######## design 1 ########
$ cat config.mk
export PLATFORM = sky130hd
export DESIGN_NAME = ada4355_frame_align
export DESIGN_NICKNAME = d
export VERILOG_FILES = /design/src/rtl/ada4355_frame_align.sv
export SDC_FILE = /design/constraint.sdc
export NUM_CORES = 1
export LEC_CHECK = 0
export CAP_MARGIN = 0
export CORE_MARGIN = 2
export CORE_UTILIZATION = 41
export CTS_CLUSTER_SIZE = 25
export DETAILED_ROUTE_END_ITERATION = 6
export DONT_BUFFER_PORTS = 1
export PLACE_DENSITY = 0.54
export SKIP_LAST_GASP = 1
export SLEW_MARGIN = 20
export SYNTH_ARGS = -nofsm -noshare
export SYNTH_HDL_FRONTEND = slang
export SYNTH_SLANG_ARGS = --single-unit
$ cat constraint.sdc
create_clock -name clk -period 5.01 [get_ports clk]
set_clock_uncertainty 0.1 [all_clocks]
set_input_delay 1.2525 -clock clk [delete_from_list [all_inputs] [get_ports clk]]
set_output_delay 1.2525 -clock clk [all_outputs]
set_load 0.02 [all_outputs]
$ cat src/rtl/ada4355_frame_align.sv
// ADA4355 frame-clock alignment: finds the SERDES bit-slip that yields FRAME_PATTERN.
// Define ADA4355_FRAME_ALIGN_DIRECT_EN to jump straight to the observed rotation.
module ada4355_frame_align #(
    parameter logic [7:0] FRAME_PATTERN = 8'hF0,
    parameter int         SETTLE_CYCLES = 4,
    parameter int         MATCH_COUNT   = 16,
    parameter int         MISS_LIMIT    = 4,
    parameter int         MAX_SWEEPS    = 2
) (
    input  logic       clk,
    input  logic       rst,
    input  logic       align_en,
    input  logic [7:0] frame_data,
    input  logic       frame_valid,
    output logic [2:0] shift_cnt,
    output logic       shift_load,
    output logic       locked,
    output logic       align_fail,
    output logic [7:0] lock_lost_cnt
);

    typedef enum logic [2:0] {
        IDLE,
        APPLY,
        SETTLE,
        CHECK,
        LOCKED,
        FAIL
    } state_t;

    localparam logic [3:0] SETTLE_LD  = 4'(SETTLE_CYCLES);
    localparam logic [7:0] MATCH_LAST = 8'(MATCH_COUNT);
    localparam logic [7:0] MISS_LAST  = 8'(MISS_LIMIT);
    localparam logic [6:0] TRY_LAST   = 7'(8 * MAX_SWEEPS);

    state_t     state;
    logic [3:0] settle_cnt;
    logic [7:0] match_cnt;
    logic [7:0] miss_cnt;
    logic [6:0] try_cnt;

    logic       frame_hit;
    logic [7:0] match_nxt;
    logic [7:0] miss_nxt;
    logic [6:0] try_nxt;
    logic [2:0] rot_k;

    assign frame_hit = (frame_data == FRAME_PATTERN);
    assign match_nxt = match_cnt + 8'd1;
    assign miss_nxt  = miss_cnt + 8'd1;
    assign try_nxt   = try_cnt + 7'd1;

`ifdef ADA4355_FRAME_ALIGN_DIRECT_EN
    function automatic logic [7:0] rotl8(input logic [7:0] w, input logic [2:0] k);
        logic [15:0] d;
        d = {w, w} << k;
        return d[15:8];
    endfunction

    // Descending scan so the smallest matching k wins; 1 is the sweep fallback.
    always_comb begin
        rot_k = 3'd1;
        for (int k = 7; k >= 1; k--) begin
            if (rotl8(frame_data, 3'(k)) == FRAME_PATTERN) begin
                rot_k = 3'(k);
            end
        end
    end
`else
    assign rot_k = 3'd1;
`endif

    always_ff @(posedge clk or posedge rst) begin
        if (rst) begin
            state         <= IDLE;
            shift_cnt     <= 3'd0;
            shift_load    <= 1'b0;
            locked        <= 1'b0;
            align_fail    <= 1'b0;
            lock_lost_cnt <= 8'd0;
            settle_cnt    <= 4'd0;
            match_cnt     <= 8'd0;
            miss_cnt      <= 8'd0;
            try_cnt       <= 7'd0;
        end else begin
            shift_load <= 1'b0;
            if (!align_en) begin
                state      <= IDLE;
                locked     <= 1'b0;
                align_fail <= 1'b0;
            end else begin
                unique case (state)
                    IDLE: begin
                        try_cnt <= 7'd0;
                        state   <= APPLY;
                    end
                    APPLY: begin
                        shift_load <= 1'b1;
                        settle_cnt <= SETTLE_LD;
                        state      <= SETTLE;
                    end
                    SETTLE: begin
                        if (settle_cnt <= 4'd1) begin
                            match_cnt <= 8'd0;
                            state     <= CHECK;
                        end else begin
                            settle_cnt <= settle_cnt - 4'd1;
                        end
                    end
                    CHECK: begin
                        if (frame_valid) begin
                            if (frame_hit) begin
                                match_cnt <= match_nxt;
                                if (match_nxt == MATCH_LAST) begin
                                    locked   <= 1'b1;
                                    miss_cnt <= 8'd0;
                                    state    <= LOCKED;
                                end
                            end else begin
                                shift_cnt <= shift_cnt + rot_k;
                                try_cnt   <= try_nxt;
                                if (try_nxt == TRY_LAST) begin
                                    align_fail <= 1'b1;
                                    state      <= FAIL;
                                end else begin
                                    state <= APPLY;
                                end
                            end
                        end
                    end
                    LOCKED: begin
                        if (frame_valid) begin
                            if (frame_hit) begin
                                miss_cnt <= 8'd0;
                            end else if (miss_nxt == MISS_LAST) begin
                                locked   <= 1'b0;
                                miss_cnt <= 8'd0;
                                try_cnt  <= 7'd0;
                                state    <= APPLY;
                                if (lock_lost_cnt != 8'hFF) begin
                                    lock_lost_cnt <= lock_lost_cnt + 8'd1;
                                end
                            end else begin
                                miss_cnt <= miss_nxt;
                            end
                        end
                    end
                    FAIL: begin
                        align_fail <= 1'b1;
                    end
                    default: begin
                        state <= IDLE;
                    end
                endcase
            end
        end
    end

endmodule

######## design 2 ########
[config.mk]
export PLATFORM = sky130hd
export DESIGN_NAME = switch_pio_debounce
export DESIGN_NICKNAME = d
export VERILOG_FILES = /design/src/rtl/switch_pio_debounce.sv
export SDC_FILE = /design/constraint.sdc
export NUM_CORES = 1
export LEC_CHECK = 0
export CAP_MARGIN = 0
export CELL_PAD_IN_SITES_DETAIL_PLACEMENT = 1
export CELL_PAD_IN_SITES_GLOBAL_PLACEMENT = 1
export CORE_MARGIN = 3
export CORE_UTILIZATION = 43
export CTS_CLUSTER_SIZE = 24
export DETAILED_ROUTE_END_ITERATION = 12
export HOLD_SLACK_MARGIN = 0.1
export PLACE_DENSITY = 0.79
export SYNTH_ARGS = -nofsm -noshare
export SYNTH_HDL_FRONTEND = slang
export SYNTH_SLANG_ARGS = --single-unit
[constraint.sdc]
create_clock -name iClk -period 7.8 [get_ports iClk]
set_input_delay 1.56 -clock iClk [delete_from_list [all_inputs] [get_ports iClk]]
set_output_delay 1.56 -clock iClk [all_outputs]
set_load 0.01 [all_outputs]
[src/rtl/switch_pio_debounce.sv]
// switch_pio_debounce: bus-mapped switch input peripheral.
// Each raw switch pin goes through a synchroniser chain and a per-channel
// debounce counter. The debounced (stable) state is readable, and its edges
// feed a sticky write-one-to-clear capture register. A mask gates that
// register into a registered level interrupt.
//
// Bus handshake: a cycle is an access only when iChip_select_n is low at the
// clock edge. With iWrite_n low, the addressed register takes iWritedata on
// that same edge. With iRead_n low, oReaddata is loaded on that edge and holds
// until the next read. If a read and a write hit the same address together,
// the read returns the value from before the write. There is no wait state and
// no back-pressure.
module switch_pio_debounce #(
   parameter int NUM_SW          = 10,
   parameter int DATA_W          = 16,
   parameter int SYNC_STAGES     = 2,
   parameter int DEBOUNCE_CYCLES = 50000
) (
   input  logic              iClk,
   input  logic              iReset,
   input  logic              iChip_select_n,
   input  logic              iRead_n,
   input  logic              iWrite_n,
   input  logic [1:0]        iAddress,
   input  logic [DATA_W-1:0] iWritedata,
   input  logic [NUM_SW-1:0] iSwitches_data,
   output logic [DATA_W-1:0] oReaddata,
   output logic              oIrq
);

   localparam int CNT_W = $clog2(DEBOUNCE_CYCLES + 1);
   // Terminal count: the channel is accepted on the edge where the counter
   // holds this value and the input still differs.
   localparam logic [CNT_W-1:0]  CNT_LAST = CNT_W'(DEBOUNCE_CYCLES - 1);
   // Channel bits of a bus word. Bits above NUM_SW are never stored.
   localparam logic [DATA_W-1:0] CH_MASK  = DATA_W'({NUM_SW{1'b1}});

   localparam logic [1:0] ADDR_DATA = 2'd0;
   localparam logic [1:0] ADDR_EDGE = 2'd1;
   localparam logic [1:0] ADDR_MASK = 2'd2;
   localparam logic [1:0] ADDR_CFG  = 2'd3;

   // ---------------------------------------------------------------------
   // Synchroniser
   // ---------------------------------------------------------------------
   logic [NUM_SW-1:0] sync_q [SYNC_STAGES];
   logic [NUM_SW-1:0] sync_d [SYNC_STAGES];
   logic [NUM_SW-1:0] sync_out;

   // Shift the raw pins down the chain; the last stage is the clean sample.
   always_comb begin
      sync_d[0] = iSwitches_data;
      for (int s = 1; s < SYNC_STAGES; s++) begin
         sync_d[s] = sync_q[s-1];
      end
      sync_out = sync_q[SYNC_STAGES-1];
   end

   // Synchroniser flops.
   always_ff @(posedge iClk or posedge iReset) begin
      if (iReset) begin
         for (int s = 0; s < SYNC_STAGES; s++) begin
            sync_q[s] <= '0;
         end
      end else begin
         for (int s = 0; s < SYNC_STAGES; s++) begin
            sync_q[s] <= sync_d[s];
         end
      end
   end

   // ---------------------------------------------------------------------
   // Debounce
   // ---------------------------------------------------------------------
   logic [NUM_SW-1:0] stable_q, stable_d;
   logic [CNT_W-1:0]  cnt_q [NUM_SW];
   logic [CNT_W-1:0]  cnt_d [NUM_SW];

   // Count consecutive cycles in which a channel differs from its stable
   // state. A single cycle of agreement restarts the count. The counter never
   // passes CNT_LAST, so it cannot wrap.
   always_comb begin
      stable_d = stable_q;
      for (int i = 0; i < NUM_SW; i++) begin
         cnt_d[i] = '0;
         if (sync_out[i] != stable_q[i]) begin
            if (cnt_q[i] == CNT_LAST) begin
               stable_d[i] = sync_out[i];
            end else begin
               cnt_d[i] = cnt_q[i] + CNT_W'(1);
            end
         end
      end
   end

   // Stable state and debounce counters.
   always_ff @(posedge iClk or posedge iReset) begin
      if (iReset) begin
         stable_q <= '0;
         for (int i = 0; i < NUM_SW; i++) begin
            cnt_q[i] <= '0;
         end
      end else begin
         stable_q <= stable_d;
         for (int i = 0; i < NUM_SW; i++) begin
            cnt_q[i] <= cnt_d[i];
         end
      end
   end

   // ---------------------------------------------------------------------
   // Edge capture, mask, config, read data, interrupt
   // ---------------------------------------------------------------------
   logic [DATA_W-1:0] edge_q, edge_d;
   logic [DATA_W-1:0] mask_q, mask_d;
   logic [1:0]        cfg_q, cfg_d;
   logic [DATA_W-1:0] readdata_q, readdata_d;
   logic              irq_q, irq_d;

   logic              wr_en, rd_en;
   logic [NUM_SW-1:0] rise, fall;
   logic [DATA_W-1:0] edge_set, edge_clr;

   // Decode the bus, detect edges on the stable state, and compute the next
   // register values. The interrupt is taken from the next-state edge and
   // mask, so it moves on the same clock as the event that causes it.
   always_comb begin
      wr_en      = ~iChip_select_n & ~iWrite_n;
      rd_en      = ~iChip_select_n & ~iRead_n;

      rise       = stable_d & ~stable_q;
      fall       = ~stable_d & stable_q;
      edge_set   = DATA_W'((rise & {NUM_SW{cfg_q[0]}}) | (fall & {NUM_SW{cfg_q[1]}}));

      mask_d     = mask_q;
      cfg_d      = cfg_q;
      edge_clr   = '0;
      if (wr_en) begin
         case (iAddress)
            ADDR_DATA: ;
            ADDR_EDGE: edge_clr = iWritedata & CH_MASK;
            ADDR_MASK: mask_d   = iWritedata & CH_MASK;
            ADDR_CFG:  cfg_d    = iWritedata[1:0];
         endcase
      end
      // A clear that coincides with a new capture loses to the capture.
      edge_d     = (edge_q & ~edge_clr) | edge_set;

      readdata_d = readdata_q;
      if (rd_en) begin
         case (iAddress)
            ADDR_DATA: readdata_d = DATA_W'(stable_q);
            ADDR_EDGE: readdata_d = edge_q;
            ADDR_MASK: readdata_d = mask_q;
            ADDR_CFG:  readdata_d = DATA_W'(cfg_q);
         endcase
      end

      irq_d      = |(edge_d & mask_d);
   end

   // Bus-visible registers.
   always_ff @(posedge iClk or posedge iReset) begin
      if (iReset) begin
         edge_q     <= '0;
         mask_q     <= '0;
         cfg_q      <= '0;
         readdata_q <= '0;
         irq_q      <= 1'b0;
      end else begin
         edge_q     <= edge_d;
         mask_q     <= mask_d;
         cfg_q      <= cfg_d;
         readdata_q <= readdata_d;
         irq_q      <= irq_d;
      end
   end

   assign oReaddata = readdata_q;
   assign oIrq      = irq_q;

endmodule

######## design 3 ########
--- config.mk ---
export PLATFORM = sky130hd
export DESIGN_NAME = vec_mem_sequencer
export DESIGN_NICKNAME = d
export VERILOG_FILES = /design/src/rtl/vms_pkg.sv /design/src/rtl/vms_addr_gen.sv /design/src/rtl/vec_mem_sequencer.sv
export SDC_FILE = /design/constraint.sdc
export NUM_CORES = 1
export LEC_CHECK = 0
export ABC_AREA = 0
export CAP_MARGIN = 25
export CELL_PAD_IN_SITES_DETAIL_PLACEMENT = 0
export CELL_PAD_IN_SITES_GLOBAL_PLACEMENT = 1
export CORE_ASPECT_RATIO = 1.1
export CORE_MARGIN = 5
export CORE_UTILIZATION = 37
export DETAILED_ROUTE_END_ITERATION = 8
export PLACE_DENSITY = 0.92
export REMOVE_ABC_BUFFERS = 1
export SLEW_MARGIN = 20
export SYNTH_ARGS = -nofsm -noshare
export SYNTH_HDL_FRONTEND = slang
export SYNTH_SLANG_ARGS = --single-unit
--- constraint.sdc ---
create_clock -name clk -period 3.65 [get_ports clk]
set_clock_uncertainty 0.05 [all_clocks]
set_input_delay 0.365 -clock clk [delete_from_list [all_inputs] [get_ports clk]]
set_output_delay 0.365 -clock clk [all_outputs]
set_load 0.005 [all_outputs]
--- src/rtl/vms_pkg.sv ---
// Shared types and helpers for the vector memory sequencer.
package vms_pkg;

  typedef enum logic [2:0] {IDLE, STORE, LOAD, DRAIN, DONE} vms_state_t;

  function automatic int idx_w(input int lanes);
    return $clog2(lanes);
  endfunction

endpackage

--- src/rtl/vms_addr_gen.sv ---
// Element address accumulator: loads the base, then adds the stride per step.
// VMS_STRIDE_EN selects the programmable stride; otherwise it is a unit incrementer.
module vms_addr_gen #(
  parameter int ADDR_W = 19
) (
  input  logic              clk,
  input  logic              rst,
  input  logic              load_i,
  input  logic              step_i,
  input  logic [ADDR_W-1:0] base_i,
  input  logic [ADDR_W-1:0] stride_i,
  output logic [ADDR_W-1:0] addr_o
);

  logic [ADDR_W-1:0] addr_q, addr_d;
  logic [ADDR_W-1:0] incr;

`ifdef VMS_STRIDE_EN
  logic [ADDR_W-1:0] stride_q;

  always_ff @(posedge clk) begin
    if (rst) begin
      stride_q <= '0;
    end else if (load_i) begin
      stride_q <= stride_i;
    end
  end

  assign incr = stride_q;
`else
  // The stride port is kept for interface compatibility but has no effect here.
  logic unused_stride;
  assign unused_stride = ^stride_i;
  assign incr = ADDR_W'(1);
`endif

  // Accumulating instead of multiplying idx by stride; wrap-around is intended.
  always_comb begin
    addr_d = addr_q;
    if (load_i) begin
      addr_d = base_i;
    end else if (step_i) begin
      addr_d = addr_q + incr;
    end
  end

  always_ff @(posedge clk) begin
    if (rst) begin
      addr_q <= '0;
    end else begin
      addr_q <= addr_d;
    end
  end

  assign addr_o = addr_q;

endmodule

--- src/rtl/vec_mem_sequencer.sv ---
// Vector load/store sequencer: moves LANES elements between the pipeline and the
// element-wide data RAM, one per cycle. Optional stride support via VMS_STRIDE_EN.
module vec_mem_sequencer
  import vms_pkg::*;
#(
  parameter int LANES  = 16,
  parameter int ELEM_W = 16,
  parameter int ADDR_W = 19,
  parameter int REG_W  = 5
) (
  input  logic                    clk,
  input  logic                    rst,
  input  logic                    start,
  input  logic                    is_store,
  input  logic [ADDR_W-1:0]       base_addr,
  input  logic [ADDR_W-1:0]       stride,
  input  logic [LANES*ELEM_W-1:0] store_data,
  input  logic [REG_W-1:0]        rd_in,
  input  logic [ELEM_W-1:0]       mem_rdata,
  output logic [ADDR_W-1:0]       mem_addr,
  output logic [ELEM_W-1:0]       mem_wdata,
  output logic                    mem_wren,
  output logic                    busy,
  output logic                    done,
  output logic [LANES*ELEM_W-1:0] load_data,
  output logic [REG_W-1:0]        rd_out
);

  localparam int IW = idx_w(LANES);
  localparam logic [IW-1:0] LAST_IDX = IW'(LANES - 1);

  vms_state_t                   state_q, state_d;
  logic [IW-1:0]                idx_q, idx_d;
  logic [LANES-1:0][ELEM_W-1:0] store_q, store_d;
  logic [LANES-1:0][ELEM_W-1:0] load_q, load_d;
  logic [REG_W-1:0]             rd_q, rd_d;
  logic                         cap_q;
  logic [IW-1:0]                cap_idx_q;
  logic                         accept;
  logic                         issuing;
  logic [ADDR_W-1:0]            gen_addr;

  assign accept  = (state_q == IDLE) && start;
  assign issuing = (state_q == STORE) || (state_q == LOAD);

  vms_addr_gen #(
    .ADDR_W(ADDR_W)
  ) u_addr_gen (
    .clk     (clk),
    .rst     (rst),
    .load_i  (accept),
    .step_i  (issuing),
    .base_i  (base_addr),
    .stride_i(stride),
    .addr_o  (gen_addr)
  );

  // RAM data for lane j arrives one cycle after its address, so capture is delayed.
  always_comb begin
    state_d = state_q;
    idx_d   = idx_q;
    store_d = store_q;
    load_d  = load_q;
    rd_d    = rd_q;
    if (cap_q) begin
      load_d[cap_idx_q] = mem_rdata;
    end
    case (state_q)
      IDLE: begin
        if (start) begin
          store_d = store_data;
          idx_d   = '0;
          if (is_store) begin
            state_d = STORE;
          end else begin
            state_d = LOAD;
            load_d  = '0;
            rd_d    = rd_in;
          end
        end
      end
      STORE: begin
        if (idx_q == LAST_IDX) state_d = DONE;
        else                   idx_d   = idx_q + IW'(1);
      end
      LOAD: begin
        if (idx_q == LAST_IDX) state_d = DRAIN;
        else                   idx_d   = idx_q + IW'(1);
      end
      DRAIN:   state_d = DONE;
      DONE:    state_d = IDLE;
      default: state_d = IDLE;
    endcase
  end

  always_ff @(posedge clk) begin
    if (rst) begin
      state_q   <= IDLE;
      idx_q     <= '0;
      store_q   <= '0;
      load_q    <= '0;
      rd_q      <= '0;
      cap_q     <= 1'b0;
      cap_idx_q <= '0;
    end else begin
      state_q   <= state_d;
      idx_q     <= idx_d;
      store_q   <= store_d;
      load_q    <= load_d;
      rd_q      <= rd_d;
      cap_q     <= (state_q == LOAD);
      cap_idx_q <= idx_q;
    end
  end

  assign busy      = (state_q != IDLE);
  assign done      = (state_q == DONE);
  assign mem_wren  = (state_q == STORE);
  assign mem_addr  = issuing ? gen_addr : '0;
  assign mem_wdata = (state_q == STORE) ? store_q[idx_q] : '0;
  assign load_data = load_q;
  assign rd_out    = rd_q;

endmodule

######## design 4 ########
File: config.mk
export PLATFORM = sky130hd
export DESIGN_NAME = ahblite_slave_mux
export DESIGN_NICKNAME = d
export VERILOG_FILES = /design/src/rtl/ahb_pkg.sv /design/src/rtl/ahblite_default_slave.sv /design/src/rtl/ahblite_slave_mux.sv
export SDC_FILE = /design/constraint.sdc
export NUM_CORES = 1
export LEC_CHECK = 0
export ABC_AREA = 1
export CAP_MARGIN = 20
export CORE_MARGIN = 1
export CORE_UTILIZATION = 24
export CTS_CLUSTER_DIAMETER = 60
export DETAILED_ROUTE_END_ITERATION = 16
export PLACE_DENSITY = 0.85
export SYNTH_ARGS = -nofsm -noshare
export SYNTH_HDL_FRONTEND = slang
export SYNTH_HIERARCHICAL = 1
export SYNTH_SLANG_ARGS = --single-unit
export TNS_END_PERCENT = 100
File: constraint.sdc
create_clock -name HCLK -period 1.3 [get_ports HCLK]
set_input_delay 0.26 -clock HCLK [delete_from_list [all_inputs] [get_ports HCLK]]
set_output_delay 0.26 -clock HCLK [all_outputs]
set_load 0.01 [all_outputs]
File: src/rtl/ahb_pkg.sv
// ahb_pkg: shared AHB-Lite encodings, slave indices and default-slave state type.
// Optional feature macro used by dependants: AHB_MUX_ERRCNT_EN.
`default_nettype none

package ahb_pkg;

  localparam logic [1:0] HTRANS_IDLE   = 2'b00;
  localparam logic [1:0] HTRANS_BUSY   = 2'b01;
  localparam logic [1:0] HTRANS_NONSEQ = 2'b10;
  localparam logic [1:0] HTRANS_SEQ    = 2'b11;

  localparam logic HRESP_OKAY  = 1'b0;
  localparam logic HRESP_ERROR = 1'b1;

  localparam int SLV_P0  = 0;
  localparam int SLV_P1  = 1;
  localparam int SLV_P2  = 2;
  localparam int SLV_P3  = 3;
  localparam int SLV_P4  = 4;
  localparam int SLV_DEF = 5;
  localparam int SLV_NUM = 6;

  typedef enum logic [1:0] {
    DS_IDLE = 2'd0,
    DS_ERR1 = 2'd1,
    DS_ERR2 = 2'd2
  } ds_state_e;

endpackage

`default_nettype wire

File: src/rtl/ahblite_default_slave.sv
// ahblite_default_slave: two-cycle AHB ERROR responder for unmapped active transfers.
// Optional error counter / address capture when AHB_MUX_ERRCNT_EN is defined.
`default_nettype none

module ahblite_default_slave
  import ahb_pkg::*;
(
  input  logic        clk_i,
  input  logic        rst_ni,
  input  logic        hready_i,
  input  logic        dsel_i,
`ifdef AHB_MUX_ERRCNT_EN
  input  logic [31:0] haddr_i,
  output logic [15:0] err_cnt_o,
  output logic [31:0] err_addr_o,
`endif
  output logic        hreadyout_o,
  output logic        hresp_o
);

  ds_state_e state_q, state_d;

  always_comb begin
    state_d = state_q;
    case (state_q)
      DS_IDLE: if (hready_i && dsel_i) state_d = DS_ERR1;
      DS_ERR1: state_d = DS_ERR2;
      DS_ERR2: state_d = (hready_i && dsel_i) ? DS_ERR1 : DS_IDLE;
      default: state_d = DS_IDLE;
    endcase
  end

  always_ff @(posedge clk_i) begin
    if (!rst_ni) state_q <= DS_IDLE;
    else         state_q <= state_d;
  end

  // ERR1 is the wait cycle of the error response, ERR2 completes it
  assign hreadyout_o = (state_q != DS_ERR1);
  assign hresp_o     = (state_q == DS_IDLE) ? HRESP_OKAY : HRESP_ERROR;

`ifdef AHB_MUX_ERRCNT_EN
  logic [15:0] err_cnt_q, err_cnt_d;
  logic [31:0] err_addr_q, err_addr_d;
  logic        err_entry_w;

  assign err_entry_w = (state_d == DS_ERR1);

  always_comb begin
    err_cnt_d  = err_cnt_q;
    err_addr_d = err_addr_q;
    if (err_entry_w) begin
      err_addr_d = haddr_i;
      if (err_cnt_q != 16'hFFFF) err_cnt_d = err_cnt_q + 16'd1;
    end
  end

  always_ff @(posedge clk_i) begin
    if (!rst_ni) begin
      err_cnt_q  <= '0;
      err_addr_q <= '0;
    end else begin
      err_cnt_q  <= err_cnt_d;
      err_addr_q <= err_addr_d;
    end
  end

  assign err_cnt_o  = err_cnt_q;
  assign err_addr_o = err_addr_q;
`endif

endmodule

`default_nettype wire

File: src/rtl/ahblite_slave_mux.sv
// ahblite_slave_mux: AHB-Lite response mux for five slaves plus a built-in default slave.
// Optional AHB_MUX_ERRCNT_EN adds HADDR input and ERR_CNT / ERR_ADDR outputs.
`default_nettype none

module ahblite_slave_mux
  import ahb_pkg::*;
#(
  parameter bit Port0_en = 1'b1,
  parameter bit Port1_en = 1'b1,
  parameter bit Port2_en = 1'b1,
  parameter bit Port3_en = 1'b1,
  parameter bit Port4_en = 1'b1
) (
  input  logic        HCLK,
  input  logic        HRESETn,
  input  logic [1:0]  HTRANS,
`ifdef AHB_MUX_ERRCNT_EN
  input  logic [31:0] HADDR,
  output logic [15:0] ERR_CNT,
  output logic [31:0] ERR_ADDR,
`endif
  input  logic        P0_HSEL,
  input  logic        P0_HREADYOUT,
  input  logic        P0_HRESP,
  input  logic [31:0] P0_HRDATA,
  input  logic        P1_HSEL,
  input  logic        P1_HREADYOUT,
  input  logic        P1_HRESP,
  input  logic [31:0] P1_HRDATA,
  input  logic        P2_HSEL,
  input  logic        P2_HREADYOUT,
  input  logic        P2_HRESP,
  input  logic [31:0] P2_HRDATA,
  input  logic        P3_HSEL,
  input  logic        P3_HREADYOUT,
  input  logic        P3_HRESP,
  input  logic [31:0] P3_HRDATA,
  input  logic        P4_HSEL,
  input  logic        P4_HREADYOUT,
  input  logic        P4_HRESP,
  input  logic [31:0] P4_HRDATA,
  output logic        HREADY,
  output logic        HRESP,
  output logic [31:0] HRDATA
);

  logic [4:0]         en_w, hsel_w, ep_w, pick_w, hreadyout_w, hresp_w;
  logic [31:0]        hrdata_w [5];
  logic               dsel_w;
  logic [SLV_NUM-1:0] sel_q, sel_d;
  logic               ds_hreadyout_w, ds_hresp_w;
  logic               unused_w;

  assign en_w        = {Port4_en, Port3_en, Port2_en, Port1_en, Port0_en};
  assign hsel_w      = {P4_HSEL, P3_HSEL, P2_HSEL, P1_HSEL, P0_HSEL};
  assign hreadyout_w = {P4_HREADYOUT, P3_HREADYOUT, P2_HREADYOUT, P1_HREADYOUT, P0_HREADYOUT};
  assign hresp_w     = {P4_HRESP, P3_HRESP, P2_HRESP, P1_HRESP, P0_HRESP};
  assign hrdata_w[0] = P0_HRDATA;
  assign hrdata_w[1] = P1_HRDATA;
  assign hrdata_w[2] = P2_HRDATA;
  assign hrdata_w[3] = P3_HRDATA;
  assign hrdata_w[4] = P4_HRDATA;
  assign unused_w    = HTRANS[0];

  assign ep_w   = hsel_w & en_w;
  // Isolate the lowest set bit so the lowest-numbered slave wins
  assign pick_w = ep_w & (~ep_w + 5'd1);
  assign dsel_w = ~|ep_w & HTRANS[1];

  assign sel_d = HREADY ? {dsel_w, pick_w} : sel_q;

  always_ff @(posedge HCLK) begin
    if (!HRESETn) sel_q <= '0;
    else          sel_q <= sel_d;
  end

  always_comb begin
    HREADY = 1'b1;
    HRESP  = HRESP_OKAY;
    HRDATA = '0;
    for (int i = 0; i < 5; i++) begin
      if (sel_q[i]) begin
        HREADY = hreadyout_w[i];
        HRESP  = hresp_w[i];
        HRDATA = hrdata_w[i];
      end
    end
    if (sel_q[SLV_DEF]) begin
      HREADY = ds_hreadyout_w;
      HRESP  = ds_hresp_w;
    end
  end

  ahblite_default_slave u_default_slave (
    .clk_i       (HCLK),
    .rst_ni      (HRESETn),
    .hready_i    (HREADY),
    .dsel_i      (dsel_w),
`ifdef AHB_MUX_ERRCNT_EN
    .haddr_i     (HADDR),
    .err_cnt_o   (ERR_CNT),
    .err_addr_o  (ERR_ADDR),
`endif
    .hreadyout_o (ds_hreadyout_w),
    .hresp_o     (ds_hresp_w)
  );

endmodule

`default_nettype wire


==> notes/layouts.md <==
Pictures saved along the way, in no particular order.

Routing congestion.
image #1
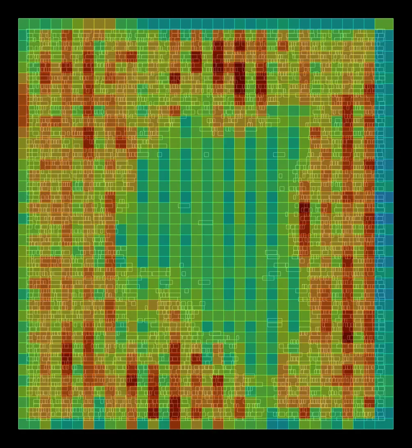
image #2
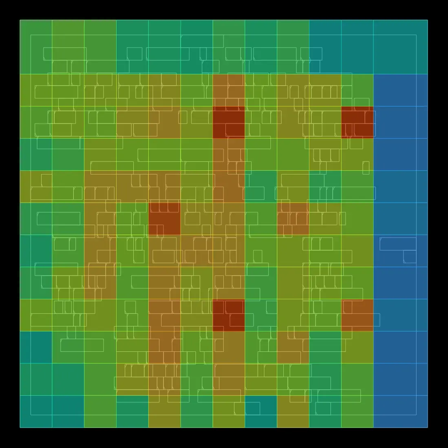
image #3
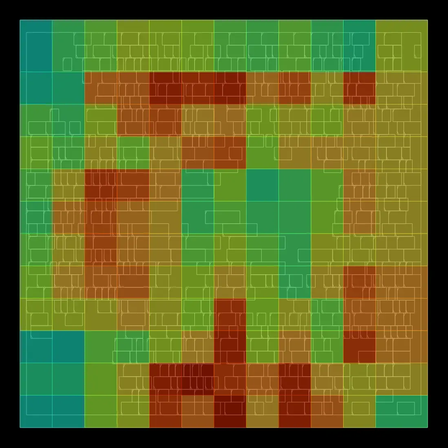
image #4
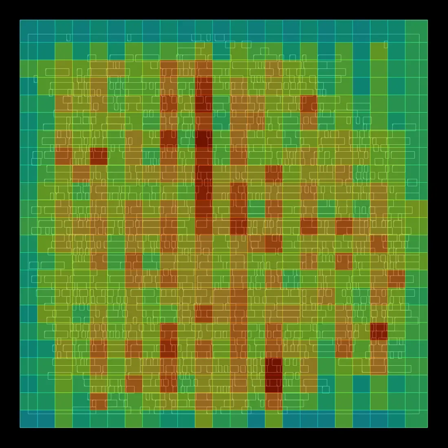
The one with the lowest utilization is image #2.
- image #3 = design 4
- image #1 = design 3
- image #2 = design 1
- image #4 = design 2

Figure 1. The metal 4 layer (design 4).
Scale: 4 px per um.
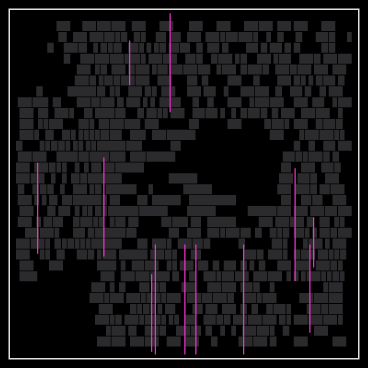
longest straight run = 27.9 um
nets with wire on the layer = 12
wire length on this layer = 272 um
vias: 3227
final wirelength: 10400 um

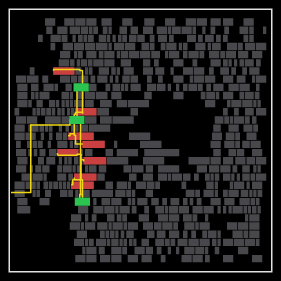
Figure 2: design 4, clock network drawn from the DEF.
Scale: 3 px per um.
flip-flops -> red  # count 8
clock wires -> yellow  # length 163 um
clock-net drivers -> green  # count 3
routed clock nets = 4
flops lie = left middle
Clk power: 308 uW
Layout Skew: 0.00198 ns

==> metrics.cfg, design 4 <==
[outcome]
outcome=finished, violations left
violations=negative setup slack

[yosys]
ys_warn_count=6
ys_cells=339
ys_types=19
top_area_cell=a21oi_1

[placement]
io_buffers=211

[routing]
initialDrtViolationCount=113
first_pass_iters=4
drc_errors=0

[final_timing]
layout_setup_ws_ns=-0.514
setup_viol=40
finalCriticalPeriod_ns=1.81

[cts]
htreeDepth=1
cts_hold_buffers=0
insertion_delay_ns=0.23

[run]
warning_count=30

[grt]
grt_pass1_vias=3096
grt_max_degree=36

[layout]
final_layout_top_logic_cell=clkdlybuf4s50_1
design_area_um2=4370

[floorplan]
floorplan.core_util_pct=25.2
num_rows=30

[power_and_ir_drop]
leakage_uw=0.00183

[hold_path]
min_to=u_default_slave/state_q[1]

[setup_path]
rr_worst_depth=11

design 4: cell usage after synthesis (all sizes together):
cell / n
nor2: 50
nand3: 7
buf: 14
clkinv: 1
o211ai: 33
nand2: 89
dfxtp: 8
clkbuf: 16
o21ai: 2
a21oi: 104
inv: 13
nor4: 1
nor3: 1
design 4: logic make-up (layout without fill, tap and decap cells):
logic type	Yosys count	after routing	share of synthesized area (%)
AOI/OAI and AO/OA	139	139	44.9
buffers and inverters	44	267	11.9
DFF	8	8	9.24
and+or+nand+nor	148	148	33.9
design 4: metrics by stage:
stage / worst slack [ns] / power, uW / instances / utilization, % / hold slack (ns)
floorplan: -0.0485 / 3490 / 339 / - / 0.381
global placement: -0.685 / 6350 / 643 / 62.1 / 0.525
detailed placement: -0.728 / 6460 / 643 / 62.1 / 0.543
CTS: -0.496 / 6620 / 659 / 63.2 / 0.550
global route: -0.524 / 7200 / 658 / 63.6 / 0.576
finish: -0.514 / 6700 / 658 / 63.6 / 0.549
design 4: layout make-up:
class                      instances  area [um2]
tap                               96         120
clock buffer                       3        41.3
sequential                         8         169
inverter                          14        65.1
multi-input combinational        287        1540
timing repair buffer             250        2430
fill                             619        2500
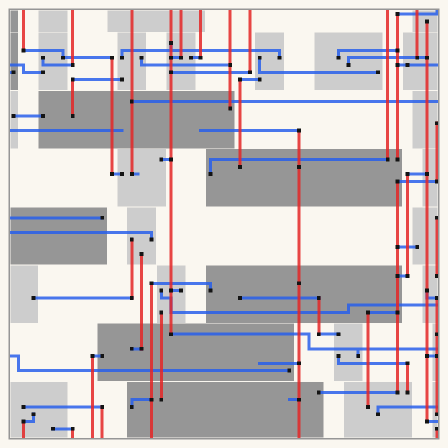
Figure 3: design 2, layout detail.
Region (110, 30) to (130, 50) um. Cells in grey, sequential cells in the stronger grey; small squares are vias.
M2 -> red
M1 -> blue
most frequent = nor2_1 (8), dfrtp_1 (5), xnor2_1 (3)
netlist names of flops here include = `cnt_q` (5)
cells with their middle in the window = 20
sequential cells in the window = 5

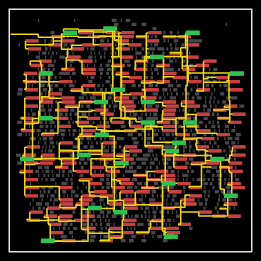
Figure 4: design 2, clock network drawn from the DEF.
Scale: 1.5 px per um.
clock wires -> yellow  # length 3010 um
clock-net drivers -> green  # count 25
flip-flops -> red  # count 223
flops lie = spread over the die
worst skew pair latency: 0.53 ns
Layout Skew: 0.0163 ns

==> metrics.cfg, design 2 <==
[outcome]
outcome=finished clean

[layout]
nets=1066
design_area_um2=11800
seq-cell-share_pct=47.2
multiInputGateArea_um2=4520
flop-count=223

[yosys]
synth_flop_count=223
top_area_cell=dfrtp_1
synthArstFlopShare_pct=100

[grt]
antenna_found_initial=0

[placement]
hpwl_um=15000
dp_slack_ns=3.09

[floorplan]
core_um2=23100

[cts]
clock_path_buffers=3
numClockSinks=223
cts_resized=0

[final_timing]
maxSlewHeadroom_pct=16.7
slew_violations=0

[setup_path]
crit_required_ns=8.19
setup.worst_path.start_class=input port

[routing]
highest_layer=met4
wl_met2_um=11600
drc_errors=0

[power_and_ir_drop]
power_uw=2650

[hold_path]
hold_class=flip-flop to flip-flop

==> design 2: final timing paths <==
kind	startpoint	slack, ns	cells after the start	endpoint
hold / removal	sync_d[9]	0.36	0	sync_out[9]
min in group asynchronous	iReset	1.52	2	cnt_q[7]
setup reg to reg	cnt_q[75]	5.62	4	cnt_q[75]
setup / recovery	iAddress[1]	3.64	6	oIrq
max in group asynchronous	iReset	4.87	3	cnt_q[29]
hold reg to reg	sync_d[9]	0.36	0	sync_out[9]
==> design 2: report_power, final <==
group / switching (uW) / internal (uW) / total [uW]
Clock: 468 / 779 / 1250
Sequential: 44.0 / 1200 / 1240
Combinational: 91.3 / 70.1 / 161
==> design 2: sequential cells by signal, indices dropped and copies added, names as in the netlist <==
name	cells
oIrq	1
oReaddata	10
cfg_q	2
sync_d	10
edge_q	10
mask_q	10
cnt_q	160
stable_q	10
sync_out	10
==> design 2: cell families after synthesis <==
group                      Yosys count  share of synthesized area, %
and+or+nand+nor                    473                          22.7
DFF                                223                          54.3
xor gates and xnor gates           135                          11.5
AOI/OAI and AO/OA                   64                          4.38
buffers and inverters               39                          2.00
muxes                               34                          3.85
adders and majority gates           10                          1.22
other                                1                        0.0365
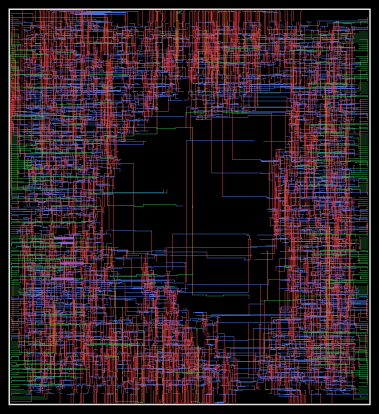
Figure 5: design 3, wiring by layer.
Scale: 1.5 px per um.
M3 -> green  # wire length 6700 um
M4 -> orange  # wire length 2150 um
M1 -> blue  # wire length 30.2 mm
M5 -> purple  # wire length 46.9 um
M2 -> red  # wire length 35.3 mm
vias: 19912
All-Layer GR Usage: 22.1%
final wirelength: 74400 um

==> metrics.cfg, design 3 <==
[power_and_ir_drop]
p_int_uw=11900

[layout]
seq_area_um2=11000
final_cell_mix=1057 x nand2_1, 596 x clkdlybuf4s50_1, 545 x dfxtp_1
instances_no_fill=3927
final_layout_top_logic_cell=nand2_1

[outcome]
outcome=finished clean

[setup_path]
cp_top_family=buffers and inverters
worst_setup_path_end_kind=primary output
max_stage_delay_ns=0.76

[final_timing]
setup_viol=0

[hold_path]
hold_class=input port to flip-flop

[placement]
dp_slack_ns=0.614
hpwl_um=52500

[cts]
clock_path_buffers=3

[floorplan]
chipArea_um2=62900

[yosys]
syn_area_um2=21400

-- design 3: sequential cells by signal, indices dropped and copies added (netlist names) --
name and count:
load_data 256, store_q 256, u_addr_gen.addr_o 19, rd_out 5
cap_idx_q 4, idx_q 4, state_q 3, cap_q 1
-- design 3: routing by layer --
metal / routed length, um / global-route usage, %
met1: 30200 / 28.0
met2: 35300 / 36.6
met3: 6700 / 6.22
met4: 2150 / 6.73
met5: 46 / 0
-- design 3: worst paths after layout --
path | from | endpoint | cells past startpoint
max | idx_q[1] | mem_wdata[14] | 5
min | rst | store_q[76] | 2
max reg2reg | state_q[2] | load_data[74] | 5
min reg2reg | store_q[170] | store_q[170] | 2
-- design 3: area by class of cell --
type / instances / area share (%)
flip-flops and latches: 548 / 36.7
multi-input cells: 1867 / 32.1
repair buffers: 649 / 21.7
clock buffers: 81 / 5.51
well taps: 752 / 3.15
clock inverters: 17 / 0.662
diodes: 9 / 0.0754
inverters: 4 / 0.0502
-- design 3: worst reg2reg max path: cells and delay by family (launching register included) --
kind	cells	cell delay [ns]
flip-flops	1	0.48
buffers and inverters	1	0.59
AND/OR/NAND/NOR	3	1.41
AND-OR/OR-AND	1	0.13
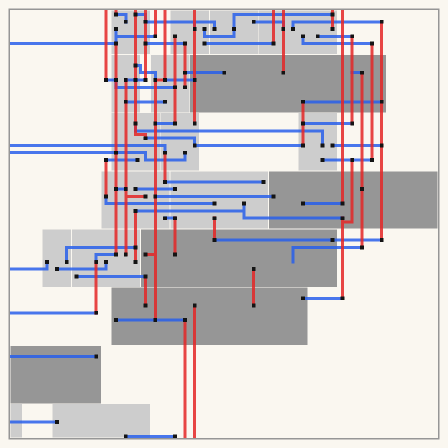
Figure 6: design 1, layout detail.
Region (56, 12) to (76, 32) um. Cells in grey, sequential cells in the stronger grey; small squares are vias.
M2 -> red
M1 -> blue
cells with their middle in the window = 18
most frequent = dfrtp_1 (4), nand3_1 (2), ha_1 (2)
netlist names of flops here include = `match_cnt` (4)
sequential cells in the window = 4

==> metrics.cfg, design 1 <==
[outcome]
outcome=finished clean

[setup_path]
cp_top_family=simple AND/OR/NAND/NOR gates
max_stage_delay_ns=0.63
rrSetupSlack_ns=2.32
crit_arrival_ns=2.92
critPathBufInv=0
crit_cells=5
critPathKind=input port to flip-flop
crit_end=match_cnt[5]

[yosys]
aoi_share_pct=20.3
yosysTopAreaCellShare_pct=38.5
synth.top_cells.by_count=44 x dfrtp_1, 23 x nand2_1, 18 x nand3_1, 16 x inv_1, 13 x o21ai_0
flop_cell=dfrtp_1
area_leaders=dfrtp_1 38%, ha_1 3.5%, nand3_1 3.1%
synth_chip_area_um2=2860

[routing]
drt-total-wl_um=6220
first_pass_iters=4
via_per_inst=6.08

[final_timing]
finalCriticalPeriod_ns=2.85
slew_violations=0
setup_viol=0

[cts]
numClockSinks=44

[layout]
final_util_pct=44.2
n_fill_cell=636

[power_and_ir_drop]
pwr_density_cell_nw_per_um2=375
power_uw=1120

[grt]
overflow=0
gr-usage-met3_pct=3.32

[floorplan]
core_um2=6760

[placement]
hpwl_um=4330

## design 1: power by group
part           total (uW)  internal (uW)  switching, uW
clock network         260            143            117
registers             545            415            130
logic                 316            139            177
## design 1: sequential cells by signal, indices dropped and copies added, names as in the netlist, 3 cells and up
signal,cells
lock_lost_cnt,8
match_cnt,8
miss_cnt,8
settle_cnt,4
shift_cnt,3
state,3
try_cnt,7
## design 1: through the flow
step | hold WS (ns) | setup slack, ns
finish | 0.397 | 2.16
global route | 0.440 | 1.94
CTS | 0.399 | 2.18
detailed placement | 0.387 | 1.86
global placement | 0.389 | 1.94
floorplan | 0.352 | 2.17
## design 1: layout make-up
type	instances	area, um2	share of cell area, %
well taps	80	100	3.35
clock inverters	1	30.0	1.00
clock buffers	5	68.8	2.30
multi-input cells	229	1620	54.2
inverters	16	60.1	2.01
repair buffers	1	7.51	0.251
flip-flops and latches	44	1100	36.8
## design 1: worst register-to-register path, delay by kind of cell, from the launching register on
kind / cells / cell delay, ns
flops: 1 / 0.51
compound gates: 3 / 1.17
simple gates: 2 / 0.48
fa+ha+maj: 1 / 0.28

######## design 5 ########
Figure 7. Wiring by layer (design 5).
Scale: 4 px per um.
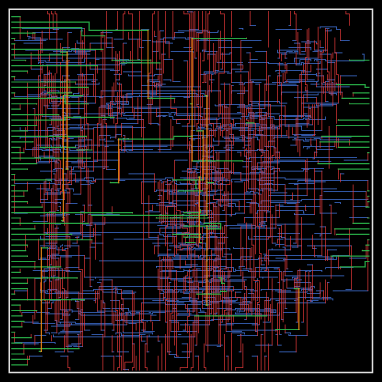

==> src/rtl/lc3_int_ctrl.sv <==
// ============================================================================
// lc3_int_ctrl : multi-source edge-latched interrupt controller for the LC-3
//                (priority arbitration, PSR compare, vector hand-off, nesting)
// Revision     : 1.0 - initial release
// ============================================================================
`default_nettype none

module lc3_int_ctrl #(
  parameter int NUM_SRC  = 8,
  parameter int PRI_W    = 3,
  parameter int VEC_W    = 8,
  parameter int MAX_NEST = 4
) (
  input  logic                     clk,
  input  logic                     reset,
  input  logic [NUM_SRC-1:0]       irq_req,
  input  logic [NUM_SRC-1:0]       irq_mask,
  input  logic [NUM_SRC*PRI_W-1:0] src_pri,
  input  logic [NUM_SRC*VEC_W-1:0] src_vec,
  input  logic [PRI_W-1:0]         cur_priority,
  input  logic                     int_ack,
  input  logic                     int_done,
  output logic                     INT,
  output logic [VEC_W-1:0]         INTV,
  output logic [PRI_W-1:0]         Int_Priority,
  output logic [NUM_SRC-1:0]       ack_src,
  output logic [NUM_SRC-1:0]       pending,
  output logic [3:0]               depth,
  output logic                     err
);

  localparam logic [3:0] MAX_DEPTH = 4'(MAX_NEST);

  logic [NUM_SRC-1:0] irq_q;
  logic [NUM_SRC-1:0] rise;
  logic [NUM_SRC-1:0] eligible;
  logic [NUM_SRC-1:0] win_onehot;
  logic [NUM_SRC-1:0] ack_clr;
  logic               win_valid;
  logic [PRI_W-1:0]   win_pri;
  logic [VEC_W-1:0]   win_vec;
  logic               ack_fire;
  logic               int_next;
  logic [3:0]         depth_next;
  logic               err_set;

  assign rise     = irq_req & ~irq_q;
  assign eligible = pending & ~irq_mask;
  assign ack_fire = int_ack & INT;

  // Ascending scan with a strict '>' keeps the lowest index on priority ties.
  always_comb begin
    win_valid  = 1'b0;
    win_pri    = '0;
    win_vec    = '0;
    win_onehot = '0;
    for (int i = 0; i < NUM_SRC; i++) begin
      if (eligible[i] && (!win_valid || (src_pri[i*PRI_W +: PRI_W] > win_pri))) begin
        win_valid     = 1'b1;
        win_pri       = src_pri[i*PRI_W +: PRI_W];
        win_vec       = src_vec[i*VEC_W +: VEC_W];
        win_onehot    = '0;
        win_onehot[i] = 1'b1;
      end
    end
  end

  assign ack_clr = (ack_fire && win_valid) ? win_onehot : '0;

  // INT is forced low for the cycle after an ack so the FSM can raise PSR first.
  always_comb begin
    int_next = 1'b0;
    if (!ack_fire) begin
      int_next = win_valid && (win_pri > cur_priority) && (depth < MAX_DEPTH);
    end
  end

  always_comb begin
    depth_next = depth;
    err_set    = 1'b0;
    if (int_ack && !INT) begin
      err_set = 1'b1;
    end
    if (ack_fire && !int_done) begin
      depth_next = depth + 4'd1;
    end else if (!ack_fire && int_done) begin
      if (depth != 4'd0) begin
        depth_next = depth - 4'd1;
      end else begin
        err_set = 1'b1;
      end
    end
  end

  always_ff @(posedge clk or negedge reset) begin
    if (!reset) begin
      irq_q        <= '0;
      pending      <= '0;
      ack_src      <= '0;
      INT          <= 1'b0;
      INTV         <= '0;
      Int_Priority <= '0;
      depth        <= 4'd0;
      err          <= 1'b0;
    end else begin
      irq_q   <= irq_req;
      pending <= (pending & ~ack_clr) | rise;
      ack_src <= ack_clr;
      INT     <= int_next;
      depth   <= depth_next;
      if (err_set) begin
        err <= 1'b1;
      end
      if (ack_fire && win_valid) begin
        INTV         <= win_vec;
        Int_Priority <= win_pri;
      end
    end
  end

endmodule

`default_nettype wire

==> config.mk <==
export PLATFORM = sky130hd
export DESIGN_NAME = lc3_int_ctrl
export DESIGN_NICKNAME = d
export VERILOG_FILES = /design/src/rtl/lc3_int_ctrl.sv
export SDC_FILE = /design/constraint.sdc
export NUM_CORES = 1
export LEC_CHECK = 0
export CORE_MARGIN = 2
export CORE_UTILIZATION = 42
export CTS_CLUSTER_DIAMETER = 100
export DETAILED_ROUTE_END_ITERATION = 8
export PLACE_DENSITY = 0.81
export SYNTH_ARGS = -nofsm -noshare
export SYNTH_HDL_FRONTEND = slang
export SYNTH_SLANG_ARGS = --single-unit
export TNS_END_PERCENT = 100
==> constraint.sdc <==
create_clock -name clk -period 12.8 [get_ports clk]
set_input_delay 2.56 -clock clk [delete_from_list [all_inputs] [get_ports clk]]
set_output_delay 2.56 -clock clk [all_outputs]
set_load 0.1 [all_outputs]
######## design 6 ########
--- src/rtl/seq_pattern_tx_if.sv ---
// Bundle between the pattern transmitter and whatever drives or consumes it.
// Configuration, control and the serial handshake travel together here.
interface seq_pattern_tx_if;
    logic        load;
    logic [15:0] pattern;
    logic [3:0]  length;
    logic [3:0]  repeats;
    logic [3:0]  gap;
    logic        start;
    logic        abort;
    logic        ready;
    logic        x_out;
    logic        x_valid;
    logic        busy;
    logic        done;
    logic [3:0]  bit_idx;
    logic [3:0]  rep_idx;
    logic [7:0]  tx_count;

    modport master (
        output load, pattern, length, repeats, gap,
        output start, abort, ready,
        input  x_out, x_valid, busy, done,
        input  bit_idx, rep_idx, tx_count
    );

    modport slave (
        input  load, pattern, length, repeats, gap,
        input  start, abort, ready,
        output x_out, x_valid, busy, done,
        output bit_idx, rep_idx, tx_count
    );
endinterface

--- src/rtl/seq_pattern_tx.sv ---
// Serial pattern transmitter: sends a loaded bit pattern MSB-first in
// repeated bursts with optional idle gaps, under a valid/ready handshake.
module seq_pattern_tx (
    input  logic          clk,
    input  logic          rst,
    seq_pattern_tx_if.slave bus
);
    typedef enum logic [1:0] {
        IDLE,
        SEND,
        GAP,
        DONE
    } state_t;

    state_t      state;
    logic [15:0] pattern_r;
    logic [3:0]  length_r;
    logic [3:0]  repeats_r;
    logic [3:0]  gap_r;
    logic [3:0]  gap_cnt;

    logic        x_out_r;
    logic        x_valid_r;
    logic        busy_r;
    logic        done_r;
    logic [3:0]  bit_idx_r;
    logic [3:0]  rep_idx_r;
    logic [7:0]  tx_count_r;

    // Start uses freshly loaded values when load and start coincide.
    logic [15:0] pat_sel;
    logic [3:0]  len_sel;

    assign pat_sel = bus.load ? bus.pattern : pattern_r;
    assign len_sel = bus.load ? bus.length  : length_r;

    assign bus.x_out    = x_out_r;
    assign bus.x_valid  = x_valid_r;
    assign bus.busy     = busy_r;
    assign bus.done     = done_r;
    assign bus.bit_idx  = bit_idx_r;
    assign bus.rep_idx  = rep_idx_r;
    assign bus.tx_count = tx_count_r;

    // Control FSM; every output is a register updated alongside the state.
    always_ff @(posedge clk) begin
        if (rst) begin
            state      <= IDLE;
            pattern_r  <= '0;
            length_r   <= '0;
            repeats_r  <= '0;
            gap_r      <= '0;
            gap_cnt    <= '0;
            x_out_r    <= 1'b0;
            x_valid_r  <= 1'b0;
            busy_r     <= 1'b0;
            done_r     <= 1'b0;
            bit_idx_r  <= '0;
            rep_idx_r  <= '0;
            tx_count_r <= '0;
        end else begin
            unique case (state)
                IDLE: begin
                    if (bus.load) begin
                        pattern_r <= bus.pattern;
                        length_r  <= bus.length;
                        repeats_r <= bus.repeats;
                        gap_r     <= bus.gap;
                    end
                    if (bus.start) begin
                        state     <= SEND;
                        bit_idx_r <= len_sel;
                        rep_idx_r <= '0;
                        x_out_r   <= pat_sel[len_sel];
                        x_valid_r <= 1'b1;
                        busy_r    <= 1'b1;
                    end
                end
                SEND: begin
                    if (bus.abort) begin
                        state     <= IDLE;
                        x_out_r   <= 1'b0;
                        x_valid_r <= 1'b0;
                        busy_r    <= 1'b0;
                    end else if (x_valid_r && bus.ready) begin
                        tx_count_r <= tx_count_r + 8'd1;
                        if (bit_idx_r != 4'd0) begin
                            bit_idx_r <= bit_idx_r - 4'd1;
                            x_out_r   <= pattern_r[bit_idx_r - 4'd1];
                        end else if (rep_idx_r == repeats_r) begin
                            state     <= DONE;
                            x_out_r   <= 1'b0;
                            x_valid_r <= 1'b0;
                            busy_r    <= 1'b0;
                            done_r    <= 1'b1;
                        end else if (gap_r == 4'd0) begin
                            bit_idx_r <= length_r;
                            rep_idx_r <= rep_idx_r + 4'd1;
                            x_out_r   <= pattern_r[length_r];
                        end else begin
                            state     <= GAP;
                            gap_cnt   <= gap_r;
                            x_out_r   <= 1'b0;
                            x_valid_r <= 1'b0;
                        end
                    end
                end
                GAP: begin
                    if (bus.abort) begin
                        state     <= IDLE;
                        x_out_r   <= 1'b0;
                        x_valid_r <= 1'b0;
                        busy_r    <= 1'b0;
                    end else if (gap_cnt <= 4'd1) begin
                        state     <= SEND;
                        bit_idx_r <= length_r;
                        rep_idx_r <= rep_idx_r + 4'd1;
                        x_out_r   <= pattern_r[length_r];
                        x_valid_r <= 1'b1;
                    end else begin
                        gap_cnt <= gap_cnt - 4'd1;
                    end
                end
                DONE: begin
                    state  <= IDLE;
                    done_r <= 1'b0;
                end
                default: begin
                    state <= IDLE;
                end
            endcase
        end
    end
endmodule

--- src/flat_wrapper.sv ---
// flat-port wrapper written by rule: the top's interface ports become plain ports
module seq_pattern_tx_flat 
  (clk, rst, bus_load, bus_pattern, bus_length, bus_repeats, bus_gap, bus_start, bus_abort, bus_ready, bus_x_out, bus_x_valid, bus_busy, bus_done, bus_bit_idx, bus_rep_idx, bus_tx_count);
  seq_pattern_tx_if bus_i ();
  input  logic clk;
  input  logic rst;
  input wire logic [$bits(bus_i.load)-1:0] bus_load;
  input wire logic [$bits(bus_i.pattern)-1:0] bus_pattern;
  input wire logic [$bits(bus_i.length)-1:0] bus_length;
  input wire logic [$bits(bus_i.repeats)-1:0] bus_repeats;
  input wire logic [$bits(bus_i.gap)-1:0] bus_gap;
  input wire logic [$bits(bus_i.start)-1:0] bus_start;
  input wire logic [$bits(bus_i.abort)-1:0] bus_abort;
  input wire logic [$bits(bus_i.ready)-1:0] bus_ready;
  output wire logic [$bits(bus_i.x_out)-1:0] bus_x_out;
  output wire logic [$bits(bus_i.x_valid)-1:0] bus_x_valid;
  output wire logic [$bits(bus_i.busy)-1:0] bus_busy;
  output wire logic [$bits(bus_i.done)-1:0] bus_done;
  output wire logic [$bits(bus_i.bit_idx)-1:0] bus_bit_idx;
  output wire logic [$bits(bus_i.rep_idx)-1:0] bus_rep_idx;
  output wire logic [$bits(bus_i.tx_count)-1:0] bus_tx_count;
  assign bus_i.load = bus_load;
  assign bus_i.pattern = bus_pattern;
  assign bus_i.length = bus_length;
  assign bus_i.repeats = bus_repeats;
  assign bus_i.gap = bus_gap;
  assign bus_i.start = bus_start;
  assign bus_i.abort = bus_abort;
  assign bus_i.ready = bus_ready;
  assign bus_x_out = bus_i.x_out;
  assign bus_x_valid = bus_i.x_valid;
  assign bus_busy = bus_i.busy;
  assign bus_done = bus_i.done;
  assign bus_bit_idx = bus_i.bit_idx;
  assign bus_rep_idx = bus_i.rep_idx;
  assign bus_tx_count = bus_i.tx_count;
  seq_pattern_tx u_core (.clk(clk), .rst(rst), .bus(bus_i));
endmodule
--- config.mk ---
export PLATFORM = sky130hd
export DESIGN_NAME = seq_pattern_tx_flat
export DESIGN_NICKNAME = d
export VERILOG_FILES = /design/src/rtl/seq_pattern_tx_if.sv /design/src/rtl/seq_pattern_tx.sv /design/src/flat_wrapper.sv
export SDC_FILE = /design/constraint.sdc
export NUM_CORES = 1
export LEC_CHECK = 0
export CAP_MARGIN = 15
export CORE_MARGIN = 4
export CORE_UTILIZATION = 54
export CTS_BUF_LIST = sky130_fd_sc_hd__clkbuf_16
export DETAILED_ROUTE_END_ITERATION = 6
export PLACE_DENSITY = 0.92
export SLEW_MARGIN = 20
export SYNTH_ARGS = -nofsm -noshare
export SYNTH_HDL_FRONTEND = slang
export SYNTH_SLANG_ARGS = --single-unit
--- constraint.sdc ---
create_clock -name clk -period 3.2 [get_ports clk]
set_input_delay 0.64 -clock clk [delete_from_list [all_inputs] [get_ports clk]]
set_output_delay 0.64 -clock clk [all_outputs]
set_load 0.03 [all_outputs]
######## design 7 ########
`src/rtl/st7735_spi_tx_if.sv`:
```
// Byte handshake between the ST7735 command/pixel sequencer and the SPI serializer.
// The sequencer (master) offers DATA_IN/DC_IN with VALID; the serializer (slave)
// takes the byte on any edge where VALID and READY are both high.
interface st7735_spi_tx_if;
  logic [7:0] DATA_IN;
  logic       DC_IN;
  logic       VALID;
  logic       READY;

  modport master (output DATA_IN, output DC_IN, output VALID, input READY);
  modport slave  (input DATA_IN, input DC_IN, input VALID, output READY);
endinterface

```
`src/rtl/st7735_spi_tx.sv`:
```
// SPI mode-0, MSB-first byte serializer for the ST7735 panel.
// It drives CS, MOSI, DC and LCD_CLK. CS stays low across back-to-back bytes.
// After the last byte, CS is released only once CS_HOLD idle cycles have passed.
module st7735_spi_tx #(
  parameter int CLK_DIV = 2,  // SYSTEM_CLK cycles per LCD_CLK half-period, 1..255
  parameter int CS_HOLD = 2   // SYSTEM_CLK cycles CS stays low after the last byte, 1..255
) (
  input  logic               SYSTEM_CLK,
  input  logic               SYSTEM_RST,
  st7735_spi_tx_if.slave     bus,
  output logic               BUSY,
  output logic               CS,
  output logic               MOSI,
  output logic               DC,
  output logic               LCD_CLK
);

  typedef enum logic [1:0] {
    IDLE  = 2'd0,
    SHIFT = 2'd1,
    HOLD  = 2'd2
  } state_t;

  localparam logic [7:0] DIV_LAST  = 8'(CLK_DIV - 1);
  localparam logic [7:0] HOLD_LAST = 8'(CS_HOLD - 1);

  state_t     state;
  logic [7:0] shreg;     // byte being sent; MOSI is picked out of it by bit_cnt
  logic [2:0] bit_cnt;   // bit currently on MOSI, 7 down to 0
  logic [7:0] div_cnt;   // cycles spent in the current LCD_CLK half-period
  logic [7:0] hold_cnt;  // cycles spent in HOLD without a new byte
  logic       ready_q;
  logic       accept;

  assign bus.READY = ready_q;
  assign accept    = bus.VALID && ready_q;

  // Single registered FSM: handshake, bit timing, CS hold-off and every pin output.
  // NOTE: all state here is written with <= so every register samples the pre-edge
  // values; mixing in blocking assignments would make results depend on statement order.
  always_ff @(posedge SYSTEM_CLK) begin
    if (SYSTEM_RST) begin
      // NOTE: the datapath registers (shift register, counters) are cleared along with
      // the control state; there is no RAM here, so a full clear is cheap and makes a
      // mid-byte reset leave nothing behind.
      state    <= IDLE;
      shreg    <= 8'h00;
      bit_cnt  <= 3'd0;
      div_cnt  <= 8'd0;
      hold_cnt <= 8'd0;
      ready_q  <= 1'b1;
      BUSY     <= 1'b0;
      CS       <= 1'b1;
      MOSI     <= 1'b0;
      DC       <= 1'b0;
      LCD_CLK  <= 1'b0;
    end else begin
      case (state)
        IDLE, HOLD: begin
          if (accept) begin
            // A new byte starts the same way from IDLE or HOLD, so CS never glitches
            // high between back-to-back bytes. DC changes together with the first bit.
            state    <= SHIFT;
            shreg    <= bus.DATA_IN;
            bit_cnt  <= 3'd7;
            div_cnt  <= 8'd0;
            hold_cnt <= 8'd0;
            ready_q  <= 1'b0;
            BUSY     <= 1'b1;
            CS       <= 1'b0;
            DC       <= bus.DC_IN;
            MOSI     <= bus.DATA_IN[7];
            LCD_CLK  <= 1'b0;
          end else if (state == HOLD) begin
            // The accept branch above has priority, so a byte arriving on the
            // expiry edge keeps CS low.
            if (hold_cnt == HOLD_LAST) begin
              state    <= IDLE;
              CS       <= 1'b1;
              BUSY     <= 1'b0;
              hold_cnt <= 8'd0;
            end else begin
              hold_cnt <= hold_cnt + 8'd1;
            end
          end
        end

        SHIFT: begin
          if (div_cnt != DIV_LAST) begin
            div_cnt <= div_cnt + 8'd1;
          end else begin
            div_cnt <= 8'd0;
            if (!LCD_CLK) begin
              // Rising edge sits mid-bit; the panel samples MOSI here.
              LCD_CLK <= 1'b1;
            end else begin
              LCD_CLK <= 1'b0;
              if (bit_cnt == 3'd0) begin
                state    <= HOLD;
                MOSI     <= 1'b0;
                ready_q  <= 1'b1;
                hold_cnt <= 8'd0;
              end else begin
                // The next lower bit goes out on the same edge that LCD_CLK falls.
                bit_cnt <= bit_cnt - 3'd1;
                MOSI    <= shreg[bit_cnt - 3'd1];
              end
            end
          end
        end

        default: begin
          state <= IDLE;
        end
      endcase
    end
  end

endmodule

```
`src/flat_wrapper.sv`:
```
// flat-port wrapper written by rule: the top's interface ports become plain ports
module st7735_spi_tx_flat 
#(
  parameter int CLK_DIV = 2,                                                      
  parameter int CS_HOLD = 2                                                                
)
  (SYSTEM_CLK, SYSTEM_RST, BUSY, CS, MOSI, DC, LCD_CLK, bus_DATA_IN, bus_DC_IN, bus_VALID, bus_READY);
  st7735_spi_tx_if bus_i ();
  input  logic SYSTEM_CLK;
  input  logic SYSTEM_RST;
  output logic BUSY;
  output logic CS;
  output logic MOSI;
  output logic DC;
  output logic LCD_CLK;
  input wire logic [$bits(bus_i.DATA_IN)-1:0] bus_DATA_IN;
  input wire logic [$bits(bus_i.DC_IN)-1:0] bus_DC_IN;
  input wire logic [$bits(bus_i.VALID)-1:0] bus_VALID;
  output wire logic [$bits(bus_i.READY)-1:0] bus_READY;
  assign bus_i.DATA_IN = bus_DATA_IN;
  assign bus_i.DC_IN = bus_DC_IN;
  assign bus_i.VALID = bus_VALID;
  assign bus_READY = bus_i.READY;
  st7735_spi_tx #(.CLK_DIV(CLK_DIV), .CS_HOLD(CS_HOLD)) u_core (.SYSTEM_CLK(SYSTEM_CLK), .SYSTEM_RST(SYSTEM_RST), .bus(bus_i), .BUSY(BUSY), .CS(CS), .MOSI(MOSI), .DC(DC), .LCD_CLK(LCD_CLK));
endmodule
```
`config.mk`:
```
export PLATFORM = sky130hd
export DESIGN_NAME = st7735_spi_tx_flat
export DESIGN_NICKNAME = d
export VERILOG_FILES = /design/src/rtl/st7735_spi_tx_if.sv /design/src/rtl/st7735_spi_tx.sv /design/src/flat_wrapper.sv
export SDC_FILE = /design/constraint.sdc
export NUM_CORES = 1
export LEC_CHECK = 0
export CORE_ASPECT_RATIO = 1.75
export CORE_MARGIN = 1.5
export CORE_UTILIZATION = 60
export CTS_CLUSTER_DIAMETER = 100
export CTS_CLUSTER_SIZE = 10
export DETAILED_ROUTE_END_ITERATION = 6
export MAX_ROUTING_LAYER = met4
export PLACE_DENSITY = 0.83
export RECOVER_POWER = 25
export SYNTH_ARGS = -nofsm -noshare
export SYNTH_HDL_FRONTEND = slang
export SYNTH_SLANG_ARGS = --single-unit
```
`constraint.sdc`:
```
create_clock -name SYSTEM_CLK -period 3.9 [get_ports SYSTEM_CLK]
set_clock_uncertainty 0.15 [all_clocks]
set_input_delay 0.78 -clock SYSTEM_CLK [delete_from_list [all_inputs] [get_ports SYSTEM_CLK]]
set_output_delay 0.78 -clock SYSTEM_CLK [all_outputs]
set_load 0.01 [all_outputs]
```
######## design 8 ########
$ cat src/rtl/program_loader_pkg.sv
// Shared types and constants for the boot-time program loader.
// The StChk state exists only when PROGRAM_LOADER_CHECKSUM_EN is defined.
package program_loader_pkg;

  localparam int unsigned WORD_BYTES = 4;
  localparam int unsigned ADDR_W     = 8;
  localparam int unsigned INSTR_W    = 32;
  localparam int unsigned CNT_W      = $clog2(WORD_BYTES);

  typedef enum logic [2:0] {
    StIdle,
    StData,
`ifdef PROGRAM_LOADER_CHECKSUM_EN
    StChk,
`endif
    StDone,
    StError
  } state_e;

endpackage

$ cat src/rtl/program_loader_word_assembler.sv
// Packs accepted bytes little-endian into instruction words and pulses
// word_valid_o for one cycle once the last byte of a word has been taken.
module program_loader_word_assembler
  import program_loader_pkg::*;
(
  input  logic               clk_i,
  input  logic               rst_i,
  input  logic               clear_i,
  input  logic               byte_valid_i,
  input  logic [7:0]         byte_i,
  output logic [CNT_W-1:0]   byte_cnt_o,
  output logic               word_valid_o,
  output logic [INSTR_W-1:0] word_o
);

  logic [INSTR_W-1:0] word_q, word_d;
  logic [CNT_W-1:0]   cnt_q, cnt_d;
  logic               word_valid_q, word_valid_d;

  always_comb begin
    word_d       = word_q;
    cnt_d        = cnt_q;
    word_valid_d = 1'b0;
    if (clear_i) begin
      word_d = '0;
      cnt_d  = '0;
    end else if (byte_valid_i) begin
      // Newest byte enters at the top, so the first byte ends up in bits 7:0.
      word_d       = {byte_i, word_q[INSTR_W-1:8]};
      cnt_d        = cnt_q + CNT_W'(1);
      word_valid_d = (cnt_q == CNT_W'(WORD_BYTES - 1));
    end
  end

  always_ff @(posedge clk_i) begin
    if (rst_i) begin
      word_q       <= '0;
      cnt_q        <= '0;
      word_valid_q <= 1'b0;
    end else begin
      word_q       <= word_d;
      cnt_q        <= cnt_d;
      word_valid_q <= word_valid_d;
    end
  end

  assign byte_cnt_o   = cnt_q;
  assign word_valid_o = word_valid_q;
  assign word_o       = word_q;

endmodule

$ cat src/rtl/program_loader.sv
// Boot loader: length-prefixed byte stream -> instruction memory, core held in reset
// until loaded. Define PROGRAM_LOADER_CHECKSUM_EN to require a trailing XOR checksum byte.
module program_loader
  import program_loader_pkg::*;
#(
  parameter int unsigned MEM_DEPTH = 256
) (
  input  logic               clk,
  input  logic               rst,
  input  logic [7:0]         in_data,
  input  logic               in_valid,
  output logic               in_ready,
  input  logic               reload,
  output logic               mem_we,
  output logic [ADDR_W-1:0]  mem_addr,
  output logic [INSTR_W-1:0] mem_wdata,
  output logic               core_rst,
  output logic               done,
  output logic               error
);

  localparam logic [ADDR_W:0] DepthLimit = MEM_DEPTH[ADDR_W:0];

  state_e            state_q, state_d;
  logic [ADDR_W-1:0] len_q, len_d;
  logic [ADDR_W-1:0] addr_q, addr_d;
  logic [CNT_W-1:0]  byte_cnt;
  logic              accept;
  logic              byte_en;
  logic              last_byte;
  logic [ADDR_W:0]   word_count;

`ifdef PROGRAM_LOADER_CHECKSUM_EN
  logic [7:0] xor_q, xor_d;
`else
  logic last_q, last_d;
`endif

  always_comb begin
    case (state_q)
      StIdle, StData: in_ready = 1'b1;
`ifdef PROGRAM_LOADER_CHECKSUM_EN
      StChk:          in_ready = 1'b1;
`endif
      default:        in_ready = 1'b0;
    endcase
  end

  // A byte presented alongside reload is never taken.
  assign accept = in_valid & in_ready & ~reload;

`ifdef PROGRAM_LOADER_CHECKSUM_EN
  assign byte_en = accept && (state_q == StData);
`else
  // Surplus bytes after the final data byte are consumed and dropped.
  assign byte_en = accept && (state_q == StData) && !last_q;
`endif

  assign last_byte  = byte_en && (byte_cnt == CNT_W'(WORD_BYTES - 1)) && (addr_q == len_q);
  assign word_count = {1'b0, in_data} + 1'b1;

  program_loader_word_assembler u_word_assembler (
    .clk_i        (clk),
    .rst_i        (rst),
    .clear_i      (reload),
    .byte_valid_i (byte_en),
    .byte_i       (in_data),
    .byte_cnt_o   (byte_cnt),
    .word_valid_o (mem_we),
    .word_o       (mem_wdata)
  );

  always_comb begin
    state_d = state_q;
    len_d   = len_q;
    addr_d  = addr_q;
`ifdef PROGRAM_LOADER_CHECKSUM_EN
    xor_d   = xor_q;
`else
    last_d  = last_q;
`endif

    // Address advances after each write except the final one.
    if (mem_we && (addr_q != len_q)) begin
      addr_d = addr_q + 1'b1;
    end

    case (state_q)
      StIdle: begin
        if (accept) begin
          len_d   = in_data;
          addr_d  = '0;
`ifdef PROGRAM_LOADER_CHECKSUM_EN
          xor_d   = '0;
`else
          last_d  = 1'b0;
`endif
          state_d = (word_count > DepthLimit) ? StError : StData;
        end
      end
      StData: begin
`ifdef PROGRAM_LOADER_CHECKSUM_EN
        if (byte_en) xor_d = xor_q ^ in_data;
        if (last_byte) state_d = StChk;
`else
        if (last_byte) last_d = 1'b1;
        // Release one cycle after the final write strobe has dropped.
        if (last_q && !mem_we) state_d = StDone;
`endif
      end
`ifdef PROGRAM_LOADER_CHECKSUM_EN
      StChk: begin
        if (accept) state_d = (in_data == xor_q) ? StDone : StError;
      end
`endif
      default: ;
    endcase

    if (reload) begin
      state_d = StIdle;
      len_d   = '0;
      addr_d  = '0;
`ifdef PROGRAM_LOADER_CHECKSUM_EN
      xor_d   = '0;
`else
      last_d  = 1'b0;
`endif
    end
  end

  always_ff @(posedge clk) begin
    if (rst) begin
      state_q <= StIdle;
      len_q   <= '0;
      addr_q  <= '0;
`ifdef PROGRAM_LOADER_CHECKSUM_EN
      xor_q   <= '0;
`else
      last_q  <= 1'b0;
`endif
    end else begin
      state_q <= state_d;
      len_q   <= len_d;
      addr_q  <= addr_d;
`ifdef PROGRAM_LOADER_CHECKSUM_EN
      xor_q   <= xor_d;
`else
      last_q  <= last_d;
`endif
    end
  end

  assign mem_addr = addr_q;
  assign core_rst = (state_q != StDone);
  assign done     = (state_q == StDone);
  assign error    = (state_q == StError);

endmodule
$ cat config.mk
export PLATFORM = sky130hd
export DESIGN_NAME = program_loader
export DESIGN_NICKNAME = d
export VERILOG_FILES = /design/src/rtl/program_loader_pkg.sv /design/src/rtl/program_loader_word_assembler.sv /design/src/rtl/program_loader.sv
export SDC_FILE = /design/constraint.sdc
export NUM_CORES = 1
export LEC_CHECK = 0
export ABC_AREA = 1
export CORE_MARGIN = 4
export CORE_UTILIZATION = 50
export CTS_BUF_LIST = sky130_fd_sc_hd__clkbuf_16
export DETAILED_ROUTE_END_ITERATION = 10
export PLACE_DENSITY_LB_ADDON = 0.1
export SLEW_MARGIN = 20
export SYNTH_ARGS = -nofsm -noshare
export SYNTH_HDL_FRONTEND = slang
export SYNTH_HIERARCHICAL = 1
export SYNTH_SLANG_ARGS = --single-unit
$ cat constraint.sdc
create_clock -name clk -period 2.48 [get_ports clk]
set_clock_uncertainty 0.05 [all_clocks]
set_input_delay 0.744 -clock clk [delete_from_list [all_inputs] [get_ports clk]]
set_output_delay 0.744 -clock clk [all_outputs]
set_load 0.02 [all_outputs]
Figure 8. Layout detail (design 7).
Region (23, 9) to (43, 29) um. Cells in grey, sequential cells in the stronger grey; small squares are vias.
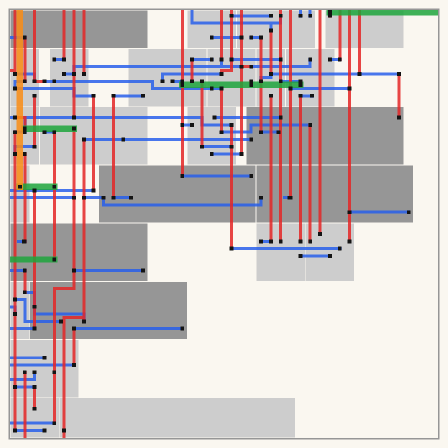
M1 -> blue
M3 -> green
M2 -> red
M4 -> orange
cells with their middle in the window = 21
netlist names of flops here include = `u_core.hold_cnt` (4), `u_core.div_cnt` (2)
most frequent = dfxtp_1 (6), and3_1 (3)
sequential cells in the window = 6

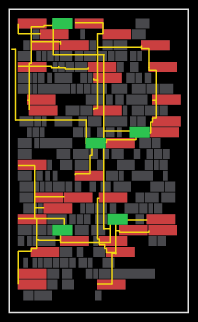
Figure 9: design 7, clock network drawn from the DEF.
Scale: 4 px per um.
clock-net drivers -> green  # count 5
flip-flops -> red  # count 35
clock wires -> yellow  # length 433 um
flops lie = spread over the die
routed clock nets = 6
clock share of power: 39.1%
Clk power: 339 uW
worst skew pair latency: 0.30 ns

==> metrics.cfg, design 7 <==
[outcome]
outcome=finished clean

[power_and_ir_drop]
pwr_density_cell_nw_per_um2=421

[yosys]
xor_share_pct=0.974
synth_chip_area_um2=1800
yosys.area_share.simple_pct=24.3
ys_types=52
synthArstFlopShare_pct=0

[hold_path]
hold_class=flip-flop to flip-flop

[layout]
comb_area_share_pct=48.5
top_regs=u_core.div_cnt: 8 flops, u_core.hold_cnt: 8 flops, u_core.shreg: 8 flops
dominant-cell-class=combinational gates
inverters=7
final_cell_mix=35 x dfxtp_1, 25 x nand2_1, 21 x a21oi_1
seq-cell-share_pct=33.9

[placement]
post_dp_cell_area_um2=1960

[floorplan]
num_rows=26

[final_timing]
fmax_mhz=395
fin_crit_sh_pct=64.9
tightest_slew_ns=0.919

[routing]
wl_met3_um=144
initialDrtViolationCount=76

[grt]
grt_pass1_wl_um=6560

design 7: cell families (layout without fill, tap and decap cells):
| group | Yosys count | in the layout |
|---|---|---|
| xor+xnor | 2 | 2 |
| buf+inv | 17 | 34 |
| fa+ha+maj | 6 | 6 |
| simple gates | 76 | 76 |
| compound gates | 56 | 56 |
| flops | 35 | 35 |
| mux | 5 | 5 |
design 7: worst paths after layout:
kind | start | end | slack [ns] | cells past startpoint
setup / recovery | u_core.div_cnt[0] | u_core.hold_cnt[2] | 1.37 | 5
hold reg to reg | u_core.shreg[5] | u_core.shreg[5] | 0.30 | 2
hold / removal | u_core.shreg[5] | u_core.shreg[5] | 0.30 | 2
setup reg to reg | u_core.div_cnt[0] | u_core.hold_cnt[2] | 1.37 | 5
design 7: where the power goes:
group          leakage [uW]  total (uW)  switching, uW  internal, uW
clock             0.0000612         339            133           207
combinational      0.000453         139           76.7          62.4
sequential         0.000285         391           15.4           375
total              0.000799         869            225           644
design 7: layer usage:
layer  vias up  track usage (%)
met2        56             48.2
met5         -                -
met3        11             5.45
met1       754             28.0
li1        767                -
met4         0             15.5
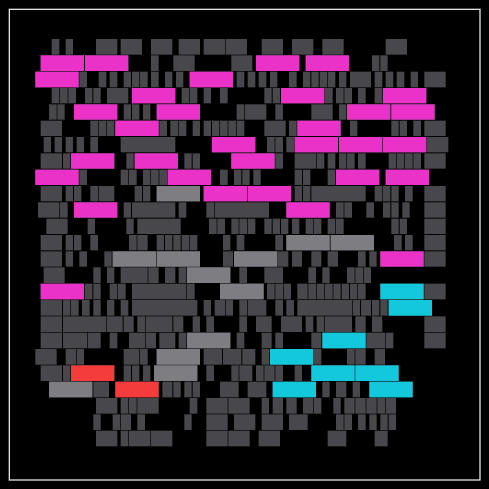
Figure 10: design 8, where the registers sit.
Scale: 6 px per um.
`u_word_assembler/word_o` -> magenta  # flops 32
`state_q` -> red  # flops 2
`mem_addr` -> cyan  # flops 8, where bottom right
Core Util, Final: 68.2%
flop share of the area: 33.3%

==> metrics.cfg, design 8 <==
[grt]
antenna_found_initial=0

[routing]
antenna_left=0
drc_errors=0
initialDrtViolationCount=94
drt-total-wl_um=5000

[yosys]
synth_flop_count=54
xor_share_pct=3.20

[layout]
antennaDiodeCount=0
final_cell_mix=102 x nand2_1, 87 x nor2_1, 56 x inv_1, 56 x clkdlybuf4s50_1, 54 x dfxtp_1

[outcome]
outcome=finished clean

[setup_path]
startpoint=state_q[1]
r2r-start=mem_addr[3]
crit_chain=inv_1 > nor2_1 > clkdlybuf4s50_1

[power_and_ir_drop]
vdd_drop_max_mv=0.517

[final_timing]
rsz0062_at_grt=no
slew_violations=0

[cts]
numClockSinks=54
post_cts_buffers=0

==> design 8: tightest hold or removal path: cells and delay by family, from the launching register on <==
| family | cells | cell delay, ns |
|---|---|---|
| compound gates | 1 | 0.05 |
| flops | 1 | 0.31 |
| buf+inv | 1 | 0.06 |
==> design 8: Yosys cell counts, drive strengths merged <==
library cell,count,area [um2]
nand2,103,389
nor2,90,350
inv,57,214
dfxtp,54,1080
buf,13,111
a21oi,12,60.1
nand3,11,60.1
o21ai,9,45.0
xnor2,6,52.6
nand3b,3,22.5
xor2,3,26.3
ha,2,25.0
clkbuf,1,3.75
nand4,1,6.26
nor3,1,5.00
o31ai,1,12.5
==> design 8: cell type report <==
cell class,count,area [um2]
clock buffers,5,125
clock inverters,2,33.8
fillers,461,1510
inverters,57,214
multi-input cells,242,1050
flip-flops and latches,54,1080
well taps,67,83.8
repair buffers,63,651
==> design 8: metal layers <==
metal / vias to the layer above / GRT usage, %
met5: - / 0
met4: 0 / 5.77
met3: 7 / 3.67
met2: 58 / 29.5
met1: 968 / 22.6
li1: 1189 / -
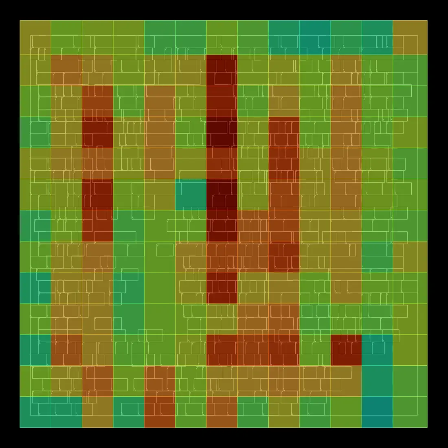
Figure 11: design 5, routing congestion.
routed len/inst: 16.3 um
met1 usage: 28.4%
gr busiest metal: met2
Core Util, Final: 69.1%
All-Layer GR Usage: 24.6%

Notes on Figure 7 above:
M4 -> orange  # wire length 233 um
M1 -> blue  # wire length 4120 um
M3 -> green  # wire length 930 um
M2 -> red  # wire length 5030 um
final wirelength: 10300 um
vias: 3500

==> metrics.cfg, design 5 <==
[cts]
clk_pin_slew_worst_paths_ns=0.08
cts_resized=3

[hold_path]
min_to=pending[7]

[yosys]
syn-instance-count=379
synth.top_cells.by_count=41 x dfrtp_1, 38 x nand2_1, 34 x a21oi_1, 34 x inv_1, 27 x ha_1
syn_area_um2=3140
top_area_cell=dfrtp_1
synth_flop_count=41
yosys.area_share.simple_pct=21.1

[routing]
wl_met2_um=5030
antenna_left=0
wl_met3_um=929

[setup_path]
startpoint=irq_mask[0]
setup.worst_path.start_class=input port
rr_worst_depth=54
r2r-start=pending[0]

[outcome]
outcome=finished clean

[grt]
grt_pass1_vias=3477

[power_and_ir_drop]
clock_power_uw=110
comb-power_uw=699
p_seq_uw=181

[layout]
antennaDiodeCount=0
design_area_um2=5010

[placement]
hpwl_um=8050

[floorplan]
core_um2=7250
chipArea_um2=8180

[final_timing]
fin_setup_tns_ns=0

design 5: layout make-up:
class	instances	area, um2
clock buffers	7	86.3
clock inverters	1	30.0
fillers	582	2240
inverters	34	128
multi-input cells	289	2040
flip-flops and latches	41	1030
well taps	99	124
repair buffers	162	1580
design 5: how the worst max path moves through the flow:
stage	end	slack (ns)	cells past startpoint
after floorplan	INT	0.31	54
after global placement	pending[4]	0.12	49
after detailed placement	pending[4]	-0.71	49
after CTS	INT	0.008	52
after global routing	INT	-0.15	55
final	INT	0.32	55
design 5: critical path, delay by kind of cell:
kind | cells | cell delay [ns]
muxes | 1 | 0.33
buffers and inverters | 4 | 0.96
adders and majority gates | 8 | 2.27
and+or+nand+nor | 15 | 2.01
AOI/OAI and AO/OA | 27 | 4.49
design 5: through the flow:
| stage | setup slack, ns | std cells | hold WS (ns) |
|---|---|---|---|
| global route | -0.149 | 633 | 0.446 |
| CTS | 0.00825 | 627 | 0.427 |
| finish | 0.321 | 633 | 0.427 |
| floorplan | 0.307 | 379 | 0.400 |
| detailed placement | -0.712 | 619 | 0.416 |
| global placement | 0.118 | 619 | 0.402 |
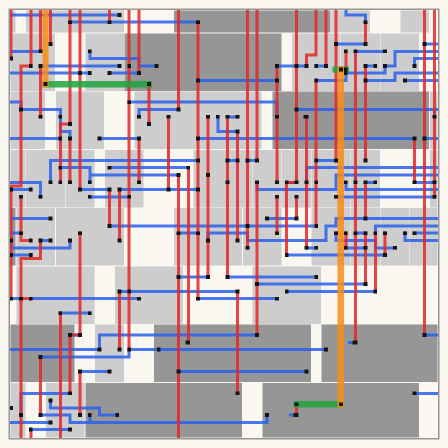
Figure 12: design 6, layout detail.
Region (54, 11) to (74, 31) um. Cells in grey, sequential cells in the stronger grey; small squares are vias.
M2 -> red
M3 -> green
M4 -> orange
M1 -> blue
sequential cells in the window = 6
most frequent = nand2_1 (8), a21oi_1 (8), dfxtp_1 (6)
cells with their middle in the window = 35
netlist names of flops here include = `u_core.repeats_r` (3), `u_core.bus.rep_idx` (2)

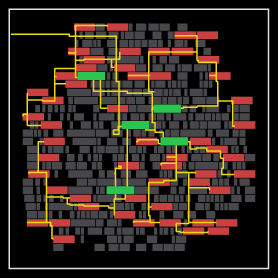
Figure 13: design 6, clock network drawn from the DEF.
Scale: 3 px per um.
clock-net drivers -> green  # count 5
flip-flops -> red  # count 54
clock wires -> yellow  # length 661 um
routed clock nets = 6
worst skew pair latency: 0.30 ns
Layout Skew: 0.00895 ns
Clk power: 630 uW
clock share of power: 24.7%

==> metrics.cfg, design 6 <==
[final_timing]
fin_crit_sh_pct=79.5
rsz0062_at_grt=no
maxSlewHeadroom_pct=35.0

[run]
warning_count=33

[grt]
overflow=0
met1_usage_pct=26.7
grt_max_degree=56

[routing]
via_per_inst=6.01
drc_errors=0

[yosys]
syn-instance-count=384
xor_share_pct=3.70
top_area_cell=dfxtp_1
ys_types=66
ys_warn_count=0

[cts]
clk_pin_slew_worst_paths_ns=0.07
post_cts_buffers=0

[setup_path]
crit_arrival_ns=2.77
startpoint=u_core.bus.bit_idx[0]
setup.worst_path.start_class=flip-flop
r2r-start=u_core.bus.bit_idx[0]
critPathKind=flip-flop to flip-flop

[outcome]
outcome=finished clean

[layout]
drive_above_1_share_pct=10.0
instances_no_fill=505
final_cell_mix=71 x nand2_1, 54 x dfxtp_1, 52 x clkdlybuf4s50_1

[floorplan]
num_rows=28
die-height_um=85.9

[placement]
dpl.cell_count=497
post_dp_cell_area_um2=3850
dp_slack_ns=0.404

==> design 6: worst max-delay path, stage by stage (launching register included) <==
cell       delay (ns)
dfxtp_1          0.38
inv_1            0.22
ha_1             0.22
nor3b_1          0.78
a21o_1           0.30
a2bb2oi_1        0.10
a21boi_0         0.27
mux2i_1          0.12
nor2_1           0.10
==> design 6: synth_stat cells (all sizes together), types with 4 or more instances <==
| library cell | instances |
|---|---|
| nand2b | 4 |
| a211oi | 4 |
| inv | 12 |
| nor2b | 7 |
| nand2 | 71 |
| mux4 | 11 |
| clkbuf | 12 |
| ha | 12 |
| o21ai | 13 |
| xor2 | 10 |
| mux2i | 21 |
| nor3 | 7 |
| buf | 9 |
| dfxtp | 54 |
| nor2 | 32 |
| nand3 | 10 |
| a21oi | 44 |
==> design 6: layout make-up <==
cell class	count	area, um2	share of cell area, %
clock inverter	3	47.5	1.18
tap	75	93.8	2.33
timing repair buffer	59	571	14.2
inverter	12	45.0	1.12
clock buffer	5	125	3.11
sequential	54	1080	26.9
multi-input combinational	297	2060	51.2
==> design 6: report_power, final <==
group	switching, uW	leakage, uW	internal (uW)
logic	615	0.00101	446
registers	103	0.000441	750
clock network	256	0.0000844	374

==> gallery <==
Wiring by layer.
Plate I
Scale: 4 px per um.
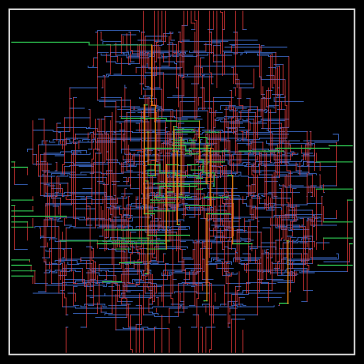
Plate II
Scale: 6 px per um.
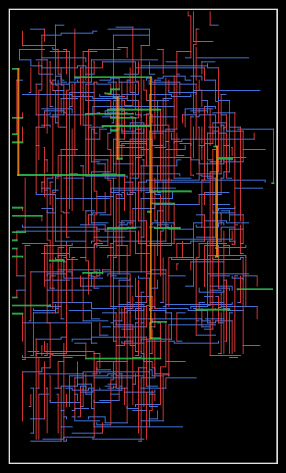
Plate III
Scale: 4 px per um.
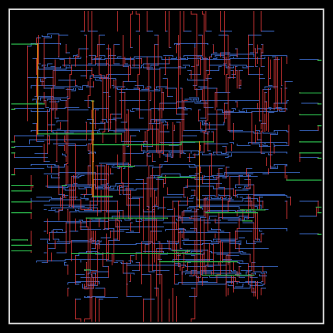
- least wire: Plate II
Design 8 is Plate III.
Design 7 is Plate II.
Design 6 is Plate I.



==> layout pictures side by side <==
Clock network drawn from the DEF.
shot_01.png
Scale: 4 px per um.
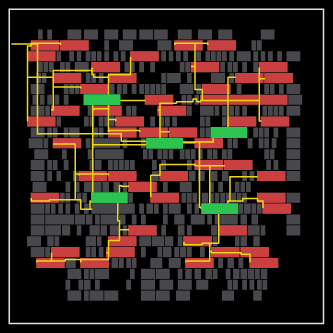
shot_02.png
Scale: 3 px per um.
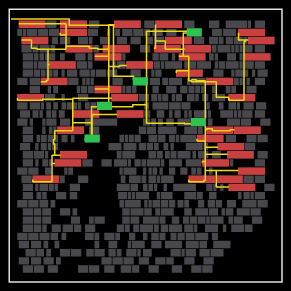
shot_03.png
Scale: 3 px per um.
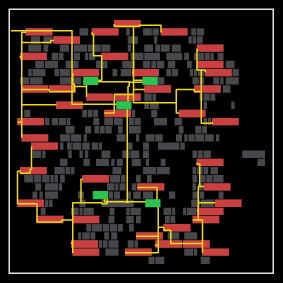
shot_04.png
Scale: 1 px per um.
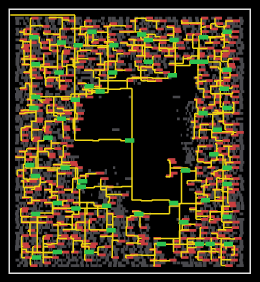
design 8: shot_01.png
design 1: shot_03.png
design 5: shot_02.png
design 3: shot_04.png
The one with the largest die is shot_04.png.
The one with the smallest die is shot_01.png.

Key to shot_02.png:
clock-net drivers -> green  # count 5
clock wires -> yellow  # length 567 um
flip-flops -> red  # count 41
routed clock nets = 6


==> layout pictures side by side <==
Layout detail.
panel A
Region (49, 10) to (69, 30) um. Cells in grey, sequential cells in the stronger grey; small squares are vias.
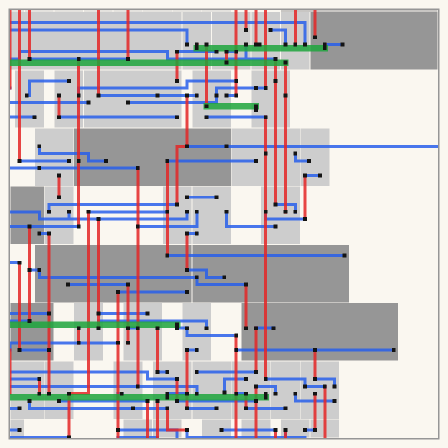
panel B
Region (58, 13) to (78, 33) um. Cells in grey, sequential cells in the stronger grey; small squares are vias.
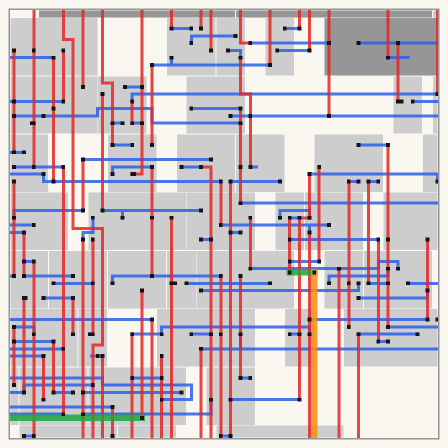
panel C
Region (170, 56) to (190, 76) um. Cells in grey, sequential cells in the stronger grey; small squares are vias.
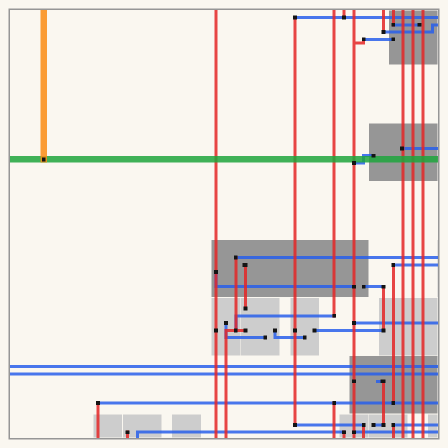
panel D
Region (55, 12) to (75, 32) um. Cells in grey, sequential cells in the stronger grey; small squares are vias.
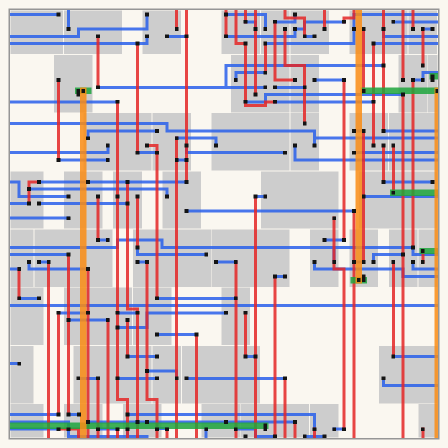
- panel B = design 5
- panel C = design 3
- panel D = design 4
- panel A = design 8

Key to panel D:
M3 -> green
M4 -> orange
M1 -> blue
M2 -> red
sequential cells in the window = 0
most frequent = clkdlybuf4s50_1 (11), a21oi_1 (9), nand2_1 (8)
cells with their middle in the window = 42

Power and IR drop assume default switching activity.
